######## design 1 ########
design_1/placement_by_type.png
Scale: 10 px per um.
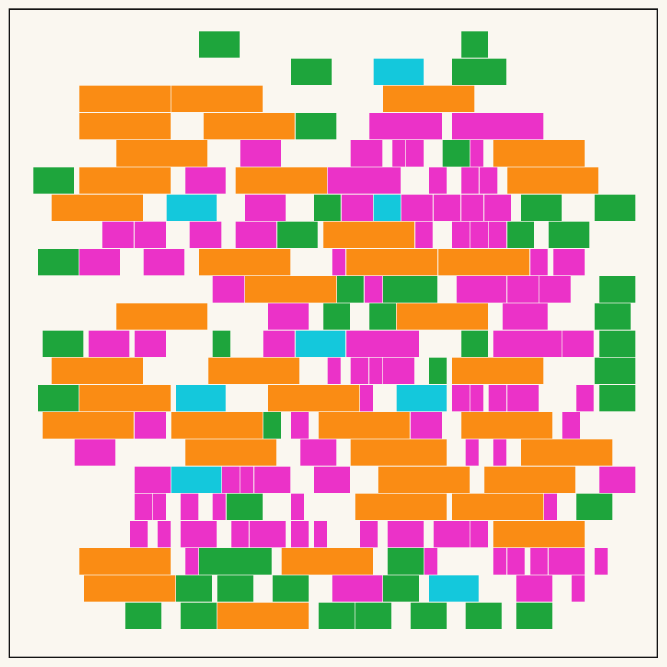
design_1/metal_density.png
Scale: 4 px per um. 13 x 13 tiles, from dark purple (low) to yellow (high), scaled to the fullest tile. Values are wire area over tile area, all layers added.
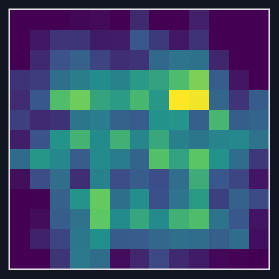
==> src/rtl/serial_sub.sv <==
// Bit-serial unsigned subtractor: computes a - b LSB first, one bit per clock,
// using a full-subtractor cell and a borrow flip-flop, then presents the result.
module serial_sub #(
  parameter int WIDTH = 8
) (
  input  logic             clk,
  input  logic             rst,
  input  logic             start,
  input  logic [WIDTH-1:0] a,
  input  logic [WIDTH-1:0] b,
  output logic [WIDTH-1:0] diff,
  output logic             bor,
  output logic             busy,
  output logic             done
);

  localparam int CW = $clog2(WIDTH + 1);
  localparam logic [CW-1:0] LAST_BIT = CW'(WIDTH - 1);

  typedef enum logic [1:0] {
    IDLE  = 2'd0,
    SHIFT = 2'd1,
    DONE  = 2'd2
  } state_t;

  state_t           state_q, state_d;
  logic [WIDTH-1:0] a_q, a_d;
  logic [WIDTH-1:0] b_q, b_d;
  logic [WIDTH-1:0] res_q, res_d;
  logic [WIDTH-1:0] diff_q, diff_d;
  logic             borrow_q, borrow_d;
  logic             bor_q, bor_d;
  logic [CW-1:0]    cnt_q, cnt_d;

  logic d_bit;
  logic b_out;

  // Subtractor cell operates on the current LSBs and the stored borrow.
  always_comb begin
    d_bit = a_q[0] ^ b_q[0] ^ borrow_q;
    b_out = (~a_q[0] & b_q[0]) | (~(a_q[0] ^ b_q[0]) & borrow_q);
  end

  always_comb begin
    state_d  = state_q;
    a_d      = a_q;
    b_d      = b_q;
    res_d    = res_q;
    diff_d   = diff_q;
    borrow_d = borrow_q;
    bor_d    = bor_q;
    cnt_d    = cnt_q;
    unique case (state_q)
      IDLE: begin
        if (start) begin
          a_d      = a;
          b_d      = b;
          res_d    = '0;
          borrow_d = 1'b0;
          cnt_d    = '0;
          state_d  = SHIFT;
        end
      end
      SHIFT: begin
        a_d      = a_q >> 1;
        b_d      = b_q >> 1;
        res_d    = {d_bit, res_q[WIDTH-1:1]};
        borrow_d = b_out;
        // The final bit goes straight into the output registers so diff/bor
        // only ever change together with the done pulse.
        if (cnt_q == LAST_BIT) begin
          diff_d  = {d_bit, res_q[WIDTH-1:1]};
          bor_d   = b_out;
          state_d = DONE;
        end else begin
          cnt_d = cnt_q + 1'b1;
        end
      end
      DONE: begin
        state_d = IDLE;
      end
      default: begin
        state_d = IDLE;
      end
    endcase
  end

  always_ff @(posedge clk or posedge rst) begin
    if (rst) begin
      state_q  <= IDLE;
      a_q      <= '0;
      b_q      <= '0;
      res_q    <= '0;
      diff_q   <= '0;
      borrow_q <= 1'b0;
      bor_q    <= 1'b0;
      cnt_q    <= '0;
    end else begin
      state_q  <= state_d;
      a_q      <= a_d;
      b_q      <= b_d;
      res_q    <= res_d;
      diff_q   <= diff_d;
      borrow_q <= borrow_d;
      bor_q    <= bor_d;
      cnt_q    <= cnt_d;
    end
  end

  assign diff = diff_q;
  assign bor  = bor_q;
  assign busy = (state_q == SHIFT);
  assign done = (state_q == DONE);

endmodule
==> config.mk <==
export PLATFORM = sky130hd
export DESIGN_NAME = serial_sub
export DESIGN_NICKNAME = d
export VERILOG_FILES = /design/src/rtl/serial_sub.sv
export SDC_FILE = /design/constraint.sdc
export NUM_CORES = 1
export LEC_CHECK = 0
export CORE_MARGIN = 2
export CORE_UTILIZATION = 47
export DETAILED_ROUTE_END_ITERATION = 12
export GPL_TIMING_DRIVEN = 0
export PLACE_DENSITY = 0.75
export SKIP_LAST_GASP = 1
export SLEW_MARGIN = 20
export SYNTH_ARGS = -nofsm -noshare
export SYNTH_HDL_FRONTEND = slang
export SYNTH_SLANG_ARGS = --single-unit
==> constraint.sdc <==
create_clock -name clk -period 1.4 [get_ports clk]
set_input_delay 0.28 -clock clk [delete_from_list [all_inputs] [get_ports clk]]
set_output_delay 0.28 -clock clk [all_outputs]
set_load 0.05 [all_outputs]
==> ci_impl_report.md <==
### Yosys + OpenROAD results

| Metric | Value |
|---|---|
| Clock tree cell share of total cell area | 4.48% |
| Vias per cell | 5.32 |
| Post-synth seq share | 56.4% |
| Antenna diodes | 0 |
| Multi-In Gates | roughly 90 |
| Outcome | finished, violations left |
| R2r endpoint | diff[0] |
| Setup WS post-layout | -0.0712 ns |
| # setup viols final | 2 |
| Worst slew pin tran | 0.284 ns |
| YS chip area | 0.00173 mm2 |
| Critical path cell sequence | nand2b_4 > inv_2 > buf_6 > buf_8 |
| Failing checks | setup timing |
| Worst reg2reg path startpoint | state_q[1] |
| Relative slew margins | around 81% |
| Power consumption | 5580 uW |
| Critical path origin | state_q[1] |
| Crit. End Element | primary output |
About design_1/placement_by_type.png:
combinational and other logic -> magenta  # cells 95, share of their area 33%
clock drivers and dummy loads -> cyan  # cells 8, share of their area 4.6%
other buffers and delay cells -> green  # cells 44, share of their area 20%
flops -> orange  # cells 39, share of their area 43%

About design_1/metal_density.png:
fullest tile = 0.45
nearly empty tiles = 15%
mean over tiles = 0.13
densest ninth of the die = centre

==> report_power, final <==
| group | switching [uW] | leakage (uW) | total [uW] | internal [uW] |
|---|---|---|---|---|
| combinational | 1540 | 0.000522 | 2760 | 1220 |
| clock | 392 | 0.0000505 | 840 | 448 |
| sequential | 350 | 0.000494 | 1980 | 1630 |
| total | 2280 | 0.00107 | 5580 | 3300 |
==> per-layer routing <==
layer / vias up / track usage, % / share of wire, %
li1: 584 / - / -
met1: 623 / 24.6 / 44
met2: 34 / 31.1 / 51
met3: 4 / 5.38 / 3.6
met4: 0 / 9.57 / 1.3
met5: - / 0 / 0

######## design 2 ########
**src/rtl/exec_step_controller.sv**
```systemverilog
// exec_step_controller: run/step/halt sequencer for the single-cycle core.
// Produces a registered one-cycle cpu_en that gates all architectural updates,
// holds the core in reset after board reset, debounces the step button and
// stops the core when pc reaches halt_addr.
//
// state | meaning
// IDLE  | core parked, no enables issued; waits for a step or run mode
// RUN   | free-run (mode 10) or rate-limited run (mode 11)
// STEP  | one cpu_en per debounced rising edge of step_btn
// HALT  | pc reached halt_addr; only mode 00 releases back to IDLE
module exec_step_controller #(
    parameter int PC_WIDTH        = 32,
    parameter int RATE_WIDTH      = 24,
    parameter int DEBOUNCE_CYCLES = 16,
    parameter int RESET_HOLD      = 2,
    parameter int COUNT_WIDTH     = 16
) (
    input  logic                   clk,
    input  logic                   reset,
    input  logic [1:0]             mode_sw,
    input  logic                   step_btn,
    input  logic [RATE_WIDTH-1:0]  rate_div,
    input  logic [PC_WIDTH-1:0]    pc,
    input  logic [PC_WIDTH-1:0]    halt_addr,
    output logic                   cpu_en,
    output logic                   cpu_reset,
    output logic [1:0]             state,
    output logic                   halted,
    output logic [COUNT_WIDTH-1:0] retired_count
);
    typedef enum logic [1:0] {
        S_IDLE = 2'b00,
        S_RUN  = 2'b01,
        S_STEP = 2'b10,
        S_HALT = 2'b11
    } state_t;

    localparam int HOLD_W = $clog2(RESET_HOLD + 1);
    localparam int DB_W   = $clog2(DEBOUNCE_CYCLES);
    localparam logic [HOLD_W-1:0] HOLD_INIT = HOLD_W'(RESET_HOLD);
    localparam logic [DB_W-1:0]   DB_INIT   = DB_W'(DEBOUNCE_CYCLES - 1);

    state_t                  state_q;
    state_t                  state_d;
    logic                    cpu_en_d;
    logic [RATE_WIDTH-1:0]   rate_cnt_q;
    logic [RATE_WIDTH-1:0]   rate_cnt_d;
    logic [HOLD_W-1:0]       hold_cnt;
    logic                    hold_active;
    logic                    btn_sync1;
    logic                    btn_sync2;
    logic                    db_level;
    logic                    db_level_q;
    logic [DB_W-1:0]         db_cnt;
    logic                    step_pulse;
    logic                    at_halt;

    assign at_halt     = (pc == halt_addr);
    assign hold_active = reset || (hold_cnt != '0);
    assign step_pulse  = db_level & ~db_level_q;
    assign state       = state_q;

    // Reset hold: cpu_reset stays up RESET_HOLD cycles past reset release, via a down-counter
    always_ff @(posedge clk) begin
        if (reset) begin
            hold_cnt  <= HOLD_INIT;
            cpu_reset <= 1'b1;
        end else if (hold_cnt != '0) begin
            hold_cnt  <= hold_cnt - 1'b1;
            cpu_reset <= 1'b1;
        end else begin
            cpu_reset <= 1'b0;
        end
    end

    // Button path: two-flop synchroniser, then level accepted after DEBOUNCE_CYCLES differing samples
    always_ff @(posedge clk) begin
        if (reset) begin
            btn_sync1  <= 1'b0;
            btn_sync2  <= 1'b0;
            db_level   <= 1'b0;
            db_level_q <= 1'b0;
            db_cnt     <= DB_INIT;
        end else begin
            btn_sync1  <= step_btn;
            btn_sync2  <= btn_sync1;
            db_level_q <= db_level;
            if (btn_sync2 == db_level) begin
                db_cnt <= DB_INIT;
            end else if (db_cnt == '0) begin
                db_level <= btn_sync2;
                db_cnt   <= DB_INIT;
            end else begin
                db_cnt <= db_cnt - 1'b1;
            end
        end
    end

    // Next-state and enable decode; mode changes beat halt, halt beats tick/step
    always_comb begin
        state_d    = state_q;
        cpu_en_d   = 1'b0;
        rate_cnt_d = '0;
        if (hold_active) begin
            state_d = S_IDLE;
        end else begin
            case (state_q)
                S_IDLE: begin
                    if (mode_sw == 2'b01)  state_d = S_STEP;
                    else if (mode_sw[1])   state_d = S_RUN;
                end
                S_RUN: begin
                    if (mode_sw == 2'b00)       state_d = S_IDLE;
                    else if (mode_sw == 2'b01)  state_d = S_STEP;
                    else if (at_halt)           state_d = S_HALT;
                    else if (mode_sw == 2'b10)  cpu_en_d = 1'b1;
                    else if (rate_cnt_q >= rate_div) cpu_en_d = 1'b1;
                    else rate_cnt_d = rate_cnt_q + 1'b1;
                end
                S_STEP: begin
                    if (mode_sw == 2'b00)  state_d = S_IDLE;
                    else if (mode_sw[1])   state_d = S_RUN;
                    else if (at_halt)      state_d = S_HALT;
                    else if (step_pulse)   cpu_en_d = 1'b1;
                end
                S_HALT: begin
                    if (mode_sw == 2'b00)  state_d = S_IDLE;
                end
                default: state_d = S_IDLE;
            endcase
        end
    end

    // Registered outputs, rate counter and saturating retire counter
    always_ff @(posedge clk) begin
        if (reset) begin
            state_q       <= S_IDLE;
            cpu_en        <= 1'b0;
            halted        <= 1'b0;
            rate_cnt_q    <= '0;
            retired_count <= '0;
        end else begin
            state_q    <= state_d;
            cpu_en     <= cpu_en_d;
            halted     <= (state_d == S_HALT);
            rate_cnt_q <= rate_cnt_d;
            if (cpu_en_d && (retired_count != '1))
                retired_count <= retired_count + 1'b1;
        end
    end
endmodule

```
**config.mk**
```make
export PLATFORM = sky130hd
export DESIGN_NAME = exec_step_controller
export DESIGN_NICKNAME = d
export VERILOG_FILES = /design/src/rtl/exec_step_controller.sv
export SDC_FILE = /design/constraint.sdc
export NUM_CORES = 1
export LEC_CHECK = 0
export CAP_MARGIN = 20
export CORE_ASPECT_RATIO = 1.1
export CORE_MARGIN = 5
export CORE_UTILIZATION = 35
export DETAILED_ROUTE_END_ITERATION = 10
export HOLD_SLACK_MARGIN = 0.1
export PLACE_DENSITY = 0.69
export SETUP_SLACK_MARGIN = 0.15
export SLEW_MARGIN = 40
export SYNTH_ARGS = -nofsm -noshare
export SYNTH_HDL_FRONTEND = slang
export SYNTH_SLANG_ARGS = --single-unit
```
**constraint.sdc**
```tcl
create_clock -name clk -period 2.8 [get_ports clk]
set_clock_uncertainty 0.1 [all_clocks]
set_input_delay 0.56 -clock clk [delete_from_list [all_inputs] [get_ports clk]]
set_output_delay 0.56 -clock clk [all_outputs]
set_load 0.03 [all_outputs]
```
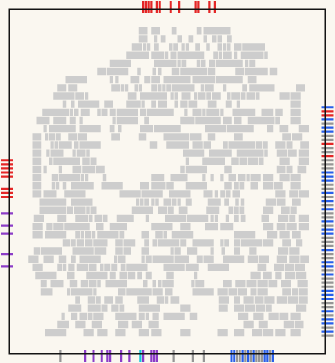
design_2/io_placement.png
Scale: 3 px per um. Pins as bars across the die edge, other pins in grey.
step_btn -> cyan  # pins 1, direction input, edge bottom
rate_div -> red  # pins 24, direction input, edge 12 top, 8 left, 4 right
halt_addr -> blue  # pins 32, direction input, edge 24 right, 8 bottom
retired_count -> purple  # pins 16, direction output, edge 11 bottom, 5 left
all pins by edge = 57 right, 32 bottom, 13 left, 12 top

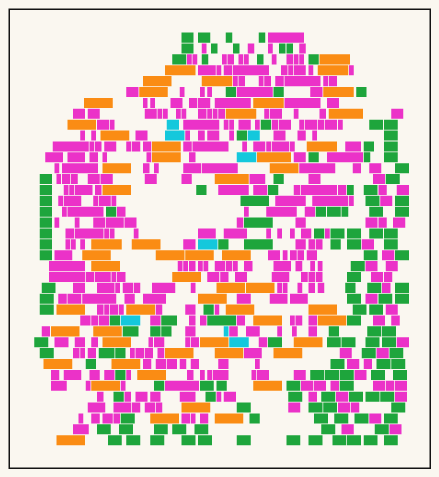
design_2/placement_by_type.png
Scale: 4 px per um.
flops -> orange  # cells 55, share of their area 21%
other buffers and delay cells -> green  # cells 149, share of their area 26%
combinational and other logic -> magenta  # cells 350, share of their area 51%
clock drivers and dummy loads -> cyan  # cells 8, share of their area 1.7%

==> ci_impl_report.md <==
### Yosys + OpenROAD results

| Metric | Value |
|---|---|
| Post-synth seq share | roughly a third |
| Comb power frac | between 20% and 30% |
| Clock power frac | between 20% and 30% |
| Outcome | completed |
| Ys async rst share | 0% |
| Top Metal Used | met4 |
| Comb area share | a little under half |
| Reg2reg path depth | 11 |
| Die W | 105 um |
| Clk Latency, worst-skew pair | 0.32 ns |
| Worst setup SP type | input pin |
| Relative slew margins | a little over two thirds |
| Layout clock buffers | 6 |
| MI comb area | about 0.0025 mm2 |
| Post-synth EDFFs | 0 |
| Worst VDD drop | approximately 0.00021 V |
| Signal buffers | between 100 and 150 |
| Worst EP required | around 3.0 ns |
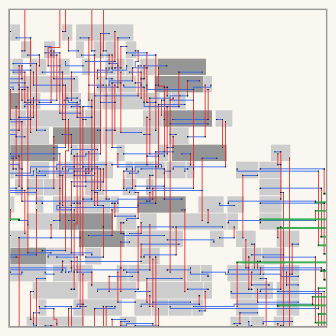
design_2/detail.png
Window x 54 to 104, y 61 to 111 um. Cells in grey, sequential cells in the stronger grey; small squares are vias.
metal 1 -> blue
metal 2 -> red
metal 3 -> green
cells with their middle in the window = 131
most frequent = nor2_1 (13), clkdlybuf4s50_1 (13), buf_4 (11)
sequential cells in the window = 10
netlist names of flops here include = rate_cnt_q (10)

==> synthesized netlist by cell type, types with 11 or more instances <==
library cell  number
xor2_1            15
nor2b_1           11
nand4_1           20
o31ai_1           11
a21oi_1           22
dfxtp_1           55
nand2_1           22
nand3_1           14
ha_1              32
o21ai_0           11
inv_1             38
xnor2_1           43
nor2_1            49
==> power by group through the flow <==
stage	clock network [uW]	registers [uW]	logic, uW
after floorplan	0	845	171
after CTS	467	815	410
after detailed placement	0	834	391
after global routing	501	816	450
after global placement	0	833	381
final	450	812	408

######## design 3 ########
File: src/rtl/sar_pkg.sv
// Shared types and constants for the successive-approximation search controller.
package sar_pkg;

  localparam int SAR_WIDTH = 4;
  localparam int SAR_CNT_W = 4;

  typedef enum logic [1:0] {
    ST_IDLE   = 2'd0,
    ST_SETTLE = 2'd1,
    ST_SAMPLE = 2'd2,
    ST_DONE   = 2'd3
  } sar_state_e;

endpackage

File: src/rtl/sar_search.sv
// Successive-approximation controller: drives a comparator's trial operand and
// recovers the unknown target one bit per step, MSB first.
module sar_search
  import sar_pkg::*;
#(
  parameter int WIDTH  = SAR_WIDTH,
  parameter int SETTLE = 0
) (
  input  logic             i_clk,
  input  logic             i_rst,
  input  logic             i_start,
  input  logic             i_cmp_gt,
  output logic [WIDTH-1:0] o_trial,
  output logic             o_busy,
  output logic             o_done,
  output logic [WIDTH-1:0] o_result
);

  localparam int IDX_W = (WIDTH > 1) ? $clog2(WIDTH) : 1;
  localparam logic [WIDTH-1:0]     ONE_W    = WIDTH'(1);
  localparam logic [IDX_W-1:0]     IDX_TOP  = IDX_W'(WIDTH - 1);
  localparam logic [IDX_W-1:0]     IDX_ONE  = IDX_W'(1);
  localparam logic [SAR_CNT_W-1:0] CNT_LOAD = SAR_CNT_W'(SETTLE);
  localparam logic [SAR_CNT_W-1:0] CNT_ONE  = SAR_CNT_W'(1);
  localparam sar_state_e           STEP_ST  = (SETTLE > 0) ? ST_SETTLE : ST_SAMPLE;

  sar_state_e           r_state, w_state_nxt;
  logic [WIDTH-1:0]     r_cand, w_cand_nxt, w_cand_upd;
  logic [IDX_W-1:0]     r_idx, w_idx_nxt;
  logic [SAR_CNT_W-1:0] r_cnt, w_cnt_nxt;
  logic [WIDTH-1:0]     r_result, w_result_nxt;
  logic [WIDTH-1:0]     w_bit;
  logic [WIDTH-1:0]     w_trial;

  // Probe value is one below the candidate-with-bit, so cmp_gt means target >= cand|bit.
  assign w_bit   = ONE_W << r_idx;
  assign w_trial = (r_cand | w_bit) - ONE_W;

  // State and datapath registers
  always_ff @(posedge i_clk) begin
    if (i_rst) begin
      r_state  <= ST_IDLE;
      r_cand   <= '0;
      r_idx    <= IDX_TOP;
      r_cnt    <= '0;
      r_result <= '0;
    end else begin
      r_state  <= w_state_nxt;
      r_cand   <= w_cand_nxt;
      r_idx    <= w_idx_nxt;
      r_cnt    <= w_cnt_nxt;
      r_result <= w_result_nxt;
    end
  end

  // Next-state and datapath update
  always_comb begin
    w_state_nxt  = r_state;
    w_cand_nxt   = r_cand;
    w_idx_nxt    = r_idx;
    w_cnt_nxt    = r_cnt;
    w_result_nxt = r_result;
    if (i_cmp_gt) begin
      w_cand_upd = r_cand | w_bit;
    end else begin
      w_cand_upd = r_cand;
    end
    case (r_state)
      ST_IDLE: begin
        if (i_start) begin
          w_cand_nxt  = '0;
          w_idx_nxt   = IDX_TOP;
          w_cnt_nxt   = CNT_LOAD;
          w_state_nxt = STEP_ST;
        end else begin
          w_state_nxt = ST_IDLE;
        end
      end
      ST_SETTLE: begin
        w_cnt_nxt = r_cnt - CNT_ONE;
        if (r_cnt == CNT_ONE) begin
          w_state_nxt = ST_SAMPLE;
        end else begin
          w_state_nxt = ST_SETTLE;
        end
      end
      ST_SAMPLE: begin
        w_cand_nxt = w_cand_upd;
        if (r_idx == '0) begin
          w_result_nxt = w_cand_upd;
          w_state_nxt  = ST_DONE;
        end else begin
          w_idx_nxt   = r_idx - IDX_ONE;
          w_cnt_nxt   = CNT_LOAD;
          w_state_nxt = STEP_ST;
        end
      end
      ST_DONE: begin
        w_state_nxt = ST_IDLE;
      end
      default: begin
        w_state_nxt = ST_IDLE;
      end
    endcase
  end

  // Output decode from the state register
  always_comb begin
    o_trial  = '0;
    o_busy   = 1'b0;
    o_done   = 1'b0;
    o_result = r_result;
    case (r_state)
      ST_SETTLE, ST_SAMPLE: begin
        o_trial = w_trial;
        o_busy  = 1'b1;
      end
      ST_DONE: begin
        o_done = 1'b1;
      end
      default: begin
        o_trial = '0;
      end
    endcase
  end

endmodule

File: config.mk
export PLATFORM = sky130hd
export DESIGN_NAME = sar_search
export DESIGN_NICKNAME = d
export VERILOG_FILES = /design/src/rtl/sar_pkg.sv /design/src/rtl/sar_search.sv
export SDC_FILE = /design/constraint.sdc
export NUM_CORES = 1
export LEC_CHECK = 0
export CORE_MARGIN = 2
export CORE_UTILIZATION = 53
export CTS_CLUSTER_DIAMETER = 200
export DETAILED_ROUTE_END_ITERATION = 10
export PLACE_DENSITY = 0.78
export SLEW_MARGIN = 0
export SYNTH_ARGS = -nofsm -noshare
export SYNTH_HDL_FRONTEND = slang
export SYNTH_SLANG_ARGS = --single-unit
File: constraint.sdc
create_clock -name i_clk -period 1.8 [get_ports i_clk]
set_input_delay 0.45 -clock i_clk [delete_from_list [all_inputs] [get_ports i_clk]]
set_output_delay 0.45 -clock i_clk [all_outputs]
set_load 0.05 [all_outputs]
==> ci_impl_report.md <==
### Yosys + OpenROAD results

| Metric | Value |
|---|---|
| Main synth FF type | dfxtp_1 |
| Most used standard cell by instance count after synthesis | dfxtp_1 |
| Setup WS post-layout | -0.295 ns |
| Failing checks | setup timing |
| Die footprint | ~0.0023 mm2 |
| Largest net degree at the start of global routing | 15 |
| Fin util | between 80% and 90% |
| Tool warnings | 37 |
| # setup viols final | 4 |
| Clock sink count | 16 |
| Design Area, Final | approximately 0.0014 mm2 |
| Worst VDD drop | roughly 0.00064 V |
| Sequential power share | 43.9% |
| Outcome | finished, violations left |
| Worst EP required | around 1.4 ns |
## how the worst max path moves through the flow
stage	slack, ns	from	cells after the start	endpoint
final	-0.30	r_idx[0]	4	o_trial[3]
after global placement	0.007	r_idx[1]	7	o_trial[2]
after CTS	-0.27	r_idx[1]	7	o_trial[2]
after detailed placement	-0.09	r_idx[0]	6	o_trial[3]
after global routing	-0.34	r_idx[1]	6	o_trial[3]
after floorplan	-0.04	r_idx[1]	6	o_trial[1]
## area by class of cell
class	instances	share of cell area (%)
well taps	25	2.20
inverters	7	2.20
multi-input cells	86	51.5
flip-flops and latches	16	23.3
repair buffers	23	18.2
clock buffers	4	2.56
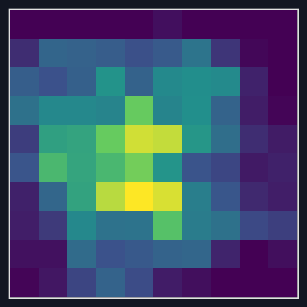
design_3/metal_density.png
Scale: 6 px per um. 10 x 10 tiles, from dark purple (low) to yellow (high), scaled to the fullest tile. Values are wire area over tile area, all layers added.
fullest tile = 0.65
nearly empty tiles = 18%
tiles over half the peak = 18%
densest ninth of the die = centre


######## design 4 ########
## config.mk

```make
export PLATFORM = sky130hd
export DESIGN_NAME = lift_scheduler
export DESIGN_NICKNAME = d
export VERILOG_FILES = /design/src/rtl/lift_pkg.sv /design/src/rtl/lift_scheduler_tick_sync.sv /design/src/rtl/lift_scheduler.sv
export SDC_FILE = /design/constraint.sdc
export NUM_CORES = 1
export LEC_CHECK = 0
export CAP_MARGIN = 20
export CORE_MARGIN = 2
export CORE_UTILIZATION = 30
export CTS_CLUSTER_DIAMETER = 80
export CTS_CLUSTER_SIZE = 16
export DETAILED_ROUTE_END_ITERATION = 7
export MAX_ROUTING_LAYER = met4
export SYNTH_ARGS = -nofsm -noshare
export SYNTH_HDL_FRONTEND = slang
export SYNTH_SLANG_ARGS = --single-unit
```

## constraint.sdc

```tcl
create_clock -name clk_100MHz -period 5.5 [get_ports clk_100MHz]
set_input_delay 1.1 -clock clk_100MHz [delete_from_list [all_inputs] [get_ports clk_100MHz]]
set_output_delay 1.1 -clock clk_100MHz [all_outputs]
set_load 0.03 [all_outputs]
```

## src/rtl/lift_pkg.sv

```systemverilog
// ----------------------------------------------------------------------------
// lift_pkg: shared state encoding, direction constants and call-mask helpers
// for lift_scheduler.  Rev 1.0
// ----------------------------------------------------------------------------
`default_nettype none

package lift_pkg;

  typedef enum logic [1:0] {
    ST_IDLE = 2'd0,
    ST_MOVE = 2'd1,
    ST_DOOR = 2'd2
  } lift_state_t;

  localparam logic DIR_UP   = 1'b1;
  localparam logic DIR_DOWN = 1'b0;

  localparam int unsigned LIFT_MAX_FLOORS = 32;

  // True when any call lies strictly beyond floor in the given direction.
  function automatic logic calls_beyond(input logic [LIFT_MAX_FLOORS-1:0] calls,
                                        input int unsigned floor,
                                        input logic up);
    logic found;
    found = 1'b0;
    for (int unsigned k = 0; k < LIFT_MAX_FLOORS; k++) begin
      if (calls[k] && (up ? (k > floor) : (k < floor))) found = 1'b1;
    end
    return found;
  endfunction

endpackage

`default_nettype wire

```

## src/rtl/lift_scheduler_tick_sync.sv

```systemverilog
// ----------------------------------------------------------------------------
// tick_sync: two-flop synchroniser for clk_1s plus rising-edge one-cycle pulse.
// Rev 1.0
// ----------------------------------------------------------------------------
`default_nettype none

module tick_sync (
  input  logic clk_100MHz,
  input  logic rst,
  input  logic clk_1s,
  output logic tick
);

  // [0],[1] form the synchroniser, [2] holds the previous synchronised level
  logic [2:0] r_sync;
  logic       r_tick;

  always_ff @(posedge clk_100MHz) begin
    if (rst) begin
      r_sync <= '0;
      r_tick <= 1'b0;
    end else begin
      r_sync <= {r_sync[1:0], clk_1s};
      r_tick <= r_sync[1] & ~r_sync[2];
    end
  end

  assign tick = r_tick;

endmodule

`default_nettype wire

```

## src/rtl/lift_scheduler.sv

```systemverilog
// ----------------------------------------------------------------------------
// lift_scheduler: SCAN lift-car sequencer stepped by a 1 s strobe; optional
// emergency-stop freeze when LIFT_ESTOP_EN is defined.  Rev 1.0
// ----------------------------------------------------------------------------
`default_nettype none

module lift_scheduler
  import lift_pkg::*;
#(
  parameter int NUM_FLOORS = 8,
  parameter int FLOOR_W    = 3,
  parameter int MOVE_TICKS = 2,
  parameter int DOOR_TICKS = 3
) (
  input  logic                  clk_100MHz,
  input  logic                  rst,
  input  logic                  clk_1s,
  input  logic [NUM_FLOORS-1:0] req,
`ifdef LIFT_ESTOP_EN
  input  logic                  estop,
  output logic                  estop_active,
`endif
  output logic [NUM_FLOORS-1:0] pending,
  output logic [FLOOR_W-1:0]    current_floor,
  output logic                  dir_up,
  output logic                  moving,
  output logic                  door_open
);

  localparam int MAX_TICKS = (MOVE_TICKS > DOOR_TICKS) ? MOVE_TICKS : DOOR_TICKS;
  localparam int CNT_W     = $clog2(MAX_TICKS + 1);
  localparam logic [CNT_W-1:0]   MOVE_LAST = CNT_W'(MOVE_TICKS - 1);
  localparam logic [CNT_W-1:0]   DOOR_LAST = CNT_W'(DOOR_TICKS - 1);
  localparam logic [FLOOR_W-1:0] TOP_FLOOR = FLOOR_W'(NUM_FLOORS - 1);

  lift_state_t               r_state, w_nxt_state;
  logic [FLOOR_W-1:0]        r_floor, w_nxt_floor, w_step_floor;
  logic                      r_dir, w_nxt_dir;
  logic [CNT_W-1:0]          r_cnt, w_nxt_cnt;
  logic [NUM_FLOORS-1:0]     r_pending, w_pend, w_clear;
  logic [NUM_FLOORS-1:0]     w_cur_onehot, w_step_onehot, w_door_mask;
  logic [LIFT_MAX_FLOORS-1:0] w_pend_ext;
  logic                      r_moving, r_door;
  logic                      w_tick, w_freeze, w_req_cur;
  logic                      w_hit_cur, w_hit_step, w_ahead_cur, w_ahead_step, w_behind_step;

  tick_sync u_tick_sync (
    .clk_100MHz (clk_100MHz),
    .rst        (rst),
    .clk_1s     (clk_1s),
    .tick       (w_tick)
  );

`ifdef LIFT_ESTOP_EN
  assign w_freeze = estop;
`else
  assign w_freeze = 1'b0;
`endif

  // A call for the floor whose door is open is absorbed as a door restart.
  always_comb begin
    w_cur_onehot          = '0;
    w_cur_onehot[r_floor] = 1'b1;
    w_door_mask           = (r_state == ST_DOOR) ? w_cur_onehot : '0;
    w_pend                = r_pending | (req & ~w_door_mask);
    w_req_cur             = (r_state == ST_DOOR) && req[r_floor];

    if (r_dir == DIR_UP) w_step_floor = (r_floor == TOP_FLOOR) ? r_floor : r_floor + 1'b1;
    else                 w_step_floor = (r_floor == '0) ? r_floor : r_floor - 1'b1;
    w_step_onehot               = '0;
    w_step_onehot[w_step_floor] = 1'b1;

    w_pend_ext                   = '0;
    w_pend_ext[NUM_FLOORS-1:0]   = w_pend;
    w_hit_cur     = w_pend[r_floor];
    w_hit_step    = w_pend[w_step_floor];
    w_ahead_cur   = calls_beyond(w_pend_ext, 32'(r_floor), r_dir);
    w_ahead_step  = calls_beyond(w_pend_ext, 32'(w_step_floor), r_dir);
    w_behind_step = calls_beyond(w_pend_ext, 32'(w_step_floor), ~r_dir);
  end

  always_comb begin
    w_nxt_state = r_state;
    w_nxt_floor = r_floor;
    w_nxt_dir   = r_dir;
    w_nxt_cnt   = r_cnt;
    w_clear     = '0;
    if (!w_freeze) begin
      unique case (r_state)
        ST_IDLE: begin
          if (|w_pend) begin
            w_nxt_cnt = '0;
            if (w_hit_cur) begin
              w_nxt_state = ST_DOOR;
              w_clear     = w_cur_onehot;
            end else begin
              w_nxt_state = ST_MOVE;
              if (!w_ahead_cur) w_nxt_dir = ~r_dir;
            end
          end
        end
        ST_MOVE: begin
          if (w_tick) begin
            if (r_cnt == MOVE_LAST) begin
              w_nxt_floor = w_step_floor;
              w_nxt_cnt   = '0;
              if (w_hit_step) begin
                w_nxt_state = ST_DOOR;
                w_clear     = w_step_onehot;
              end else if (!w_ahead_step) begin
                if (w_behind_step) w_nxt_dir   = ~r_dir;
                else               w_nxt_state = ST_IDLE;
              end
            end else begin
              w_nxt_cnt = r_cnt + 1'b1;
            end
          end
        end
        ST_DOOR: begin
          if (w_req_cur) begin
            w_nxt_cnt = '0;
          end else if (w_tick) begin
            if (r_cnt == DOOR_LAST) begin
              w_nxt_state = ST_IDLE;
              w_nxt_cnt   = '0;
            end else begin
              w_nxt_cnt = r_cnt + 1'b1;
            end
          end
        end
        default: w_nxt_state = ST_IDLE;
      endcase
    end
  end

  always_ff @(posedge clk_100MHz) begin
    if (rst) begin
      r_state   <= ST_IDLE;
      r_floor   <= '0;
      r_dir     <= DIR_UP;
      r_cnt     <= '0;
      r_pending <= '0;
      r_moving  <= 1'b0;
      r_door    <= 1'b0;
`ifdef LIFT_ESTOP_EN
      estop_active <= 1'b0;
`endif
    end else begin
      r_state   <= w_nxt_state;
      r_floor   <= w_nxt_floor;
      r_dir     <= w_nxt_dir;
      r_cnt     <= w_nxt_cnt;
      r_pending <= w_pend & ~w_clear;
      r_moving  <= (w_nxt_state == ST_MOVE) && !w_freeze;
      r_door    <= (w_nxt_state == ST_DOOR);
`ifdef LIFT_ESTOP_EN
      estop_active <= estop;
`endif
    end
  end

  assign pending       = r_pending;
  assign current_floor = r_floor;
  assign dir_up        = r_dir;
  assign moving        = r_moving;
  assign door_open     = r_door;

endmodule

`default_nettype wire
```

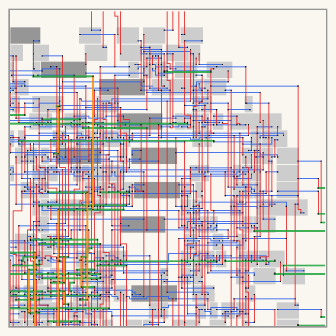
design_4/detail.png
Window x 37 to 87, y 37 to 87 um. Cells in grey, sequential cells in the stronger grey; small squares are vias.
metal 3 -> green
metal 1 -> blue
metal 4 -> orange
metal 2 -> red
cells with their middle in the window = 145
most frequent = a21oi_1 (20), clkdlybuf4s50_1 (15), nor2_1 (13)
sequential cells in the window = 9
netlist names of flops here include = pending (8), current_floor (1)

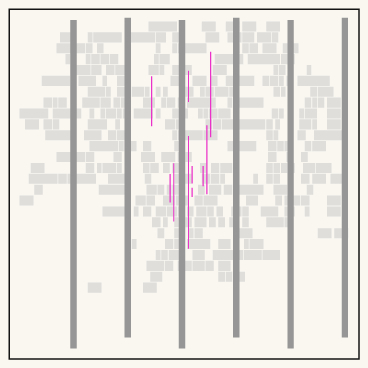
design_4/layer_met4.png
Scale: 4 px per um. Supply wires on this layer in grey. Cells faint in the background.
wire length on this layer = 118 um
main direction = vertical
share of all routed wire = 1.9%
nets with wire on the layer = 9

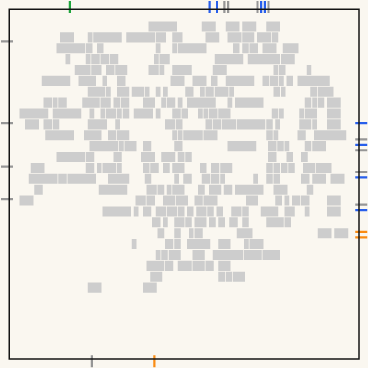
design_4/io_placement.png
Scale: 4 px per um. Pins as bars across the die edge, other pins in grey.
moving -> green  # pins 1, direction output, edge top
pending -> blue  # pins 8, direction output, edge 4 right, 4 top
current_floor -> orange  # pins 3, direction output, edge 2 right, 1 bottom
all pins by edge = 10 right, 9 top, 4 left, 2 bottom

==> ci_impl_report.md <==
### Yosys + OpenROAD results

| Metric | Value |
|---|---|
| Worst EP required | 5.71 ns |
| Die footprint | approximately 0.0076 mm2 |
| Synth Area in Adders | under 10% |
| Layout clock buffers | 4 |
| Switching share of power | between 40% and 50% |
| CTS tree | built |
| Top Metal Used | met4 |
| Placed insts | approximately 360 |
| Main synth FF type | dfxtp_1 |
| Internal | about 450 uW |
| Layout area overhead | 15.4% |
| # Cells Yosys | around 270 |
| Non-Filler Instances | 363 |
| Root Driver | clkbuf_8 |
| Mux area share | about 6.3% |
| DP HPWL | between 4000 and 5000 um |
| Registers, synthesis | 22 |
| Die height | about 87 um |
| Outcome | completed |
| Die W | about 87 um |
| Fin util | between 30% and 40% |
| Invs w/o clock | 10 |
| Worst slew pin tran | 0.937 ns |
| Yosys cell types | between 50 and 60 |
| Commonest cells in the netlist | a21oi_1 (26), nor2_1 (24), dfxtp_1 (22) |
| Sequential share of cell area | between 15 and 20% |
| Synth logic family | AND-OR/OR-AND gates |
| Core area | roughly 0.0067 mm2 |
## critical path, stage by stage, from the launching register on
cell and delay (ns):
dfxtp_1 0.33, inv_1 0.26, ha_1 0.40, or4b_1 0.52, and3_1 0.36, nor3_4 0.35, a21oi_1 0.15, o2bb2ai_1 0.19
o2111ai_1 0.20, o311ai_0 0.37, and4_1 0.31, and3_1 0.17
## logic make-up after synthesis
kind of cell,count (synthesis)
DFF,22
and+or+nand+nor,103
xor gates and xnor gates,3
adders and majority gates,9
AOI/OAI and AO/OA,96
buffers and inverters,31
muxes,9

######## design 5 ########
===== src/rtl/adc_pkg.sv =====
// Shared ADC definitions used by the SPI poller and its post-processing stages.
package adc_pkg;

  localparam int ADC_DATA_W = 12;
  localparam int ADC_CH_N   = 8;

  typedef logic [2:0]  adc_ch_t;
  typedef logic [11:0] adc_sample_t;

  // Parity of a sample word; handy for integrity checks on stored results.
  function automatic logic sample_parity(input adc_sample_t v);
    return ^v;
  endfunction

endpackage


===== src/rtl/adc_channel_averager_if.sv =====
// Channel-tagged sample stream: valid/ready handshake with channel and data.
interface adc_channel_averager_if #(
  parameter int CH_W   = 3,
  parameter int DATA_W = 12
);
  logic              valid;
  logic              ready;
  logic [CH_W-1:0]   ch;
  logic [DATA_W-1:0] data;

  modport master (output valid, output ch, output data, input ready);
  modport slave  (input valid, input ch, input data, output ready);
endinterface


===== src/rtl/adc_avg_out_reg.sv =====
// One-entry valid/ready holding register. A new result arriving while the
// held one is still waiting is dropped and flagged in a sticky overflow bit.
module adc_avg_out_reg
  import adc_pkg::*;
#(
  parameter int CH_W   = 3,
  parameter int DATA_W = ADC_DATA_W
) (
  input  logic              clk,
  input  logic              rst,
  input  logic              in_valid,
  input  logic [CH_W-1:0]   in_ch,
  input  logic [DATA_W-1:0] in_data,
  input  logic              ovf_clr,
  output logic              ovf,
  adc_channel_averager_if.master m
);

  logic              valid_q, valid_d;
  logic [CH_W-1:0]   ch_q, ch_d;
  logic [DATA_W-1:0] data_q, data_d;
  logic              ovf_q, ovf_d;
  logic              accept_s;

  assign accept_s = valid_q & m.ready;

  // Next state: load when empty or draining this cycle, otherwise drop.
  always_comb begin
    valid_d = valid_q;
    ch_d    = ch_q;
    data_d  = data_q;
    ovf_d   = ovf_q;
    if (in_valid && (!valid_q || accept_s)) begin
      valid_d = 1'b1;
      ch_d    = in_ch;
      data_d  = in_data;
    end else if (in_valid) begin
      ovf_d   = 1'b1;
    end else if (accept_s) begin
      valid_d = 1'b0;
    end else begin
      valid_d = valid_q;
    end
    // A drop in the same cycle as a clear keeps the flag set.
    if (ovf_clr && !(in_valid && valid_q && !accept_s)) begin
      ovf_d = 1'b0;
    end else begin
      ovf_d = ovf_d;
    end
  end

  // Output and overflow state registers.
  always_ff @(posedge clk or posedge rst) begin
    if (rst) begin
      valid_q <= 1'b0;
      ch_q    <= '0;
      data_q  <= '0;
      ovf_q   <= 1'b0;
    end else begin
      valid_q <= valid_d;
      ch_q    <= ch_d;
      data_q  <= data_d;
      ovf_q   <= ovf_d;
    end
  end

  assign m.valid = valid_q;
  assign m.ch    = ch_q;
  assign m.data  = data_q;
  assign ovf     = ovf_q;

endmodule


===== src/rtl/adc_channel_averager.sv =====
// Per-channel boxcar averager: accumulates 2^AVG_LOG2 samples per channel,
// presents each average on a one-deep output and keeps the last one per channel.
module adc_channel_averager
  import adc_pkg::*;
#(
  parameter int AVG_LOG2 = 3,
  parameter int DATA_W   = ADC_DATA_W,
  parameter int CH_N     = ADC_CH_N,
  localparam int CH_W    = $clog2(CH_N)
) (
  input  logic              clk,
  input  logic              rst,
  adc_channel_averager_if.slave  s,
  adc_channel_averager_if.master m,
  output logic              ovf,
  input  logic              ovf_clr,
  input  logic [CH_W-1:0]   rd_ch,
  output logic [DATA_W-1:0] rd_data
);

  localparam int ACC_W = DATA_W + AVG_LOG2;
  // Keep the counter at least one bit wide so passthrough stays legal.
  localparam int CNT_W = (AVG_LOG2 == 0) ? 1 : AVG_LOG2;
  localparam logic [CNT_W-1:0] CNT_MAX = CNT_W'((1 << AVG_LOG2) - 1);

  logic [ACC_W-1:0]  acc_q  [CH_N];
  logic [ACC_W-1:0]  acc_d  [CH_N];
  logic [CNT_W-1:0]  cnt_q  [CH_N];
  logic [CNT_W-1:0]  cnt_d  [CH_N];
  logic [DATA_W-1:0] last_q [CH_N];
  logic [DATA_W-1:0] last_d [CH_N];

  logic              complete_s;
  logic [ACC_W-1:0]  sum_s;
  logic [DATA_W-1:0] avg_s;

  // Samples are never refused.
  assign s.ready    = 1'b1;
  assign complete_s = s.valid && (cnt_q[s.ch] == CNT_MAX);
  assign sum_s      = acc_q[s.ch] + ACC_W'(s.data);
  assign avg_s      = DATA_W'(sum_s >> AVG_LOG2);
  assign rd_data    = last_q[rd_ch];

  // Accumulate the addressed channel, or close out its average window.
  always_comb begin
    acc_d  = acc_q;
    cnt_d  = cnt_q;
    last_d = last_q;
    if (complete_s) begin
      acc_d[s.ch]  = '0;
      cnt_d[s.ch]  = '0;
      last_d[s.ch] = avg_s;
    end else if (s.valid) begin
      acc_d[s.ch]  = sum_s;
      cnt_d[s.ch]  = cnt_q[s.ch] + CNT_W'(1);
    end else begin
      acc_d = acc_q;
    end
  end

  // Accumulator, count and result-bank registers; reset discards partials.
  always_ff @(posedge clk or posedge rst) begin
    if (rst) begin
      for (int i = 0; i < CH_N; i++) begin
        acc_q[i]  <= '0;
        cnt_q[i]  <= '0;
        last_q[i] <= '0;
      end
    end else begin
      for (int i = 0; i < CH_N; i++) begin
        acc_q[i]  <= acc_d[i];
        cnt_q[i]  <= cnt_d[i];
        last_q[i] <= last_d[i];
      end
    end
  end

  adc_avg_out_reg #(
    .CH_W  (CH_W),
    .DATA_W(DATA_W)
  ) u_out (
    .clk     (clk),
    .rst     (rst),
    .in_valid(complete_s),
    .in_ch   (s.ch),
    .in_data (avg_s),
    .ovf_clr (ovf_clr),
    .ovf     (ovf),
    .m       (m)
  );

endmodule


===== src/flat_wrapper.sv =====
// flat-port wrapper written by rule: the top's interface ports become plain ports
module adc_channel_averager_flat import adc_pkg::*;
#(
  parameter int AVG_LOG2 = 3,
  parameter int DATA_W   = ADC_DATA_W,
  parameter int CH_N     = ADC_CH_N,
  localparam int CH_W    = $clog2(CH_N)
)
  (clk, rst, ovf, ovf_clr, rd_ch, rd_data, s_valid, s_ch, s_data, s_ready, m_valid, m_ch, m_data, m_ready);
  adc_channel_averager_if #(.DATA_W(DATA_W)) s_i ();
  adc_channel_averager_if #(.DATA_W(DATA_W)) m_i ();
  input  logic clk;
  input  logic rst;
  output logic ovf;
  input  logic ovf_clr;
  input  logic [CH_W-1:0] rd_ch;
  output logic [DATA_W-1:0] rd_data;
  input wire logic [$bits(s_i.valid)-1:0] s_valid;
  input wire logic [$bits(s_i.ch)-1:0] s_ch;
  input wire logic [$bits(s_i.data)-1:0] s_data;
  output wire logic [$bits(s_i.ready)-1:0] s_ready;
  output wire logic [$bits(m_i.valid)-1:0] m_valid;
  output wire logic [$bits(m_i.ch)-1:0] m_ch;
  output wire logic [$bits(m_i.data)-1:0] m_data;
  input wire logic [$bits(m_i.ready)-1:0] m_ready;
  assign s_i.valid = s_valid;
  assign s_i.ch = s_ch;
  assign s_i.data = s_data;
  assign s_ready = s_i.ready;
  assign m_valid = m_i.valid;
  assign m_ch = m_i.ch;
  assign m_data = m_i.data;
  assign m_i.ready = m_ready;
  adc_channel_averager #(.AVG_LOG2(AVG_LOG2), .DATA_W(DATA_W), .CH_N(CH_N)) u_core (.clk(clk), .rst(rst), .s(s_i), .m(m_i), .ovf(ovf), .ovf_clr(ovf_clr), .rd_ch(rd_ch), .rd_data(rd_data));
endmodule

===== config.mk =====
export PLATFORM = sky130hd
export DESIGN_NAME = adc_channel_averager_flat
export DESIGN_NICKNAME = d
export VERILOG_FILES = /design/src/rtl/adc_pkg.sv /design/src/rtl/adc_channel_averager_if.sv /design/src/rtl/adc_avg_out_reg.sv /design/src/rtl/adc_channel_averager.sv /design/src/flat_wrapper.sv
export SDC_FILE = /design/constraint.sdc
export NUM_CORES = 1
export LEC_CHECK = 0
export ABC_AREA = 1
export CAP_MARGIN = 20
export CORE_ASPECT_RATIO = 0.7
export CORE_MARGIN = 4
export CORE_UTILIZATION = 52
export CTS_BUF_LIST = sky130_fd_sc_hd__clkbuf_16
export CTS_CLUSTER_SIZE = 25
export DETAILED_ROUTE_END_ITERATION = 10
export GPL_TIMING_DRIVEN = 0
export PLACE_DENSITY = 0.68
export SLEW_MARGIN = 20
export SYNTH_ARGS = -nofsm -noshare
export SYNTH_HDL_FRONTEND = slang
export SYNTH_SLANG_ARGS = --single-unit

===== constraint.sdc =====
create_clock -name clk -period 11.84 [get_ports clk]
set_input_delay 1.776 -clock clk [delete_from_list [all_inputs] [get_ports clk]]
set_output_delay 1.776 -clock clk [all_outputs]
set_load 0.02 [all_outputs]

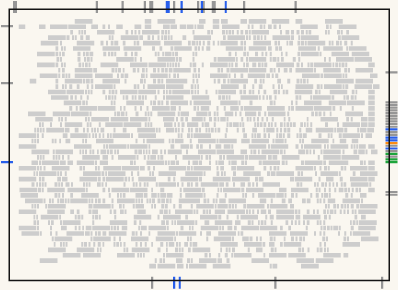
design_5/io_placement.png
Scale: 2 px per um. Pins as bars across the die edge, other pins in grey.
m_ch -> green  # pins 3, direction output, edge right
m_ready -> orange  # pins 1, direction input, edge right
s_data -> blue  # pins 12, direction input, edge 5 top, 4 right, 2 bottom, 1 left
all pins by edge = 26 right, 19 top, 5 bottom, 3 left

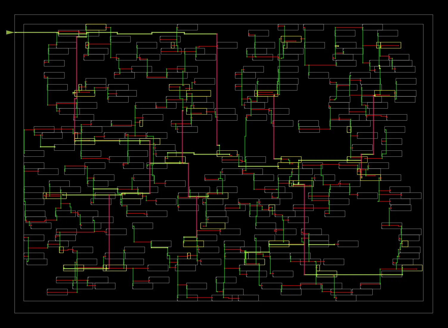
design_5/clocks.png
clock sink count: 257
P_clk: 800 uW
Post-Route Skew: 0.0108 ns

-- per-stage QoR --
step	hold slack (ns)	setup slack [ns]	instance area [um2]	setup TNS (ns)	util [%]
final	0.479	5.46	13800	0	60.8
after floorplan	0.442	2.99	12000	0	-
after global placement	0.458	-0.334	12800	-80.25	56.8
after global routing	0.501	5.41	13800	0	60.8
after CTS	0.476	5.57	13800	0	60.8
after detailed placement	0.460	5.30	12900	0	57.2
-- critical path, delay by kind of cell --
family / cells / cell delay, ns
buffers and inverters: 4 / 2.20
and+or+nand+nor: 2 / 0.18
AOI/OAI and AO/OA: 2 / 0.45
==> ci_impl_report.md <==
### Yosys + OpenROAD results

| Metric | Value |
|---|---|
| Drt first-iter violations | 1349 |
| Final hold violations | 0 |
| Comb power frac | roughly 34% |
| Top Metal Used | met4 |
| DR WL/cell | between 20 and 25 um |
| Pwr dens | between 200 and 300 mW/mm2 |
| Layout area overhead | 15.1% |
| Floorplan Utilization | 52.9% |
| Final nets | between 1500 and 2000 |
| Vias | between 10000 and 15000 |
| Relative slew margins | 26.5% |
| Clk Latency, worst-skew pair | roughly 0.53 ns |
| Placer Congestion | ~0.92 |
| Leakage | roughly 0.0066 uW |
| Outcome | completed |
| I/O Buffers | approximately 50 |

######## design 6 ########
design_6/detail.png
Window x 311 to 361, y 311 to 361 um. Cells in grey, sequential cells in the stronger grey; small squares are vias.
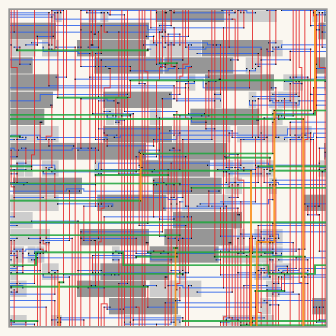
design_6/layer_met4.png
Scale: 1 px per um. Supply wires on this layer in grey. Cells faint in the background.
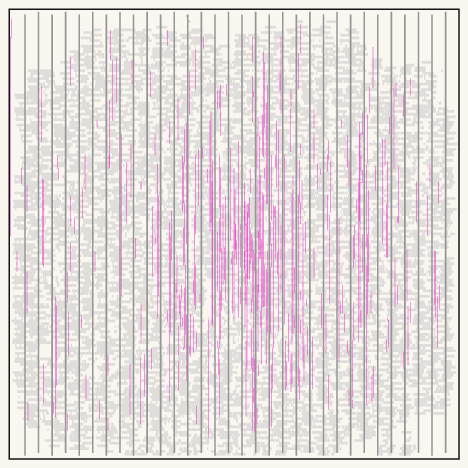
==> src/rtl/gshare_pht.sv <==
// rtl/gshare_pht.sv - gshare pattern history table with folded global history and trainable 2-bit counters
// Sweeps the table to weakly-not-taken after reset, then serves 1-cycle predictions and training updates.
module gshare_pht #(
  parameter int HISTORY_SIZE = 64,
  parameter int INDEX_BITS   = 10,
  parameter int PC_LSB       = 2
) (
  input  logic                    clk,
  input  logic                    rst,
  output logic                    o_ready,
  input  logic                    i_req_valid,
  input  logic [31:0]             i_req_pc,
  input  logic [HISTORY_SIZE-1:0] i_history,
  output logic                    o_pred_valid,
  output logic                    o_pred_taken,
  output logic [INDEX_BITS-1:0]   o_pred_index,
  input  logic                    i_upd_valid,
  input  logic [INDEX_BITS-1:0]   i_upd_index,
  input  logic                    i_upd_taken
);

  localparam int ENTRIES = 1 << INDEX_BITS;
  localparam int NCHUNK  = (HISTORY_SIZE + INDEX_BITS - 1) / INDEX_BITS;
  localparam int PAD_W   = NCHUNK * INDEX_BITS;

  typedef enum logic {
    ST_INIT,
    ST_RUN
  } state_e;

  state_e                state_q, state_d;
  logic [INDEX_BITS-1:0] ptr_q, ptr_d;
  logic                  valid_q, valid_d;
  logic                  taken_q, taken_d;
  logic [INDEX_BITS-1:0] index_q, index_d;

  logic [1:0]            pht_q [ENTRIES];
  logic                  pht_we;
  logic [INDEX_BITS-1:0] pht_waddr;
  logic [1:0]            pht_wdata;

  logic [PAD_W-1:0]      hist_pad;
  logic [INDEX_BITS-1:0] fold;
  logic [INDEX_BITS-1:0] req_idx;
  logic [1:0]            upd_cur;
  logic [1:0]            upd_ctr;
  logic [1:0]            pred_ctr;
  logic                  unused_pc;

  assign unused_pc = ^i_req_pc;

  always_comb begin
    hist_pad = '0;
    hist_pad[HISTORY_SIZE-1:0] = i_history;
    fold = '0;
    for (int c = 0; c < NCHUNK; c++) begin
      fold = fold ^ hist_pad[c*INDEX_BITS +: INDEX_BITS];
    end
  end

  assign req_idx = fold ^ i_req_pc[PC_LSB +: INDEX_BITS];

  always_comb begin
    upd_cur = pht_q[i_upd_index];
    upd_ctr = upd_cur;
    if (i_upd_taken) begin
      if (upd_cur != 2'd3) upd_ctr = upd_cur + 2'd1;
    end else begin
      if (upd_cur != 2'd0) upd_ctr = upd_cur - 2'd1;
    end
  end

  // Same-cycle update to the requested entry is forwarded so the prediction sees the trained value.
  assign pred_ctr = (i_upd_valid && (i_upd_index == req_idx)) ? upd_ctr : pht_q[req_idx];

  always_comb begin
    state_d   = state_q;
    ptr_d     = ptr_q;
    valid_d   = 1'b0;
    taken_d   = taken_q;
    index_d   = index_q;
    pht_we    = 1'b0;
    pht_waddr = i_upd_index;
    pht_wdata = upd_ctr;
    case (state_q)
      ST_INIT: begin
        pht_we    = 1'b1;
        pht_waddr = ptr_q;
        pht_wdata = 2'b01;
        ptr_d     = ptr_q + INDEX_BITS'(1);
        if (ptr_q == {INDEX_BITS{1'b1}}) state_d = ST_RUN;
      end
      ST_RUN: begin
        pht_we = i_upd_valid;
        if (i_req_valid) begin
          valid_d = 1'b1;
          index_d = req_idx;
          taken_d = pred_ctr[1];
        end
      end
      default: state_d = ST_INIT;
    endcase
  end

  always_ff @(posedge clk or posedge rst) begin
    if (rst) begin
      state_q <= ST_INIT;
      ptr_q   <= '0;
      valid_q <= 1'b0;
      taken_q <= 1'b0;
      index_q <= '0;
    end else begin
      state_q <= state_d;
      ptr_q   <= ptr_d;
      valid_q <= valid_d;
      taken_q <= taken_d;
      index_q <= index_d;
    end
  end

  // Table contents need no reset: the INIT sweep rewrites every entry.
  always_ff @(posedge clk) begin
    if (pht_we) pht_q[pht_waddr] <= pht_wdata;
  end

  assign o_ready      = (state_q == ST_RUN);
  assign o_pred_valid = valid_q;
  assign o_pred_taken = taken_q;
  assign o_pred_index = index_q;

endmodule

==> config.mk <==
export PLATFORM = sky130hd
export DESIGN_NAME = gshare_pht
export DESIGN_NICKNAME = d
export VERILOG_FILES = /design/src/rtl/gshare_pht.sv
export SDC_FILE = /design/constraint.sdc
export NUM_CORES = 2
export LEC_CHECK = 0
export CAP_MARGIN = 0
export CELL_PAD_IN_SITES_DETAIL_PLACEMENT = 0
export CELL_PAD_IN_SITES_GLOBAL_PLACEMENT = 2
export CORE_UTILIZATION = 47
export CTS_CLUSTER_SIZE = 25
export DETAILED_ROUTE_END_ITERATION = 10
export GPL_TIMING_DRIVEN = 1
export PLACE_DENSITY = 0.77
export SLEW_MARGIN = 10
export SYNTH_ARGS = -nofsm -noshare
export SYNTH_HDL_FRONTEND = slang
export SYNTH_SLANG_ARGS = --single-unit
==> constraint.sdc <==
create_clock -name clk -period 68.2 [get_ports clk]
set_clock_uncertainty 0.1 [all_clocks]
set_input_delay 10.23 -clock clk [delete_from_list [all_inputs] [get_ports clk]]
set_output_delay 10.23 -clock clk [all_outputs]
set_load 0.005 [all_outputs]
==> ci_impl_report.md <==
### Yosys + OpenROAD results

| Metric | Value |
|---|---|
| Clk buf depth | 3 |
| DRT antenna net count | 0 |
| Fin util | a little over half |
| Yosys xor share | less than 1% |
| Final slew viol count | 0 |
| Registers, synthesis | between 2000 and 2500 |
| Worst setup SP type | input pin |
| Drt first pass iters | 6 |
| Clock sink count | 2071 |
| # setup viols final | 0 |
| YS chip area | just over 0.09 mm2 |
| Ys async rst share | 1.11% |
| Final period util | ~28% |
| Inserted tap cell count | 2640 |
| DR WL/cell | about 36 um |
| Top post-synthesis cells by area | edfxtp_1 (66%), mux4_2 (14%), nor2_1 (4.2%) |
| Critical Path Most Common Cell | buf_4 |
| Crit. End Element | flip-flop |
| Power consumption | 3090 uW |
| Tool warnings | approximately 91 |
| First-pass GRT wire length | ~450000 um |
| Vias per cell | 6.56 |
| Met1 Routed Length | 125000 um |
| Antenna diodes | 8 |
| Crit Path Category | in2reg |
| Outcome | completed |
| Yosys cell types | roughly 63 |
| Leakage | roughly 0.034 uW |
| Post-synth seq share | roughly two thirds |
| Most common logic cell in the routed design | edfxtp_1 |
| Routed WL | around 330000 um |
| Simple Share, Synth | a little over a tenth |
| Post-synth EDFFs | 2048 |
| Max Cap Violations | 0 |
| Worst EP required | slightly below 70 ns |
| Share of cells above drive strength 1 | roughly 18% |
| Relative slew margins | ~11% |
| Synth Area in Adders | less than 1% |
| CTS hold repair buffers | 0 |
| Final TNS setup | 0 ns |
| Setup WS post-layout | roughly 49 ns |
| Seq. pwr | about 1400 uW |
| Multi-In Gates | ~3700 |
| Post_cts resized | 0 |
| Drt first-iter violations | a little under 9000 |
Notes on design_6/detail.png above:
metal 3 -> green
metal 1 -> blue
metal 2 -> red
metal 4 -> orange
cells with their middle in the window = 91
netlist names of flops here include = pht_q (27)
most frequent = edfxtp_1 (27), nor2_1 (19)
sequential cells in the window = 27

Notes on design_6/layer_met4.png above:
main direction = vertical
share of all routed wire = 4.5%

sequential cells by signal, summed over array words and instances, names as in the netlist:
signal        count
o_pred_index     10
o_pred_taken      1
o_pred_valid      1
o_ready           1
pht_q          2048
ptr_q            10
worst paths after layout:
check,depth (start not counted),end,slack [ns],from
hold / removal,2,o_pred_index[5],0.39,o_pred_index[5]
min in group asynchronous,2,o_pred_index[1],9.84,rst
hold reg to reg,2,o_pred_index[5],0.39,o_pred_index[5]
setup / recovery,16,pht_q[209][1],49.13,i_upd_index[0]
setup reg to reg,12,pht_q[209][1],61.05,pht_q[289][0]
max in group asynchronous,2,o_ready,57.44,rst

######## design 7 ########
==> src/rtl/weight_bram_reader.sv <==
// Read-side sequencer for one per-neuron weight BRAM: sweeps BASE..BASE+DEPTH-1 and
// streams the words through a 2-entry skid buffer on a valid/ready interface.
module weight_bram_reader #(
  parameter int DEPTH = 28,
  parameter int AW    = 5,
  parameter int DW    = 16,
  parameter int BASE  = 0
) (
  input  logic          CLK,
  input  logic          RST,
  input  logic          START,
  output logic          BUSY,
  output logic          DONE,
  output logic [AW-1:0] MEM_ADDR,
  output logic          MEM_EN,
  output logic          MEM_WE,
  output logic [DW-1:0] MEM_DI,
  input  logic [DW-1:0] MEM_DO,
  output logic [DW-1:0] W_DATA,
  output logic          W_VALID,
  input  logic          W_READY,
  output logic          W_LAST,
  output logic [AW-1:0] W_INDEX
);

  // state   | meaning
  // S_IDLE  | waiting for START; nothing buffered or in flight
  // S_FETCH | issuing reads, limited by skid-buffer space
  // S_DRAIN | all reads issued; emptying the buffer, DONE on last pop

  localparam int            CW       = AW + 1;
  localparam logic [CW-1:0] DEPTH_C  = CW'(DEPTH);
  localparam logic [AW-1:0] LAST_IDX = AW'(DEPTH - 1);
  localparam logic [AW-1:0] BASE_A   = AW'(BASE);

  typedef enum logic [1:0] {
    S_IDLE  = 2'd0,
    S_FETCH = 2'd1,
    S_DRAIN = 2'd2
  } state_t;

  state_t        state;
  logic [CW-1:0] issued;
  logic [1:0]    count;
  logic          inflight;
  logic [AW-1:0] inflight_idx;
  logic [DW-1:0] buf_data [2];
  logic [AW-1:0] buf_idx  [2];
  logic [1:0]    buf_last;
  logic          rd_ptr;
  logic          wr_ptr;

  logic          pop;
  logic          issue;
  logic          last_pop;
  logic [1:0]    occ_next;

  assign MEM_WE  = 1'b0;
  assign MEM_DI  = '0;
  assign BUSY    = (state != S_IDLE);
  assign W_VALID = (count != 2'd0);
  assign W_DATA  = buf_data[rd_ptr];
  assign W_INDEX = buf_idx[rd_ptr];
  assign W_LAST  = W_VALID && buf_last[rd_ptr];

  // Occupancy after this edge, counting the in-flight word as already buffered,
  // so a new read is only launched when its data is guaranteed a slot.
  always_comb begin
    pop      = 1'b0;
    occ_next = 2'd0;
    issue    = 1'b0;
    last_pop = 1'b0;
    pop      = W_VALID && W_READY;
    occ_next = count + {1'b0, inflight} - {1'b0, pop};
    issue    = ((state == S_IDLE && START) || state == S_FETCH)
               && (issued < DEPTH_C) && (occ_next < 2'd2);
    last_pop = (state == S_DRAIN) && pop && (count == 2'd1) && !inflight;
  end

  always_ff @(posedge CLK or posedge RST) begin
    if (RST) begin
      state        <= S_IDLE;
      issued       <= '0;
      count        <= 2'd0;
      inflight     <= 1'b0;
      inflight_idx <= '0;
      rd_ptr       <= 1'b0;
      wr_ptr       <= 1'b0;
      buf_last     <= 2'b00;
      DONE         <= 1'b0;
      MEM_EN       <= 1'b0;
      MEM_ADDR     <= BASE_A;
      for (int i = 0; i < 2; i++) begin
        buf_data[i] <= '0;
        buf_idx[i]  <= '0;
      end
    end else begin
      assert (occ_next <= 2'd2);

      DONE     <= last_pop;
      MEM_EN   <= issue;
      inflight <= issue;
      count    <= occ_next;

      if (issue) begin
        MEM_ADDR     <= BASE_A + issued[AW-1:0];
        inflight_idx <= issued[AW-1:0];
        issued       <= issued + CW'(1);
      end

      // BRAM data registered on the negedge of the issue cycle lands here.
      if (inflight) begin
        buf_data[wr_ptr] <= MEM_DO;
        buf_idx[wr_ptr]  <= inflight_idx;
        buf_last[wr_ptr] <= (inflight_idx == LAST_IDX);
        wr_ptr           <= ~wr_ptr;
      end

      if (pop) begin
        rd_ptr <= ~rd_ptr;
      end

      case (state)
        S_IDLE: begin
          if (issue) begin
            state <= (issued + CW'(1) == DEPTH_C) ? S_DRAIN : S_FETCH;
          end
        end
        S_FETCH: begin
          if (issue && (issued + CW'(1) == DEPTH_C)) begin
            state <= S_DRAIN;
          end
        end
        S_DRAIN: begin
          if (last_pop) begin
            state  <= S_IDLE;
            issued <= '0;
          end
        end
        default: begin
          state <= S_IDLE;
        end
      endcase
    end
  end

endmodule
==> config.mk <==
export PLATFORM = sky130hd
export DESIGN_NAME = weight_bram_reader
export DESIGN_NICKNAME = d
export VERILOG_FILES = /design/src/rtl/weight_bram_reader.sv
export SDC_FILE = /design/constraint.sdc
export NUM_CORES = 1
export LEC_CHECK = 0
export CORE_UTILIZATION = 36
export CTS_BUF_LIST = sky130_fd_sc_hd__clkbuf_2 sky130_fd_sc_hd__clkbuf_4 sky130_fd_sc_hd__clkbuf_8
export DETAILED_ROUTE_END_ITERATION = 12
export PLACE_DENSITY_LB_ADDON = 0.12
export SETUP_SLACK_MARGIN = 0.5
export SLEW_MARGIN = 25
export SYNTH_ARGS = -nofsm -noshare
export SYNTH_HDL_FRONTEND = slang
export SYNTH_SLANG_ARGS = --single-unit
==> constraint.sdc <==
create_clock -name CLK -period 2.24 [get_ports CLK]
set_clock_uncertainty 0.05 [all_clocks]
set_input_delay 0.224 -clock CLK [delete_from_list [all_inputs] [get_ports CLK]]
set_output_delay 0.224 -clock CLK [all_outputs]
set_load 0.005 [all_outputs]
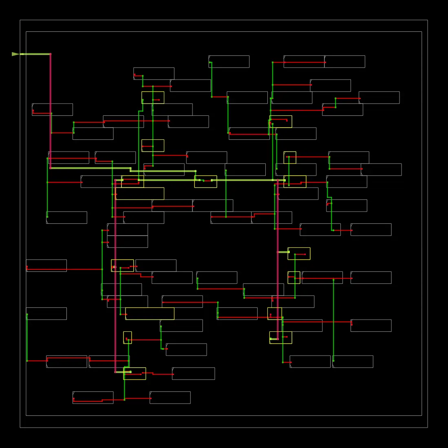
design_7/clocks.png
Layout clock buffers: 11
cts bufs inserted: 9
P_clk: 1120 uW
clock sink count: 63
Flop Count: 63

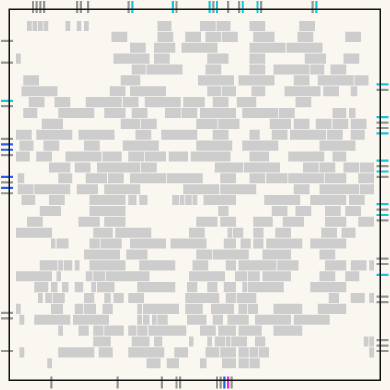
design_7/io_placement.png
Scale: 4 px per um. Pins as bars across the die edge, other pins in grey.
W_INDEX -> blue  # pins 5, direction output, edge 4 left, 1 bottom
MEM_DO -> cyan  # pins 16, direction input, edge 8 right, 7 top, 1 left
W_READY -> magenta  # pins 1, direction input, edge bottom

-- per-stage QoR --
stage | total power [uW] | TNS, ns | setup slack [ns]
after detailed placement | 5190 | -1.17 | -0.174
after floorplan | 3900 | 0 | 0.0574
after CTS | 6830 | 0 | 0.0964
after global routing | 7780 | -0.108 | -0.0329
final | 7320 | 0 | 0.0942
after global placement | 5160 | -0.723 | -0.131
-- critical path: stages (launching register included) --
cell	delay (ns)
dfrtp_1	0.40
nor2_2	0.15
inv_2	0.08
nand2_4	0.08
xnor2_2	0.11
ha_2	0.22
nor4b_4	0.21
mux2i_2	0.13
or2_4	0.31
buf_6	0.14
a211oi_2	0.21
==> ci_impl_report.md <==
### Yosys + OpenROAD results

| Metric | Value |
|---|---|
| Hold crit path type | in2async |
| Clock tree cell share of total cell area | approximately 5.2% |
| Area after DPL | between 0.003 and 0.004 mm2 |
| Most frequent cells in the layout | dfrtp_1 (60), mux2_2 (44), buf_6 (31), clkdlybuf4s50_1 (26), mux2_4 (24) |
| Outcome | completed |
| Leakage | about 0.0020 uW |
| Comb area share | a little under a third |
| Comb power frac | 55.7% |
| Die footprint | 0.00854 mm2 |
| YS chip area | between 0.002 and 0.003 mm2 |
| DRC Markers | 0 |
| Die W | about 90 um |
| Final period util | 95.8% |
| Registers, synthesis | 63 |
| Largest net degree at the start of global routing | 64 |
| Area leader, netlist | dfrtp_1 |

######## design 8 ########
design_8/placement_by_type.png
Scale: 12 px per um.
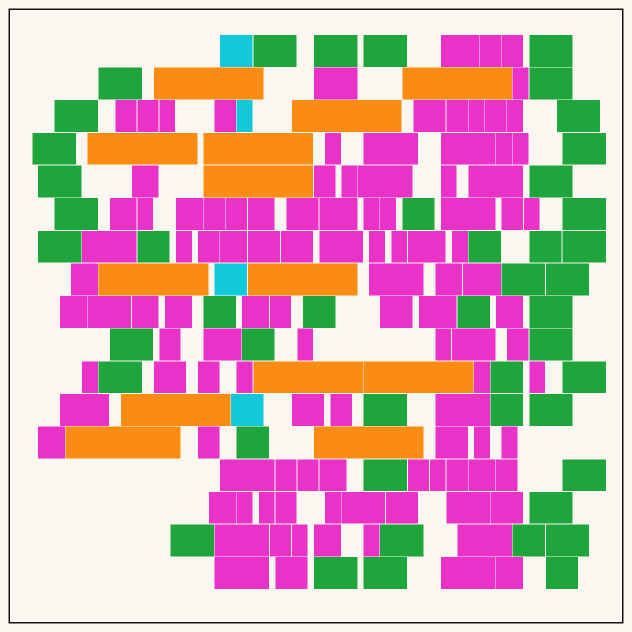
design_8/layer_met3.png
Scale: 10 px per um. Cells faint in the background.
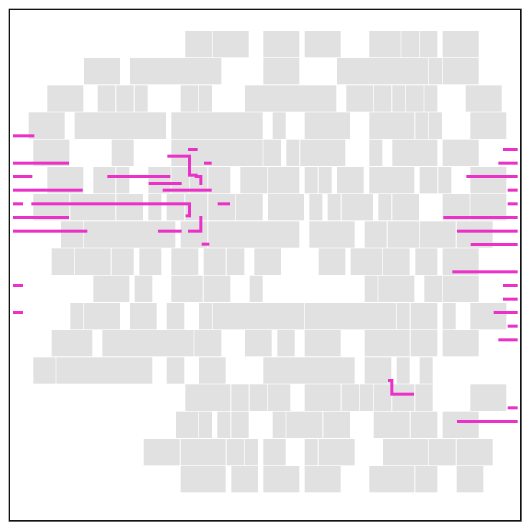
design_8/metal_density.png
Scale: 6 px per um. 10 x 10 tiles, from dark purple (low) to yellow (high), scaled to the fullest tile. Values are wire area over tile area, all layers added.
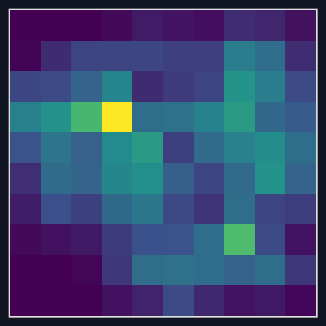
--- config.mk ---
export PLATFORM = sky130hd
export DESIGN_NAME = multimode_ff_bank
export DESIGN_NICKNAME = d
export VERILOG_FILES = /design/src/rtl/ff_pkg.sv /design/src/rtl/multimode_ff_cell.sv /design/src/rtl/multimode_ff_bank.sv
export SDC_FILE = /design/constraint.sdc
export NUM_CORES = 1
export LEC_CHECK = 0
export CORE_UTILIZATION = 46
export CTS_CLUSTER_SIZE = 10
export DETAILED_ROUTE_END_ITERATION = 8
export PLACE_DENSITY = 0.89
export REMOVE_ABC_BUFFERS = 1
export SYNTH_ARGS = -nofsm -noshare
export SYNTH_HDL_FRONTEND = slang
export SYNTH_SLANG_ARGS = --single-unit
--- constraint.sdc ---
create_clock -name clk -period 2 [get_ports clk]
set_input_delay 0.3 -clock clk [delete_from_list [all_inputs] [get_ports clk]]
set_output_delay 0.3 -clock clk [all_outputs]
set_load 0.02 [all_outputs]
--- src/rtl/ff_pkg.sv ---
// Shared mode and SR-conflict policy codes for the multimode flip-flop bank.
package ff_pkg;

    localparam logic [1:0] MODE_D  = 2'b00;
    localparam logic [1:0] MODE_T  = 2'b01;
    localparam logic [1:0] MODE_SR = 2'b10;
    localparam logic [1:0] MODE_JK = 2'b11;

    localparam int POL_HOLD = 0;
    localparam int POL_SET  = 1;
    localparam int POL_RST  = 2;

endpackage

--- src/rtl/multimode_ff_cell.sv ---
// Next-state logic for one flip-flop bit in D, T, SR or JK mode.
module multimode_ff_cell
    import ff_pkg::*;
#(
    parameter int SR_POLICY = POL_HOLD
) (
    input  logic [1:0] mode,
    input  logic       q,
    input  logic       a,
    input  logic       b,
    input  logic       en,
    output logic       q_next
);

    logic sr_both;

    // Any policy code other than set/reset falls back to hold.
    always_comb begin
        sr_both = q;
        if (SR_POLICY == POL_SET) begin
            sr_both = 1'b1;
        end else if (SR_POLICY == POL_RST) begin
            sr_both = 1'b0;
        end
    end

    always_comb begin
        q_next = q;
        if (en) begin
            case (mode)
                MODE_D: q_next = a;
                MODE_T: q_next = q ^ a;
                MODE_SR: begin
                    case ({a, b})
                        2'b10:   q_next = 1'b1;
                        2'b01:   q_next = 1'b0;
                        2'b11:   q_next = sr_both;
                        default: q_next = q;
                    endcase
                end
                default: begin
                    case ({a, b})
                        2'b10:   q_next = 1'b1;
                        2'b01:   q_next = 1'b0;
                        2'b11:   q_next = ~q;
                        default: q_next = q;
                    endcase
                end
            endcase
        end
    end

endmodule

--- src/rtl/multimode_ff_bank.sv ---
// Bank of WIDTH independent mode-selectable flip-flops with SR conflict flag and
// saturating conflict counter.
module multimode_ff_bank
    import ff_pkg::*;
#(
    parameter int               WIDTH     = 4,
    parameter int               SR_POLICY = POL_HOLD,
    parameter int               CNT_W     = 8,
    parameter logic [WIDTH-1:0] RST_VAL   = '0
) (
    input  logic             clk,
    input  logic             rst,
    input  logic [1:0]       mode,
    input  logic [WIDTH-1:0] a,
    input  logic [WIDTH-1:0] b,
    input  logic [WIDTH-1:0] en,
    input  logic             clr_err,
    output logic [WIDTH-1:0] q,
    output logic [WIDTH-1:0] qbar,
    output logic             conflict,
    output logic [CNT_W-1:0] err_cnt
);

    localparam logic [CNT_W-1:0] CNT_MAX = '1;

    logic [WIDTH-1:0] q_d, q_q;
    logic [CNT_W-1:0] err_cnt_d, err_cnt_q;
    logic             conflict_d, conflict_q;

    for (genvar i = 0; i < WIDTH; i++) begin : g_cell
        multimode_ff_cell #(
            .SR_POLICY(SR_POLICY)
        ) u_cell (
            .mode  (mode),
            .q     (q_q[i]),
            .a     (a[i]),
            .b     (b[i]),
            .en    (en[i]),
            .q_next(q_d[i])
        );
    end

    // Several conflicting bits in one edge still count as a single conflict.
    always_comb begin
        conflict_d = (mode == MODE_SR) && (|(en & a & b));
        err_cnt_d  = err_cnt_q;
        if (clr_err) begin
            err_cnt_d = '0;
        end else if (conflict_d && (err_cnt_q != CNT_MAX)) begin
            err_cnt_d = err_cnt_q + 1'b1;
        end
    end

    always_ff @(posedge clk or posedge rst) begin
        if (rst) begin
            q_q        <= RST_VAL;
            conflict_q <= 1'b0;
            err_cnt_q  <= '0;
        end else begin
            q_q        <= q_d;
            conflict_q <= conflict_d;
            err_cnt_q  <= err_cnt_d;
        end
    end

    assign q        = q_q;
    assign qbar     = ~q_q;
    assign conflict = conflict_q;
    assign err_cnt  = err_cnt_q;

endmodule

==> ci_impl_report.md <==
### Yosys + OpenROAD results

| Metric | Value |
|---|---|
| Outcome | completed |
| CTS hold repair buffers | 0 |
| CP Depth | 6 |
| Vias in the first global route | approximately 1100 |
| Crit-path max cell delay | 0.52 ns |
| CTS H-tree depth | 1 |
| I/O Buffers | 33 |
| Inserted tap cell count | 28 |
| Core area | 0.00223 mm2 |
| Dominant cell area share | 29.4% |
| Final nets | approximately 210 |
| Mapped Cells | ~130 |
| Signal buffers | ~46 |
| Worst reg2reg path startpoint | err_cnt[0] |
| Clock power frac | 20.5% |
| Fin crit period | around 2.0 ns |
| Fin util | slightly below 70% |
Notes on design_8/placement_by_type.png above:
clock drivers and dummy loads -> cyan  # cells 4, share of their area 1.7%
other buffers and delay cells -> green  # cells 46, share of their area 28%
flops -> orange  # cells 13, share of their area 22%
combinational and other logic -> magenta  # cells 111, share of their area 48%

Notes on design_8/layer_met3.png above:
main direction = horizontal
longest straight run = 15.6 um
wire length on this layer = 122 um
nets with wire on the layer = 33
share of all routed wire = 4.3%

Notes on design_8/metal_density.png above:
tiles over half the peak = 8.0%
emptiest ninth of the die = lower left
fullest tile = 0.69
nearly empty tiles = 11%
mean over tiles = 0.17

## cell usage in the layout (no fill, tap or decap), types with 2 or more instances in the layout
master / n
ha_1: 13
o311ai_0: 2
nand2b_1: 3
nand3_1: 2
a31oi_1: 3
xnor2_1: 2
mux2i_1: 4
clkbuf_4: 3
nor3_1: 2
clkdlybuf4s50_1: 33
nor2_1: 6
inv_1: 14
a21oi_1: 11
dfrtp_1: 12
o31ai_1: 2
buf_4: 13
o21ai_0: 10
nand2_1: 11
or4_1: 2
nor2b_1: 2
nand4_1: 3
and3_1: 2
or3_1: 3
nand3b_1: 4

######## design 9 ########
[src/rtl/tlb_pkg.sv]
// Shared TLB definitions: field widths, cache attribute codes, page and key payloads.
package tlb_pkg;

  localparam int unsigned VPN2_W = 19;
  localparam int unsigned PFN_W  = 20;
  localparam int unsigned ASID_W = 8;
  localparam int unsigned C_W    = 3;

  // Cache attribute codes, kept identical to the ones cp0 uses
  localparam logic [C_W-1:0] CACHE_UNCACHED = 3'd2;
  localparam logic [C_W-1:0] CACHE_CACHED   = 3'd3;

  // One half (even or odd page) of a TLB entry
  typedef struct packed {
    logic [PFN_W-1:0] pfn;
    logic [C_W-1:0]   c;
    logic             d;
    logic             v;
  } page_t;

  // Lookup key presented by a search port
  typedef struct packed {
    logic [VPN2_W-1:0] vpn2;
    logic [ASID_W-1:0] asid;
    logic              odd_page;
  } key_t;

endpackage

[src/rtl/tlb_match.sv]
// Combinational TLB search: per-entry compare, lowest-index priority encode, page-half select.
// Optional TLB_MULTI_HIT_EN adds a two-or-more-match detector.
module tlb_match
  import tlb_pkg::*;
#(
  parameter int unsigned TLBNUM       = 16,
  parameter int unsigned TLBNUM_WIDTH = $clog2(TLBNUM)
) (
  input  logic [TLBNUM-1:0][VPN2_W-1:0] vpn2_i,
  input  logic [TLBNUM-1:0][ASID_W-1:0] asid_i,
  input  logic [TLBNUM-1:0]             g_i,
  input  page_t [TLBNUM-1:0]            page0_i,
  input  page_t [TLBNUM-1:0]            page1_i,
  input  key_t                          key_i,
`ifdef TLB_MULTI_HIT_EN
  output logic                          multi_hit_o,
`endif
  output logic                          found_o,
  output logic [TLBNUM_WIDTH-1:0]       index_o,
  output page_t                         page_o
);

  logic [TLBNUM-1:0] match_c;

  // Tag compare per entry; global entries ignore the ASID
  always_comb begin
    match_c = '0;
    for (int i = 0; i < int'(TLBNUM); i++) begin
      match_c[i] = (vpn2_i[i] == key_i.vpn2) && (g_i[i] || (asid_i[i] == key_i.asid));
    end
  end

  // Lowest matching index wins; page half picked by VA[12]
  always_comb begin
    found_o = |match_c;
    index_o = '0;
    page_o  = '0;
    for (int i = int'(TLBNUM) - 1; i >= 0; i--) begin
      if (match_c[i]) index_o = TLBNUM_WIDTH'(i);
    end
    if (found_o) page_o = key_i.odd_page ? page1_i[index_o] : page0_i[index_o];
  end

`ifdef TLB_MULTI_HIT_EN
  // Clearing the lowest set bit leaves something only when two or more entries match
  assign multi_hit_o = |(match_c & (match_c - TLBNUM'(1)));
`endif

endmodule

[src/rtl/tlb.sv]
// Joint TLB array beside cp0: write port, combinational read port, two registered
// search ports with hold and stale tracking. Optional macro: TLB_MULTI_HIT_EN.
module tlb
  import tlb_pkg::*;
#(
  parameter int unsigned TLBNUM       = 16,
  parameter int unsigned TLBNUM_WIDTH = $clog2(TLBNUM)
) (
  input  logic                    clk,
  input  logic                    reset,
  input  logic                    s0_req,
  input  logic                    s0_hold,
  input  logic [VPN2_W-1:0]       s0_vpn2,
  input  logic                    s0_odd_page,
  input  logic [ASID_W-1:0]       s0_asid,
  output logic                    s0_valid,
  output logic                    s0_found,
  output logic [TLBNUM_WIDTH-1:0] s0_index,
  output logic [PFN_W-1:0]        s0_pfn,
  output logic [C_W-1:0]          s0_c,
  output logic                    s0_d,
  output logic                    s0_v,
  output logic                    s0_stale,
`ifdef TLB_MULTI_HIT_EN
  output logic                    s0_multi_hit,
  output logic                    s1_multi_hit,
`endif
  input  logic                    s1_req,
  input  logic                    s1_hold,
  input  logic [VPN2_W-1:0]       s1_vpn2,
  input  logic                    s1_odd_page,
  input  logic [ASID_W-1:0]       s1_asid,
  output logic                    s1_valid,
  output logic                    s1_found,
  output logic [TLBNUM_WIDTH-1:0] s1_index,
  output logic [PFN_W-1:0]        s1_pfn,
  output logic [C_W-1:0]          s1_c,
  output logic                    s1_d,
  output logic                    s1_v,
  output logic                    s1_stale,
  output logic [TLBNUM_WIDTH:0]   tlbp_result,
  input  logic                    we,
  input  logic [TLBNUM_WIDTH-1:0] w_index,
  input  logic [VPN2_W-1:0]       w_vpn2,
  input  logic [ASID_W-1:0]       w_asid,
  input  logic                    w_g,
  input  logic [PFN_W-1:0]        w_pfn0,
  input  logic [C_W-1:0]          w_c0,
  input  logic                    w_d0,
  input  logic                    w_v0,
  input  logic [PFN_W-1:0]        w_pfn1,
  input  logic [C_W-1:0]          w_c1,
  input  logic                    w_d1,
  input  logic                    w_v1,
  input  logic [TLBNUM_WIDTH-1:0] r_index,
  output logic [VPN2_W-1:0]       r_vpn2,
  output logic [ASID_W-1:0]       r_asid,
  output logic                    r_g,
  output logic [PFN_W-1:0]        r_pfn0,
  output logic [C_W-1:0]          r_c0,
  output logic                    r_d0,
  output logic                    r_v0,
  output logic [PFN_W-1:0]        r_pfn1,
  output logic [C_W-1:0]          r_c1,
  output logic                    r_d1,
  output logic                    r_v1
);

  logic [TLBNUM-1:0][VPN2_W-1:0] vpn2_q;
  logic [TLBNUM-1:0][ASID_W-1:0] asid_q;
  logic [TLBNUM-1:0]             g_q;
  page_t [TLBNUM-1:0]            page0_q;
  page_t [TLBNUM-1:0]            page1_q;

  // Entry storage; a write lands at the edge, so same-cycle searches see old contents
  always_ff @(posedge clk or posedge reset) begin
    if (reset) begin
      vpn2_q  <= '0;
      asid_q  <= '0;
      g_q     <= '0;
      page0_q <= '0;
      page1_q <= '0;
    end else if (we) begin
      vpn2_q[w_index]  <= w_vpn2;
      asid_q[w_index]  <= w_asid;
      g_q[w_index]     <= w_g;
      page0_q[w_index] <= {w_pfn0, w_c0, w_d0, w_v0};
      page1_q[w_index] <= {w_pfn1, w_c1, w_d1, w_v1};
    end
  end

  // Read port is combinational so cp0 can capture it in the tlbr cycle
  assign r_vpn2 = vpn2_q[r_index];
  assign r_asid = asid_q[r_index];
  assign r_g    = g_q[r_index];
  assign {r_pfn0, r_c0, r_d0, r_v0} = page0_q[r_index];
  assign {r_pfn1, r_c1, r_d1, r_v1} = page1_q[r_index];

  logic [1:0] req_c;
  logic [1:0] hold_c;
  key_t [1:0] key_c;

  assign req_c    = {s1_req, s0_req};
  assign hold_c   = {s1_hold, s0_hold};
  assign key_c[0] = {s0_vpn2, s0_asid, s0_odd_page};
  assign key_c[1] = {s1_vpn2, s1_asid, s1_odd_page};

  for (genvar p = 0; p < 2; p++) begin : g_port
    logic                    m_found;
    logic [TLBNUM_WIDTH-1:0] m_index;
    page_t                   m_page;
    logic                    valid_q, valid_d;
    logic                    found_q, found_d;
    logic                    stale_q, stale_d;
    logic [TLBNUM_WIDTH-1:0] index_q, index_d;
    page_t                   page_q, page_d;
`ifdef TLB_MULTI_HIT_EN
    logic                    m_multi;
    logic                    multi_q, multi_d;
`endif

    tlb_match #(
      .TLBNUM       (TLBNUM),
      .TLBNUM_WIDTH (TLBNUM_WIDTH)
    ) u_match (
      .vpn2_i      (vpn2_q),
      .asid_i      (asid_q),
      .g_i         (g_q),
      .page0_i     (page0_q),
      .page1_i     (page1_q),
      .key_i       (key_c[p]),
`ifdef TLB_MULTI_HIT_EN
      .multi_hit_o (m_multi),
`endif
      .found_o     (m_found),
      .index_o     (m_index),
      .page_o      (m_page)
    );

    // Result register next state: hold freezes (and may go stale), req loads, idle drops valid
    always_comb begin
      valid_d = valid_q;
      found_d = found_q;
      index_d = index_q;
      page_d  = page_q;
      stale_d = stale_q;
`ifdef TLB_MULTI_HIT_EN
      multi_d = multi_q;
`endif
      if (hold_c[p]) begin
        if (we && valid_q) stale_d = 1'b1;
      end else if (req_c[p]) begin
        valid_d = 1'b1;
        found_d = m_found;
        index_d = m_index;
        page_d  = m_page;
        stale_d = 1'b0;
`ifdef TLB_MULTI_HIT_EN
        multi_d = m_multi;
`endif
      end else begin
        valid_d = 1'b0;
        stale_d = 1'b0;
      end
    end

    // Result register
    always_ff @(posedge clk or posedge reset) begin
      if (reset) begin
        valid_q <= 1'b0;
        found_q <= 1'b0;
        index_q <= '0;
        page_q  <= '0;
        stale_q <= 1'b0;
`ifdef TLB_MULTI_HIT_EN
        multi_q <= 1'b0;
`endif
      end else begin
        valid_q <= valid_d;
        found_q <= found_d;
        index_q <= index_d;
        page_q  <= page_d;
        stale_q <= stale_d;
`ifdef TLB_MULTI_HIT_EN
        multi_q <= multi_d;
`endif
      end
    end
  end

  assign s0_valid = g_port[0].valid_q;
  assign s0_found = g_port[0].found_q;
  assign s0_index = g_port[0].index_q;
  assign s0_stale = g_port[0].stale_q;
  assign {s0_pfn, s0_c, s0_d, s0_v} = g_port[0].page_q;
  assign s1_valid = g_port[1].valid_q;
  assign s1_found = g_port[1].found_q;
  assign s1_index = g_port[1].index_q;
  assign s1_stale = g_port[1].stale_q;
  assign {s1_pfn, s1_c, s1_d, s1_v} = g_port[1].page_q;
`ifdef TLB_MULTI_HIT_EN
  assign s0_multi_hit = g_port[0].multi_q;
  assign s1_multi_hit = g_port[1].multi_q;
`endif

  // tlbp probe result: miss flag on top, index forced to zero on a miss
  assign tlbp_result = {~s1_found, s1_found ? s1_index : TLBNUM_WIDTH'(0)};

endmodule

[config.mk]
export PLATFORM = sky130hd
export DESIGN_NAME = tlb
export DESIGN_NICKNAME = d
export VERILOG_FILES = /design/src/rtl/tlb_pkg.sv /design/src/rtl/tlb_match.sv /design/src/rtl/tlb.sv
export SDC_FILE = /design/constraint.sdc
export NUM_CORES = 2
export LEC_CHECK = 0
export CORE_MARGIN = 8
export CORE_UTILIZATION = 50
export CTS_BUF_LIST = sky130_fd_sc_hd__clkbuf_2 sky130_fd_sc_hd__clkbuf_4 sky130_fd_sc_hd__clkbuf_8
export DETAILED_ROUTE_END_ITERATION = 8
export PLACE_DENSITY = 0.66
export SYNTH_ARGS = -nofsm -noshare
export SYNTH_HDL_FRONTEND = slang
export SYNTH_SLANG_ARGS = --single-unit
[constraint.sdc]
create_clock -name clk -period 53.2 [get_ports clk]
set_input_delay 5.32 -clock clk [delete_from_list [all_inputs] [get_ports clk]]
set_output_delay 5.32 -clock clk [all_outputs]
set_load 0.01 [all_outputs]
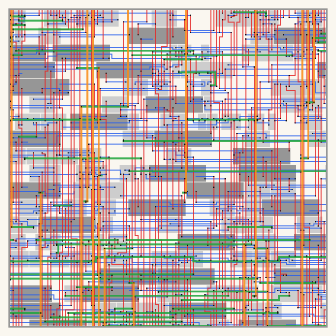
design_9/detail.png
Window x 290 to 340, y 290 to 340 um. Cells in grey, sequential cells in the stronger grey; small squares are vias.
metal 4 -> orange
metal 3 -> green
metal 2 -> red
metal 1 -> blue
most frequent = dfrtp_1 (28), mux2_2 (25), mux2i_1 (12)
cells with their middle in the window = 117
netlist names of flops here include = page1_q (27), s1_pfn (1)
sequential cells in the window = 28

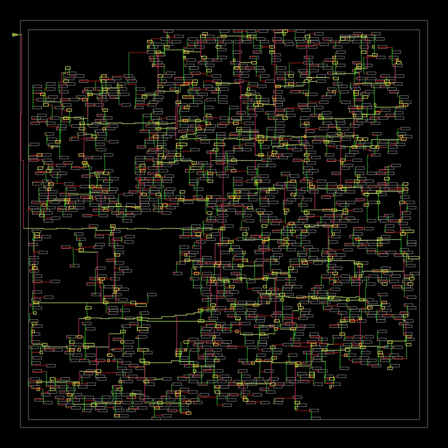
design_9/clocks.png
Clk Latency, worst-skew pair: 1.00 ns
P_clk: 1040 uW
Layout clock buffers: 354
Flop Count: 1312
Post-Route Skew: 0.0571 ns

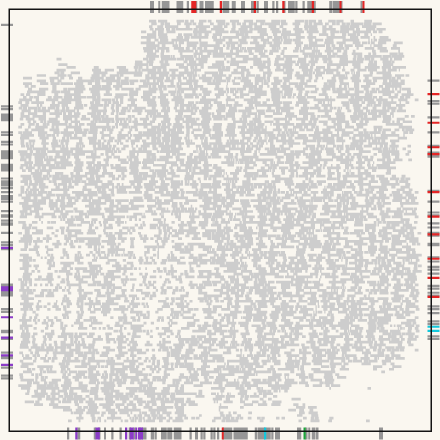
design_9/io_placement.png
Scale: 1 px per um. Pins as bars across the die edge, other pins in grey.
r_pfn0 -> red  # pins 20, direction output, edge 10 right, 9 top, 1 bottom
s1_c -> cyan  # pins 3, direction output, edge 2 right, 1 bottom
s1_valid -> green  # pins 1, direction output, edge bottom
s1_vpn2 -> purple  # pins 19, direction input, edge 11 bottom, 8 left
all pins by edge = 100 bottom, 80 top, 69 left, 47 right

==> ci_impl_report.md <==
### Yosys + OpenROAD results

| Metric | Value |
|---|---|
| Crit path DAT | roughly 10 ns |
| Hold depth | 1 |
| Worst EP required | about 48 ns |
| Routed length on met2 | 147000 um |
| Top post-synthesis cells by area | dfrtp_1 (40%), mux2_2 (17%), mux4_2 (14%) |
| Grt peak-use layer | met2 |
| Critical path cell sequence | buf_8 > buf_12 > buf_4 > buf_4 > mux4_2 > mux4_2 > clkdlybuf4s50_1 |
| Worst slew pin tran | roughly 1.3 ns |
| Cts bufs inserted | 227 |
| Vias | 61500 |
| Ys async rst share | 100% |
| Mux area share | about 36% |
| Mapped Nets | 6640 |
| Crit path max-delay cell type | buf_4 |
| Area after DPL | roughly 0.086 mm2 |
| F_max | approximately 0.063 GHz |
| CTS tree | built |
| Synth logic family | multiplexers |
| Buf+Inv Stages, Crit Path | 5 |
| Largest net degree at the start of global routing | 177 |
| Comb power frac | between 20% and 30% |
| Root Driver | clkbuf_8 |
| Synth warn | 0 |
| Grt met2 use | 55.1% |
| Final slew viol count | 0 |
| Clk buf depth | 3 |
| Antenna violations before repair | 23 |
| Clock power frac | 30.2% |
| Yosys cell types | roughly 65 |
| Worst setup SP type | input pin |
| Outcome | completed |
| Floorplan Utilization | around half |
| DRT antenna net count | 0 |
| FILL cells | 13700 |
-- final timing paths --
check                            start            to  slack, ns
max reg2reg                vpn2_q[208]    s1_pfn[11]      45.68
max in group asynchronous        reset  page1_q[116]      44.44
max                         r_index[0]     r_pfn1[5]      37.42
min reg2reg                   s0_found      s0_found       0.48
min in group asynchronous        reset      s0_stale       4.78
min                           s0_found      s0_found       0.48
-- layout make-up --
cell class,count,area share (%)
diodes,20,0.0549
clock buffers,354,4.94
clock inverters,57,0.705
inverters,4,0.0247
multi-input cells,4563,50.9
flip-flops and latches,1312,36.0
well taps,2175,2.98
repair buffers,433,4.39

######## design 10 ########
File: config.mk
export PLATFORM = sky130hd
export DESIGN_NAME = led_seq_ctrl_flat
export DESIGN_NICKNAME = d
export VERILOG_FILES = /design/src/rtl/led_seq_ctrl_pkg.sv /design/src/rtl/led_seq_ctrl_if.sv /design/src/rtl/led_seq_ctrl_ms_tick.sv /design/src/rtl/led_seq_ctrl.sv /design/src/flat_wrapper.sv
export SDC_FILE = /design/constraint.sdc
export NUM_CORES = 1
export LEC_CHECK = 0
export CAP_MARGIN = 20
export CORE_MARGIN = 3
export CORE_UTILIZATION = 52
export CTS_CLUSTER_DIAMETER = 80
export DETAILED_ROUTE_END_ITERATION = 7
export PLACE_DENSITY = 0.82
export SLEW_MARGIN = 40
export SYNTH_ARGS = -nofsm -noshare
export SYNTH_HDL_FRONTEND = slang
export SYNTH_SLANG_ARGS = --single-unit
export TNS_END_PERCENT = 20
File: constraint.sdc
create_clock -name i_clk -period 2.4 [get_ports i_clk]
set_clock_uncertainty 0.2 [all_clocks]
set_input_delay 0.6 -clock i_clk [delete_from_list [all_inputs] [get_ports i_clk]]
set_output_delay 0.6 -clock i_clk [all_outputs]
set_load 0.03 [all_outputs]
File: src/rtl/led_seq_ctrl_pkg.sv
// rtl/led_seq_ctrl_pkg.sv - shared constants, state enum and time-base helper
// Purpose: mode encodings, sequencer state enum, cycles-per-ms helper.
// Ports: none (package).
package led_pkg;

  localparam logic [1:0] MODE_OFF    = 2'd0;
  localparam logic [1:0] MODE_ALL_ON = 2'd1;
  localparam logic [1:0] MODE_BLINK  = 2'd2;
  localparam logic [1:0] MODE_CHASE  = 2'd3;

  typedef enum logic [1:0] {
    ST_IDLE   = 2'd0,
    ST_SWITCH = 2'd1,
    ST_RUN    = 2'd2
  } state_e;

  function automatic int cycles_per_ms(input int clk_freq_hz);
    return clk_freq_hz / 1000;
  endfunction

endpackage

File: src/rtl/led_seq_ctrl_if.sv
// rtl/led_seq_ctrl_if.sv - mode request handshake interface
// Purpose: carries the requested mode and its valid/ready handshake.
// Signals: i_mode (2b requested mode), i_mode_valid, o_mode_ready.
// Modports: master = requester, slave = led_seq_ctrl.
interface led_seq_ctrl_if;
  logic [1:0] i_mode;
  logic       i_mode_valid;
  logic       o_mode_ready;

  modport master (output i_mode, output i_mode_valid, input  o_mode_ready);
  modport slave  (input  i_mode, input  i_mode_valid, output o_mode_ready);
endinterface

File: src/rtl/led_seq_ctrl_ms_tick.sv
// rtl/led_seq_ctrl_ms_tick.sv - millisecond prescaler emitting a 1-cycle tick
// Purpose: counts 0..P_CYCLES_PER_MS-1, tick is high while at terminal count.
// Ports: i_clk, i_rst_n (async active-low), i_clear (hold at 0), o_tick.
module led_ms_tick #(
  parameter int P_CYCLES_PER_MS = 5000
) (
  input  logic i_clk,
  input  logic i_rst_n,
  input  logic i_clear,
  output logic o_tick
);

  localparam int W = (P_CYCLES_PER_MS > 1) ? $clog2(P_CYCLES_PER_MS) : 1;
  localparam logic [W-1:0] LAST = W'(P_CYCLES_PER_MS - 1);

  logic [W-1:0] cnt_q, cnt_d;
  logic         term;

  assign term   = (cnt_q == LAST);
  assign o_tick = term;

  always_comb begin
    cnt_d = cnt_q + W'(1);
    if (i_clear || term) begin
      cnt_d = '0;
    end
  end

  always_ff @(posedge i_clk or negedge i_rst_n) begin
    if (!i_rst_n) begin
      cnt_q <= '0;
    end else begin
      cnt_q <= cnt_d;
    end
  end

endmodule

File: src/rtl/led_seq_ctrl.sv
// rtl/led_seq_ctrl.sv - LED pattern sequencer with mode handshake
// Purpose: accepts a display mode and steps the LED bank through its pattern.
// Ports: i_clk, i_rst_n (async active-low), mode_if (slave: i_mode,
//   i_mode_valid, o_mode_ready), o_mode (running mode), o_led (registered pins).
// Build option: LED_SEQ_BOUNCE_EN makes CHASE bounce instead of wrap.
module led_seq_ctrl
  import led_pkg::*;
#(
  parameter int P_CLK_FREQ_HZ = 5_000_000,
  parameter int P_LED_NUMBER  = 2,
  parameter int P_STEP_MS     = 250,
  parameter bit P_LED_ON      = 1'b1
) (
  input  logic                    i_clk,
  input  logic                    i_rst_n,
  led_seq_ctrl_if.slave           mode_if,
  output logic [1:0]              o_mode,
  output logic [P_LED_NUMBER-1:0] o_led
);

  localparam int CPM = cycles_per_ms(P_CLK_FREQ_HZ);
  localparam int SW  = (P_STEP_MS > 1) ? $clog2(P_STEP_MS) : 1;
  localparam int IW  = (P_LED_NUMBER > 1) ? $clog2(P_LED_NUMBER) : 1;
  localparam logic [SW-1:0] STEP_LAST = SW'(P_STEP_MS - 1);
  localparam logic [IW-1:0] IDX_LAST  = IW'(P_LED_NUMBER - 1);
  // XOR mask turning a "lit" pattern into pin levels (and back).
  localparam logic [P_LED_NUMBER-1:0] OFF_LVL = P_LED_ON ? '0 : '1;
  localparam logic [P_LED_NUMBER-1:0] LED_ONE = P_LED_NUMBER'(1);

  state_e                  state_q, state_d;
  logic [1:0]              pend_q, pend_d;
  logic [1:0]              mode_q, mode_d;
  logic [P_LED_NUMBER-1:0] led_q, led_d;
  logic [IW-1:0]           idx_q, idx_d, idx_nxt;
  logic [SW-1:0]           step_q, step_d;
  logic                    tick, step, accept, ready;
`ifdef LED_SEQ_BOUNCE_EN
  logic                    dir_up_q, dir_up_d, dir_up_nxt;
`endif

  led_ms_tick #(.P_CYCLES_PER_MS(CPM)) u_ms_tick (
    .i_clk   (i_clk),
    .i_rst_n (i_rst_n),
    .i_clear (state_q != ST_RUN),
    .o_tick  (tick)
  );

  assign ready                = (state_q != ST_SWITCH);
  assign mode_if.o_mode_ready = ready;
  assign accept               = mode_if.i_mode_valid & ready;
  assign step                 = tick & (step_q == STEP_LAST);
  assign o_mode               = mode_q;
  assign o_led                = led_q;

  always_comb begin
    step_d = step_q;
    if (state_q != ST_RUN) begin
      step_d = '0;
    end else if (tick) begin
      step_d = (step_q == STEP_LAST) ? '0 : step_q + SW'(1);
    end
  end

  // Next lit position for CHASE.
  always_comb begin
    idx_nxt = idx_q;
`ifdef LED_SEQ_BOUNCE_EN
    dir_up_nxt = dir_up_q;
    if (P_LED_NUMBER > 1) begin
      if (dir_up_q) begin
        if (idx_q == IDX_LAST) begin
          dir_up_nxt = 1'b0;
          idx_nxt    = idx_q - IW'(1);
        end else begin
          idx_nxt = idx_q + IW'(1);
        end
      end else begin
        if (idx_q == '0) begin
          dir_up_nxt = 1'b1;
          idx_nxt    = idx_q + IW'(1);
        end else begin
          idx_nxt = idx_q - IW'(1);
        end
      end
    end
`else
    if (P_LED_NUMBER > 1) begin
      idx_nxt = (idx_q == IDX_LAST) ? '0 : idx_q + IW'(1);
    end
`endif
  end

  always_comb begin
    state_d = state_q;
    pend_d  = pend_q;
    mode_d  = mode_q;
    led_d   = led_q;
    idx_d   = idx_q;
`ifdef LED_SEQ_BOUNCE_EN
    dir_up_d = dir_up_q;
`endif
    case (state_q)
      ST_IDLE: begin
        if (accept) begin
          pend_d  = mode_if.i_mode;
          state_d = ST_SWITCH;
          led_d   = OFF_LVL;
        end
      end
      ST_SWITCH: begin
        led_d = OFF_LVL;
        idx_d = '0;
`ifdef LED_SEQ_BOUNCE_EN
        dir_up_d = 1'b1;
`endif
        mode_d = pend_q;
        if (pend_q == MODE_OFF) begin
          state_d = ST_IDLE;
        end else begin
          state_d = ST_RUN;
          led_d   = ((pend_q == MODE_CHASE) ? LED_ONE : '1) ^ OFF_LVL;
        end
      end
      ST_RUN: begin
        // Acceptance outranks a coincident step: the step is dropped.
        if (accept) begin
          pend_d  = mode_if.i_mode;
          state_d = ST_SWITCH;
          led_d   = OFF_LVL;
        end else if (step) begin
          if (mode_q == MODE_BLINK) begin
            led_d = ~led_q;
          end else if (mode_q == MODE_CHASE) begin
            idx_d = idx_nxt;
            led_d = (LED_ONE << idx_nxt) ^ OFF_LVL;
`ifdef LED_SEQ_BOUNCE_EN
            dir_up_d = dir_up_nxt;
`endif
          end
        end
      end
      default: begin
        state_d = ST_IDLE;
        mode_d  = MODE_OFF;
        led_d   = OFF_LVL;
      end
    endcase
  end

  always_ff @(posedge i_clk or negedge i_rst_n) begin
    if (!i_rst_n) begin
      state_q <= ST_IDLE;
      pend_q  <= MODE_OFF;
      mode_q  <= MODE_OFF;
      led_q   <= OFF_LVL;
      idx_q   <= '0;
      step_q  <= '0;
    end else begin
      state_q <= state_d;
      pend_q  <= pend_d;
      mode_q  <= mode_d;
      led_q   <= led_d;
      idx_q   <= idx_d;
      step_q  <= step_d;
    end
  end

`ifdef LED_SEQ_BOUNCE_EN
  always_ff @(posedge i_clk or negedge i_rst_n) begin
    if (!i_rst_n) begin
      dir_up_q <= 1'b1;
    end else begin
      dir_up_q <= dir_up_d;
    end
  end
`endif

endmodule

File: src/flat_wrapper.sv
// flat-port wrapper written by rule: the top's interface ports become plain ports
module led_seq_ctrl_flat import led_pkg::*;
#(
  parameter int P_CLK_FREQ_HZ = 5_000_000,
  parameter int P_LED_NUMBER  = 2,
  parameter int P_STEP_MS     = 250,
  parameter bit P_LED_ON      = 1'b1
)
  (i_clk, i_rst_n, o_mode, o_led, mode_if_i_mode, mode_if_i_mode_valid, mode_if_o_mode_ready);
  led_seq_ctrl_if mode_if_i ();
  input  logic i_clk;
  input  logic i_rst_n;
  output logic [1:0] o_mode;
  output logic [P_LED_NUMBER-1:0] o_led;
  input wire logic [$bits(mode_if_i.i_mode)-1:0] mode_if_i_mode;
  input wire logic [$bits(mode_if_i.i_mode_valid)-1:0] mode_if_i_mode_valid;
  output wire logic [$bits(mode_if_i.o_mode_ready)-1:0] mode_if_o_mode_ready;
  assign mode_if_i.i_mode = mode_if_i_mode;
  assign mode_if_i.i_mode_valid = mode_if_i_mode_valid;
  assign mode_if_o_mode_ready = mode_if_i.o_mode_ready;
  led_seq_ctrl #(.P_CLK_FREQ_HZ(P_CLK_FREQ_HZ), .P_LED_NUMBER(P_LED_NUMBER), .P_STEP_MS(P_STEP_MS), .P_LED_ON(P_LED_ON)) u_core (.i_clk(i_clk), .i_rst_n(i_rst_n), .mode_if(mode_if_i), .o_mode(o_mode), .o_led(o_led));
endmodule
==> ci_impl_report.md <==
### Yosys + OpenROAD results

| Metric | Value |
|---|---|
| Final hold violations | 0 |
| Aoi share | between 10% and 20% |
| Sequential share of cell area | roughly 40% |
| Die W | 62.3 um |
| Registers, synthesis | 30 |
| Crit Path Category | reg2reg |
| Hold Path End | u_core.u_ms_tick.cnt_q[0] |
| Area after DPL | between 0.0015 and 0.002 mm2 |
| Comb power frac | between 30% and 40% |
| Fin crit period | 2.34 ns |
| Mapped Avg Cell Area | around 10 um2 |
| Fin util | between 60% and 70% |
| Top reg by flops | u_core.u_ms_tick.cnt_q |
| Inserted tap cell count | 42 |
| DP HPWL | 2450 um |
| Comb area share | 43.7% |
| Share of cells above drive strength 1 | between 10 and 15% |
| R2r setup slk | slightly below 0.06 ns |
| Crit path max-delay cell type | or4_4 |
| Critical path origin | u_core.u_ms_tick.cnt_q[3] |
| Clk buf depth | 2 |
| Hold depth | 1 |
| Cell family with most CP delay | simple AND/OR/NAND/NOR gates |
| Multi-In Gates | about 120 |
| Outcome | completed |
| Drt first-iter violations | roughly 43 |
| Invs w/o clock | 10 |
| Hold Path Origin | u_core.u_ms_tick.cnt_q[0] |
| Final nets | 197 |
| Routed WL | approximately 3400 um |
| Clock sink count | 30 |
| Gr ovfl total | 0 |
| Final slew viol count | 0 |
## worst reg2reg max path, cell delays in order (launching register included)
cell     delay, ns
dfrtp_1       0.39
or4_4         0.53
or3_4         0.44
o31a_2        0.38
mux2_4        0.30
## power groups by stage
stage	combinational (uW)	clock [uW]	sequential, uW
3_5_place_dp	554	0	642
5_1_grt	599	435	648
6_report	553	399	638
2_1_floorplan	299	0	695
4_1_cts	556	404	635
3_3_place_gp	536	0	638
## routing by layer
layer	part of all wire (%)	global-route usage, %
met4	1.8	9.64
met2	52	34.4
met3	4.6	5.41
met5	0	0
met1	42	22.5
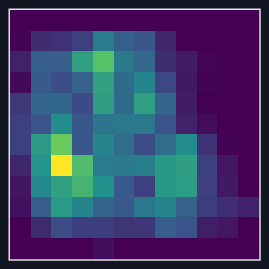
design_10/metal_density.png
Scale: 4 px per um. 12 x 12 tiles, from dark purple (low) to yellow (high), scaled to the fullest tile. Values are wire area over tile area, all layers added.
emptiest ninth of the die = upper right
mean over tiles = 0.14
nearly empty tiles = 31%
fullest tile = 0.65


######## design 11 ########
design_11/clocks.png
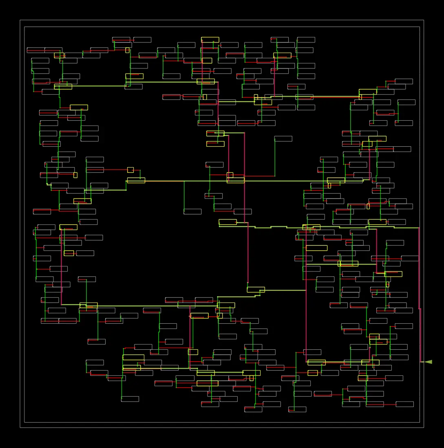
design_11/detail.png
Window x 133 to 183, y 135 to 185 um. Cells in grey, sequential cells in the stronger grey; small squares are vias.
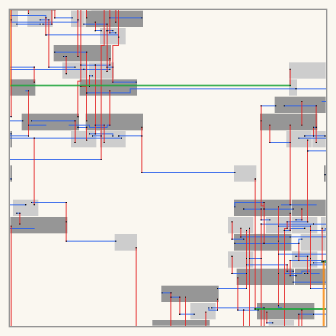
design_11/layer_met3.png
Scale: 2 px per um. Cells faint in the background.
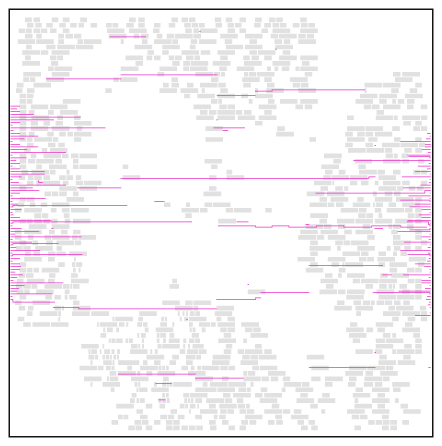
### src/rtl/mem_access_ctrl.sv
// Arbitrates fetch and load/store ports onto one RAM port; access takes 4 edges, +3 per extra dword half, +1 per extra WAIT.
// Requesters hold Req until their one-cycle Ack; the loser of a tie waits in IDLE until the port frees.
module mem_access_ctrl #(
   parameter int unsigned TIMEOUT = 15
) (
   input  logic        Clk,
   input  logic        Reset,
   input  logic        IReq,
   input  logic [7:0]  IAddr,
   output logic        IAck,
   output logic        IErr,
   output logic [31:0] IData,
   input  logic        DReq,
   input  logic        DRW,
   input  logic [7:0]  DAddr,
   input  logic [1:0]  DType,
   input  logic        DSign,
   input  logic [63:0] DWrData,
   output logic        DAck,
   output logic        DErr,
   output logic [63:0] DRdData,
   output logic        Busy,
   output logic        MemMOV,
   output logic        MemRW,
   output logic [7:0]  MemAddr,
   output logic [31:0] MemDataIn,
   output logic [1:0]  MemType,
   output logic        MemSign,
   input  logic [31:0] MemDataOut,
   input  logic        MemMOC
);

   typedef enum logic [2:0] {S_IDLE, S_SETUP, S_STROBE, S_WAIT, S_DONE} state_t;

   localparam logic [8:0] TO9 = 9'(TIMEOUT);

   state_t      state_q, state_d;
   logic        last_data_q;
   logic        gnt_data_q;
   logic        rw_q;
   logic [7:0]  addr_q;
   logic [1:0]  type_q;
   logic        sign_q;
   logic [63:0] wdata_q;
   logic        dword_q;
   logic        half_q;
   logic        err_q;
   logic [63:0] rdata_q;
   logic [7:0]  cnt_q, cnt_d;
   logic        iack_q, ierr_q, dack_q, derr_q;
   logic [31:0] idata_q;
   logic [63:0] drdata_q;

   logic        ireq_e, dreq_e, any_req, pick_data, misalign;
   logic [8:0]  cnt_inc;
   logic        timeout_hit, last_half;
   logic        mem_mov, busy;

   // A port whose Ack is showing still has Req high this cycle; it must not be re-granted.
   assign ireq_e    = IReq & ~iack_q;
   assign dreq_e    = DReq & ~dack_q;
   assign any_req   = ireq_e | dreq_e;
   assign pick_data = dreq_e & (~ireq_e | ~last_data_q);

   always_comb begin
      misalign = 1'b0;
      if (pick_data) begin
         if (DType == 2'b01)
            misalign = DAddr[0];
         else if (DType[1])
            misalign = |DAddr[1:0];
      end else begin
         misalign = |IAddr[1:0];
      end
   end

   // The counter already holds 1 on entering WAIT: the STROBE cycle counts toward the budget.
   assign cnt_inc     = {1'b0, cnt_q} + 9'd1;
   assign timeout_hit = (cnt_inc >= TO9);
   assign last_half   = ~dword_q | half_q;

   always_ff @(posedge Clk or posedge Reset) begin
      if (Reset) begin
         state_q <= S_IDLE;
         cnt_q   <= 8'd0;
      end else begin
         state_q <= state_d;
         cnt_q   <= cnt_d;
      end
   end

   always_comb begin
      state_d = state_q;
      case (state_q)
         S_IDLE:   if (any_req) state_d = misalign ? S_DONE : S_SETUP;
         S_SETUP:  state_d = S_STROBE;
         S_STROBE: state_d = S_WAIT;
         S_WAIT: begin
            if (MemMOC)
               state_d = last_half ? S_DONE : S_SETUP;
            else if (timeout_hit)
               state_d = S_DONE;
         end
         S_DONE:   state_d = S_IDLE;
         default:  state_d = S_IDLE;
      endcase
   end

   always_comb begin
      cnt_d = 8'd0;
      case (state_q)
         S_STROBE: cnt_d = 8'd1;
         S_WAIT:   cnt_d = cnt_inc[7:0];
         default:  cnt_d = 8'd0;
      endcase
   end

   always_comb begin
      mem_mov = 1'b0;
      busy    = (state_q != S_IDLE);
      if (state_q == S_STROBE || state_q == S_WAIT)
         mem_mov = 1'b1;
   end

   always_ff @(posedge Clk or posedge Reset) begin
      if (Reset) begin
         last_data_q <= 1'b0;
         gnt_data_q  <= 1'b0;
         rw_q        <= 1'b1;
         addr_q      <= 8'd0;
         type_q      <= 2'b00;
         sign_q      <= 1'b0;
         wdata_q     <= 64'd0;
         dword_q     <= 1'b0;
         half_q      <= 1'b0;
         err_q       <= 1'b0;
         rdata_q     <= 64'd0;
         iack_q      <= 1'b0;
         ierr_q      <= 1'b0;
         dack_q      <= 1'b0;
         derr_q      <= 1'b0;
         idata_q     <= 32'd0;
         drdata_q    <= 64'd0;
      end else begin
         iack_q <= 1'b0;
         ierr_q <= 1'b0;
         dack_q <= 1'b0;
         derr_q <= 1'b0;
         case (state_q)
            S_IDLE: begin
               if (any_req) begin
                  gnt_data_q <= pick_data;
                  err_q      <= misalign;
                  rdata_q    <= 64'd0;
                  half_q     <= 1'b0;
                  if (pick_data) begin
                     rw_q    <= DRW;
                     addr_q  <= DAddr;
                     type_q  <= (DType == 2'b11) ? 2'b10 : DType;
                     sign_q  <= DSign;
                     wdata_q <= DWrData;
                     dword_q <= (DType == 2'b11);
                  end else begin
                     rw_q    <= 1'b1;
                     addr_q  <= IAddr;
                     type_q  <= 2'b10;
                     sign_q  <= 1'b0;
                     wdata_q <= 64'd0;
                     dword_q <= 1'b0;
                  end
               end
            end
            S_WAIT: begin
               if (MemMOC) begin
                  if (rw_q) begin
                     if (half_q)
                        rdata_q[63:32] <= MemDataOut;
                     else
                        rdata_q[31:0] <= MemDataOut;
                  end
                  if (!last_half) begin
                     half_q <= 1'b1;
                     addr_q <= addr_q + 8'd4;
                  end
               end else if (timeout_hit) begin
                  err_q <= 1'b1;
               end
            end
            S_DONE: begin
               last_data_q <= gnt_data_q;
               if (gnt_data_q) begin
                  dack_q <= 1'b1;
                  derr_q <= err_q;
                  if (rw_q)
                     drdata_q <= rdata_q;
               end else begin
                  iack_q  <= 1'b1;
                  ierr_q  <= err_q;
                  idata_q <= rdata_q[31:0];
               end
            end
            default: ;
         endcase
      end
   end

   assign IAck      = iack_q;
   assign IErr      = ierr_q;
   assign IData     = idata_q;
   assign DAck      = dack_q;
   assign DErr      = derr_q;
   assign DRdData   = drdata_q;
   assign Busy      = busy;
   assign MemMOV    = mem_mov;
   assign MemRW     = rw_q;
   assign MemAddr   = addr_q;
   assign MemDataIn = half_q ? wdata_q[63:32] : wdata_q[31:0];
   assign MemType   = type_q;
   assign MemSign   = sign_q;

endmodule

### config.mk
export PLATFORM = sky130hd
export DESIGN_NAME = mem_access_ctrl
export DESIGN_NICKNAME = d
export VERILOG_FILES = /design/src/rtl/mem_access_ctrl.sv
export SDC_FILE = /design/constraint.sdc
export NUM_CORES = 1
export LEC_CHECK = 0
export CORE_AREA = 2 2 209 211
export CTS_CLUSTER_DIAMETER = 100
export DETAILED_ROUTE_END_ITERATION = 8
export DIE_AREA = 0 0 211 213
export PLACE_DENSITY = 0.56
export SYNTH_ARGS = -nofsm -noshare
export SYNTH_HDL_FRONTEND = slang
export SYNTH_SLANG_ARGS = --single-unit
### constraint.sdc
create_clock -name Clk -period 8.7 [get_ports Clk]
set_input_delay 1.74 -clock Clk [delete_from_list [all_inputs] [get_ports Clk]]
set_output_delay 1.74 -clock Clk [all_outputs]
set_load 0.05 [all_outputs]
==> ci_impl_report.md <==
### Yosys + OpenROAD results

| Metric | Value |
|---|---|
| Inserted tap cell count | about 550 |
| Reg2reg path depth | 4 |
| Outcome | completed |
| Aoi share | between 8 and 9% |
| Crit-path max cell delay | between 0.7 and 0.8 ns |
| Placer Congestion | approximately 0.72 |
| Crit. End Element | primary output |
| Final period util | ~49% |
| Mapped Nets | 856 |
| Top Metal Used | met5 |
| Synth Area in Adders | less than 1% |
| Final slew viol count | 0 |
| Sequential share of cell area | between 40% and 50% |
| Psw | around 2100 uW |
| Vias in the first global route | 7281 |
| WL met3 | between 2000 and 2500 um |
| Post-synth EDFFs | 0 |
| Switching share of power | roughly two fifths |
| F_max | 0.233 GHz |
| Met3 Use GR | ~3.9% |
| Share of cells above drive strength 1 | between 20% and 30% |
| Vias | about 6900 |
| Global Route met1 Usage | roughly 15% |
| Dominant cell area share | just over 60% |
## Picture notes: design_11/clocks.png
clock sink count: 256
Layout clock buffers: 44

## Picture notes: design_11/detail.png
metal 2 -> red
metal 1 -> blue
metal 4 -> orange
metal 3 -> green
netlist names of flops here include = rdata_q (7), DRdData (6), IData (2)
sequential cells in the window = 15
cells with their middle in the window = 37
most frequent = dfrtp_1 (15), mux2_2 (13)

## Picture notes: design_11/layer_met3.png
nets with wire on the layer = 147
main direction = horizontal

-- metrics by stage --
| step | hold WS (ns) | power, uW | instances |
|---|---|---|---|
| finish | 0.485 | 5440 | 1562 |
| global route | 0.510 | 5740 | 1562 |
| detailed placement | 0.477 | 4190 | 1507 |
| CTS | 0.491 | 5540 | 1562 |
| global placement | 0.469 | 4160 | 1507 |
| floorplan | 0.460 | 3460 | 732 |

######## design 12 ########
`src/rtl/cpu_ctrl_pkg.sv`:
```
// Shared control-unit definitions: sequencer state encoding, opcodes and
// branch condition codes.
package cpu_ctrl_pkg;

   typedef enum logic [3:0] {
      ST_IDLE = 4'd0,
      ST_T0   = 4'd1,
      ST_T1   = 4'd2,
      ST_T2   = 4'd3,
      ST_T3   = 4'd4,
      ST_T4   = 4'd5,
      ST_T5   = 4'd6,
      ST_T6   = 4'd7,
      ST_DONE = 4'd8,
      ST_ERR  = 4'd9
   } state_e;

   // IR[31:27] opcodes
   localparam logic [4:0] OP_LD     = 5'b00000;
   localparam logic [4:0] OP_ST     = 5'b00010;
   localparam logic [4:0] BR_OPCODE = 5'b10010;

   // IR[20:19] branch conditions (evaluated by the CON flip-flop)
   localparam logic [1:0] COND_ZR = 2'b00;
   localparam logic [1:0] COND_NZ = 2'b01;
   localparam logic [1:0] COND_PL = 2'b10;
   localparam logic [1:0] COND_MI = 2'b11;

endpackage

```
`src/rtl/branch_stat_counters.sv`:
```
// Saturating taken / not-taken branch counters, cleared only by reset.
module branch_stat_counters (
   input  logic        clock_i,
   input  logic        reset_n_i,
   input  logic        evt_i,
   input  logic        taken_i,
   output logic [15:0] taken_cnt_o,
   output logic [15:0] not_taken_cnt_o
);

   logic [15:0] taken_cnt_q, not_taken_cnt_q;

   // count one resolved branch per event, holding at all-ones
   always_ff @(posedge clock_i) begin
      if (!reset_n_i) begin
         taken_cnt_q     <= '0;
         not_taken_cnt_q <= '0;
      end else if (evt_i) begin
         if (taken_i && taken_cnt_q != 16'hFFFF)
            taken_cnt_q <= taken_cnt_q + 16'd1;
         else if (!taken_i && not_taken_cnt_q != 16'hFFFF)
            not_taken_cnt_q <= not_taken_cnt_q + 16'd1;
      end
   end

   assign taken_cnt_o     = taken_cnt_q;
   assign not_taken_cnt_o = not_taken_cnt_q;

endmodule

```
`src/rtl/branch_seq_ctrl.sv`:
```
// Fetch + conditional-branch control sequencer (T0..T6).
// Optional feature macro: BRANCH_STATS_EN adds taken/not-taken counters.
module branch_seq_ctrl
   import cpu_ctrl_pkg::*;
#(
   parameter logic [4:0] BR_OPCODE    = cpu_ctrl_pkg::BR_OPCODE,
   parameter int         MEM_WAIT_MAX = 15
) (
   input  logic        clock,
   input  logic        reset_n,
   input  logic        start,
   input  logic        mem_ready,
   input  logic [31:0] ir,
   input  logic        con_q,
   output logic        pc_out,
   output logic        mar_in,
   output logic        inc_pc,
   output logic        z_in,
   output logic        zlo_out,
   output logic        pc_in,
   output logic        mdr_in,
   output logic        mem_read,
   output logic        mdr_out,
   output logic        ir_in,
   output logic        gra,
   output logic        r_out,
   output logic        con_in,
   output logic        y_in,
   output logic        c_out,
   output logic        alu_add,
   output logic        busy,
   output logic        done,
   output logic        taken,
   output logic        err
`ifdef BRANCH_STATS_EN
   ,
   output logic [15:0] taken_cnt,
   output logic [15:0] not_taken_cnt
`endif
);

   localparam logic [7:0] WAIT_LAST = 8'(MEM_WAIT_MAX - 1);

   state_e     state_q, state_d;
   logic [7:0] wait_q, wait_d;
   logic       taken_q, taken_d;

   // only the opcode field is decoded here; condition bits feed the CON logic
   logic       ir_unused;
   assign ir_unused = ^ir[26:0];

   // state, wait counter and branch result registers
   always_ff @(posedge clock) begin
      if (!reset_n) begin
         state_q <= ST_IDLE;
         wait_q  <= '0;
         taken_q <= 1'b0;
      end else begin
         state_q <= state_d;
         wait_q  <= wait_d;
         taken_q <= taken_d;
      end
   end

   // next-state: memory wait in T1, opcode check in T3, branch resolve in T6
   always_comb begin
      state_d = state_q;
      wait_d  = wait_q;
      taken_d = taken_q;
      unique case (state_q)
         ST_IDLE: if (start) begin
            state_d = ST_T0;
            taken_d = 1'b0;
         end
         ST_T0: begin
            state_d = ST_T1;
            wait_d  = '0;
         end
         ST_T1: begin
            if (mem_ready)               state_d = ST_T2;
            else if (wait_q == WAIT_LAST) state_d = ST_ERR;
            else                         wait_d  = wait_q + 8'd1;
         end
         ST_T2: state_d = ST_T3;
         ST_T3: state_d = (ir[31:27] == BR_OPCODE) ? ST_T4 : ST_ERR;
         ST_T4: state_d = ST_T5;
         ST_T5: state_d = ST_T6;
         ST_T6: begin
            state_d = ST_DONE;
            taken_d = con_q;
         end
         ST_DONE: state_d = ST_IDLE;
         ST_ERR:  state_d = ST_IDLE;
         default: state_d = ST_IDLE;
      endcase
   end

   // strobe decode from the state register; T6 PC reload gated by CON
   always_comb begin
      pc_out   = 1'b0;
      mar_in   = 1'b0;
      inc_pc   = 1'b0;
      z_in     = 1'b0;
      zlo_out  = 1'b0;
      pc_in    = 1'b0;
      mdr_in   = 1'b0;
      mem_read = 1'b0;
      mdr_out  = 1'b0;
      ir_in    = 1'b0;
      gra      = 1'b0;
      r_out    = 1'b0;
      con_in   = 1'b0;
      y_in     = 1'b0;
      c_out    = 1'b0;
      alu_add  = 1'b0;
      unique case (state_q)
         ST_T0: begin
            pc_out = 1'b1; mar_in = 1'b1; inc_pc = 1'b1; z_in = 1'b1;
         end
         ST_T1: begin
            zlo_out = 1'b1; pc_in = 1'b1; mem_read = 1'b1; mdr_in = 1'b1;
         end
         ST_T2: begin
            mdr_out = 1'b1; ir_in = 1'b1;
         end
         ST_T3: begin
            gra = 1'b1; r_out = 1'b1; con_in = 1'b1;
         end
         ST_T4: begin
            pc_out = 1'b1; y_in = 1'b1;
         end
         ST_T5: begin
            c_out = 1'b1; alu_add = 1'b1; z_in = 1'b1;
         end
         ST_T6: begin
            zlo_out = con_q; pc_in = con_q;
         end
         default: ;
      endcase
   end

   assign busy  = (state_q != ST_IDLE);
   assign done  = (state_q == ST_DONE);
   assign err   = (state_q == ST_ERR);
   assign taken = taken_q;

`ifdef BRANCH_STATS_EN
   branch_stat_counters u_stats (
      .clock_i         (clock),
      .reset_n_i       (reset_n),
      .evt_i           (state_q == ST_T6),
      .taken_i         (con_q),
      .taken_cnt_o     (taken_cnt),
      .not_taken_cnt_o (not_taken_cnt)
   );
`endif

endmodule
```
`config.mk`:
```
export PLATFORM = sky130hd
export DESIGN_NAME = branch_seq_ctrl
export DESIGN_NICKNAME = d
export VERILOG_FILES = /design/src/rtl/cpu_ctrl_pkg.sv /design/src/rtl/branch_stat_counters.sv /design/src/rtl/branch_seq_ctrl.sv
export SDC_FILE = /design/constraint.sdc
export NUM_CORES = 1
export LEC_CHECK = 0
export CAP_MARGIN = 20
export CORE_AREA = 10 10 60 62
export DETAILED_ROUTE_END_ITERATION = 7
export DIE_AREA = 0 0 70 72
export GPL_TIMING_DRIVEN = 0
export PLACE_DENSITY = 0.85
export SLEW_MARGIN = 15
export SYNTH_ARGS = -nofsm -noshare
export SYNTH_HDL_FRONTEND = slang
export SYNTH_SLANG_ARGS = --single-unit
```
`constraint.sdc`:
```
create_clock -name clock -period 3.7 [get_ports clock]
set_clock_uncertainty 0.2 [all_clocks]
set_input_delay 0.925 -clock clock [delete_from_list [all_inputs] [get_ports clock]]
set_output_delay 0.925 -clock clock [all_outputs]
set_load 0.005 [all_outputs]
```
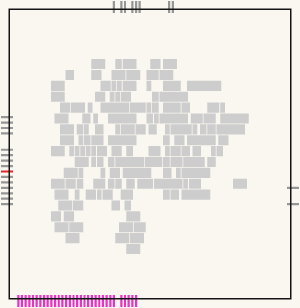
design_12/io_placement.png
Scale: 4 px per um. Pins as bars across the die edge, other pins in grey.
ir -> magenta  # pins 32, direction input, edge bottom
pc_out -> red  # pins 1, direction output, edge left
all pins by edge = 32 bottom, 15 left, 8 top, 2 right

==> ci_impl_report.md <==
### Yosys + OpenROAD results

| Metric | Value |
|---|---|
| Gr ovfl total | 0 |
| Top-level I/O count | ~57 |
| Share of cells above drive strength 1 | between 10% and 20% |
| Seq. pwr | between 100 and 150 uW |
| Global Route Usage Sum | 9.10% |
| Worst reg2reg path startpoint | state_q[3] |
| CTS hold repair buffers | 0 |
| DP HPWL | between 1500 and 2000 um |
| Worst slew pin tran | ~0.8 ns |
| Post-synth seq share | 29.7% |
| Outcome | completed |
| Grt met2 use | 16.5% |
| Worst-path clk slew | ~0.09 ns |
| Vias in the first global route | about 880 |
| R2r setup slk | roughly 1.6 ns |
| Main synth FF type | dfxtp_1 |
| Final hold violations | 0 |
| # Cells Yosys | 108 |
-- final cells by class --
type	count	area share [%]
clock inverter	1	0.410
clock buffer	3	1.84
timing repair buffer	28	23.0
tap	30	3.07
sequential	13	21.3
inverter	6	1.84
multi-input combinational	77	41.4
buffer	12	7.17
-- stage by stage --
stage               cells  setup slack [ns]  hold WS, ns  cell area [um2]  util (%)
detailed placement    166             0.457        0.297             1190      49.1
finish                170             0.468        0.317             1220      50.2
CTS                   170             0.456        0.312             1220      50.2
floorplan             108              1.34        0.286              876         -
global placement      166             0.467        0.281             1190      49.1
global route          170             0.314        0.334             1220      50.2


==> layout pictures side by side <==
I/O pins on the die edge.
panel A
Pins as bars across the die edge, other pins in grey.
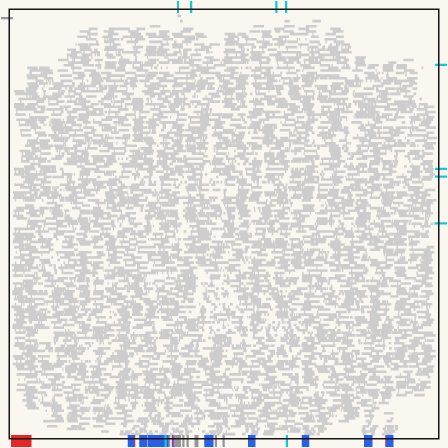
panel B
Scale: 2 px per um. Pins as bars across the die edge, other pins in grey.
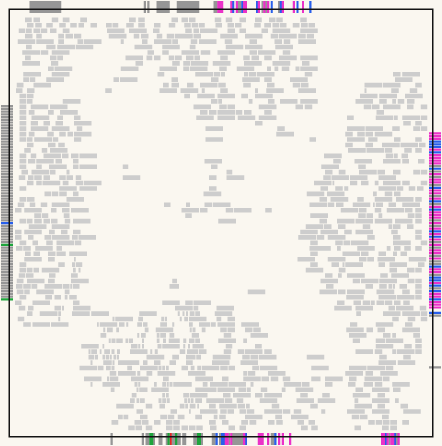
panel C
Scale: 8 px per um. Pins as bars across the die edge, other pins in grey.
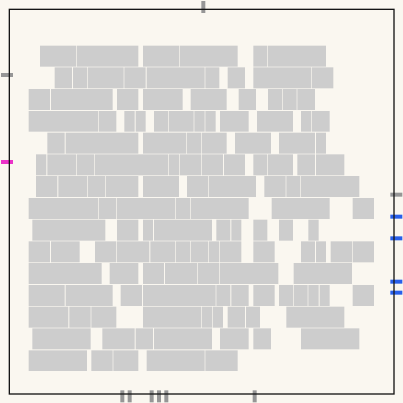
panel D
Scale: 6 px per um. Pins as bars across the die edge, other pins in grey.
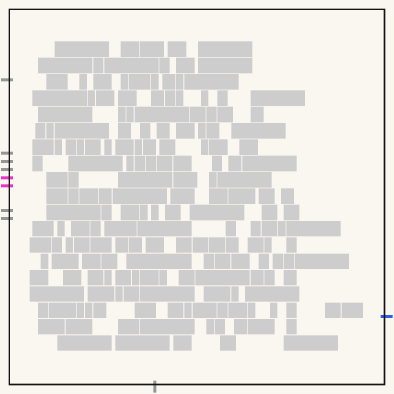
panel E
Scale: 8 px per um. Pins as bars across the die edge, other pins in grey.
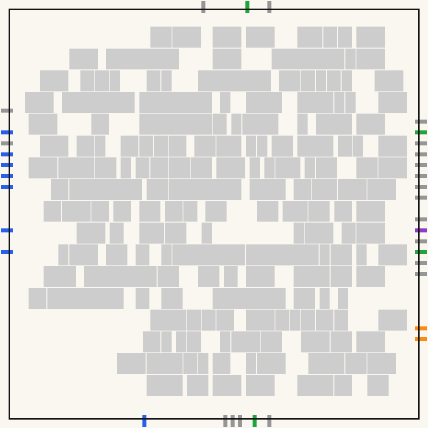
panel F
Scale: 6 px per um. Pins as bars across the die edge, other pins in grey.
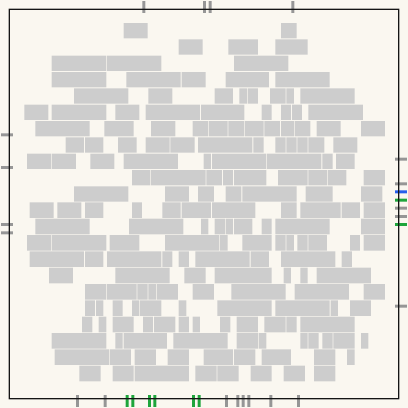
The one with the fewest pins is panel D.
- design 1 = panel F
- design 8 = panel E
- design 10 = panel D
- design 3 = panel C
- design 6 = panel A
- design 11 = panel B


==> notes/layouts.md <==
Pictures saved along the way, in no particular order.

M4 wires.
image #1
Scale: 2 px per um. Supply wires on this layer in grey. Cells faint in the background.
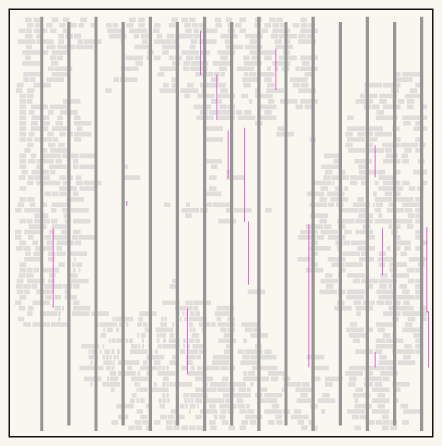
image #2
Scale: 1 px per um. Supply wires on this layer in grey. Cells faint in the background.
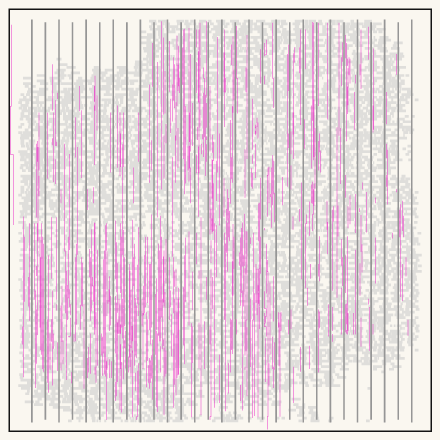
image #3
Scale: 2 px per um. Supply wires on this layer in grey. Cells faint in the background.
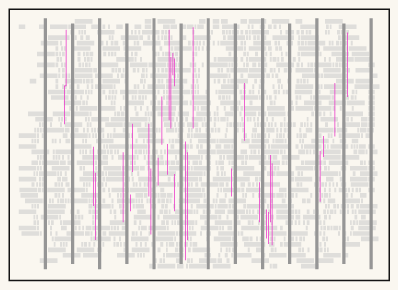
image #1 -> design 11
image #2 -> design 9
image #3 -> design 5
The one with the smallest die is image #3.
The one with the largest die is image #2.

Power is estimated from default activity; no workload was simulated.
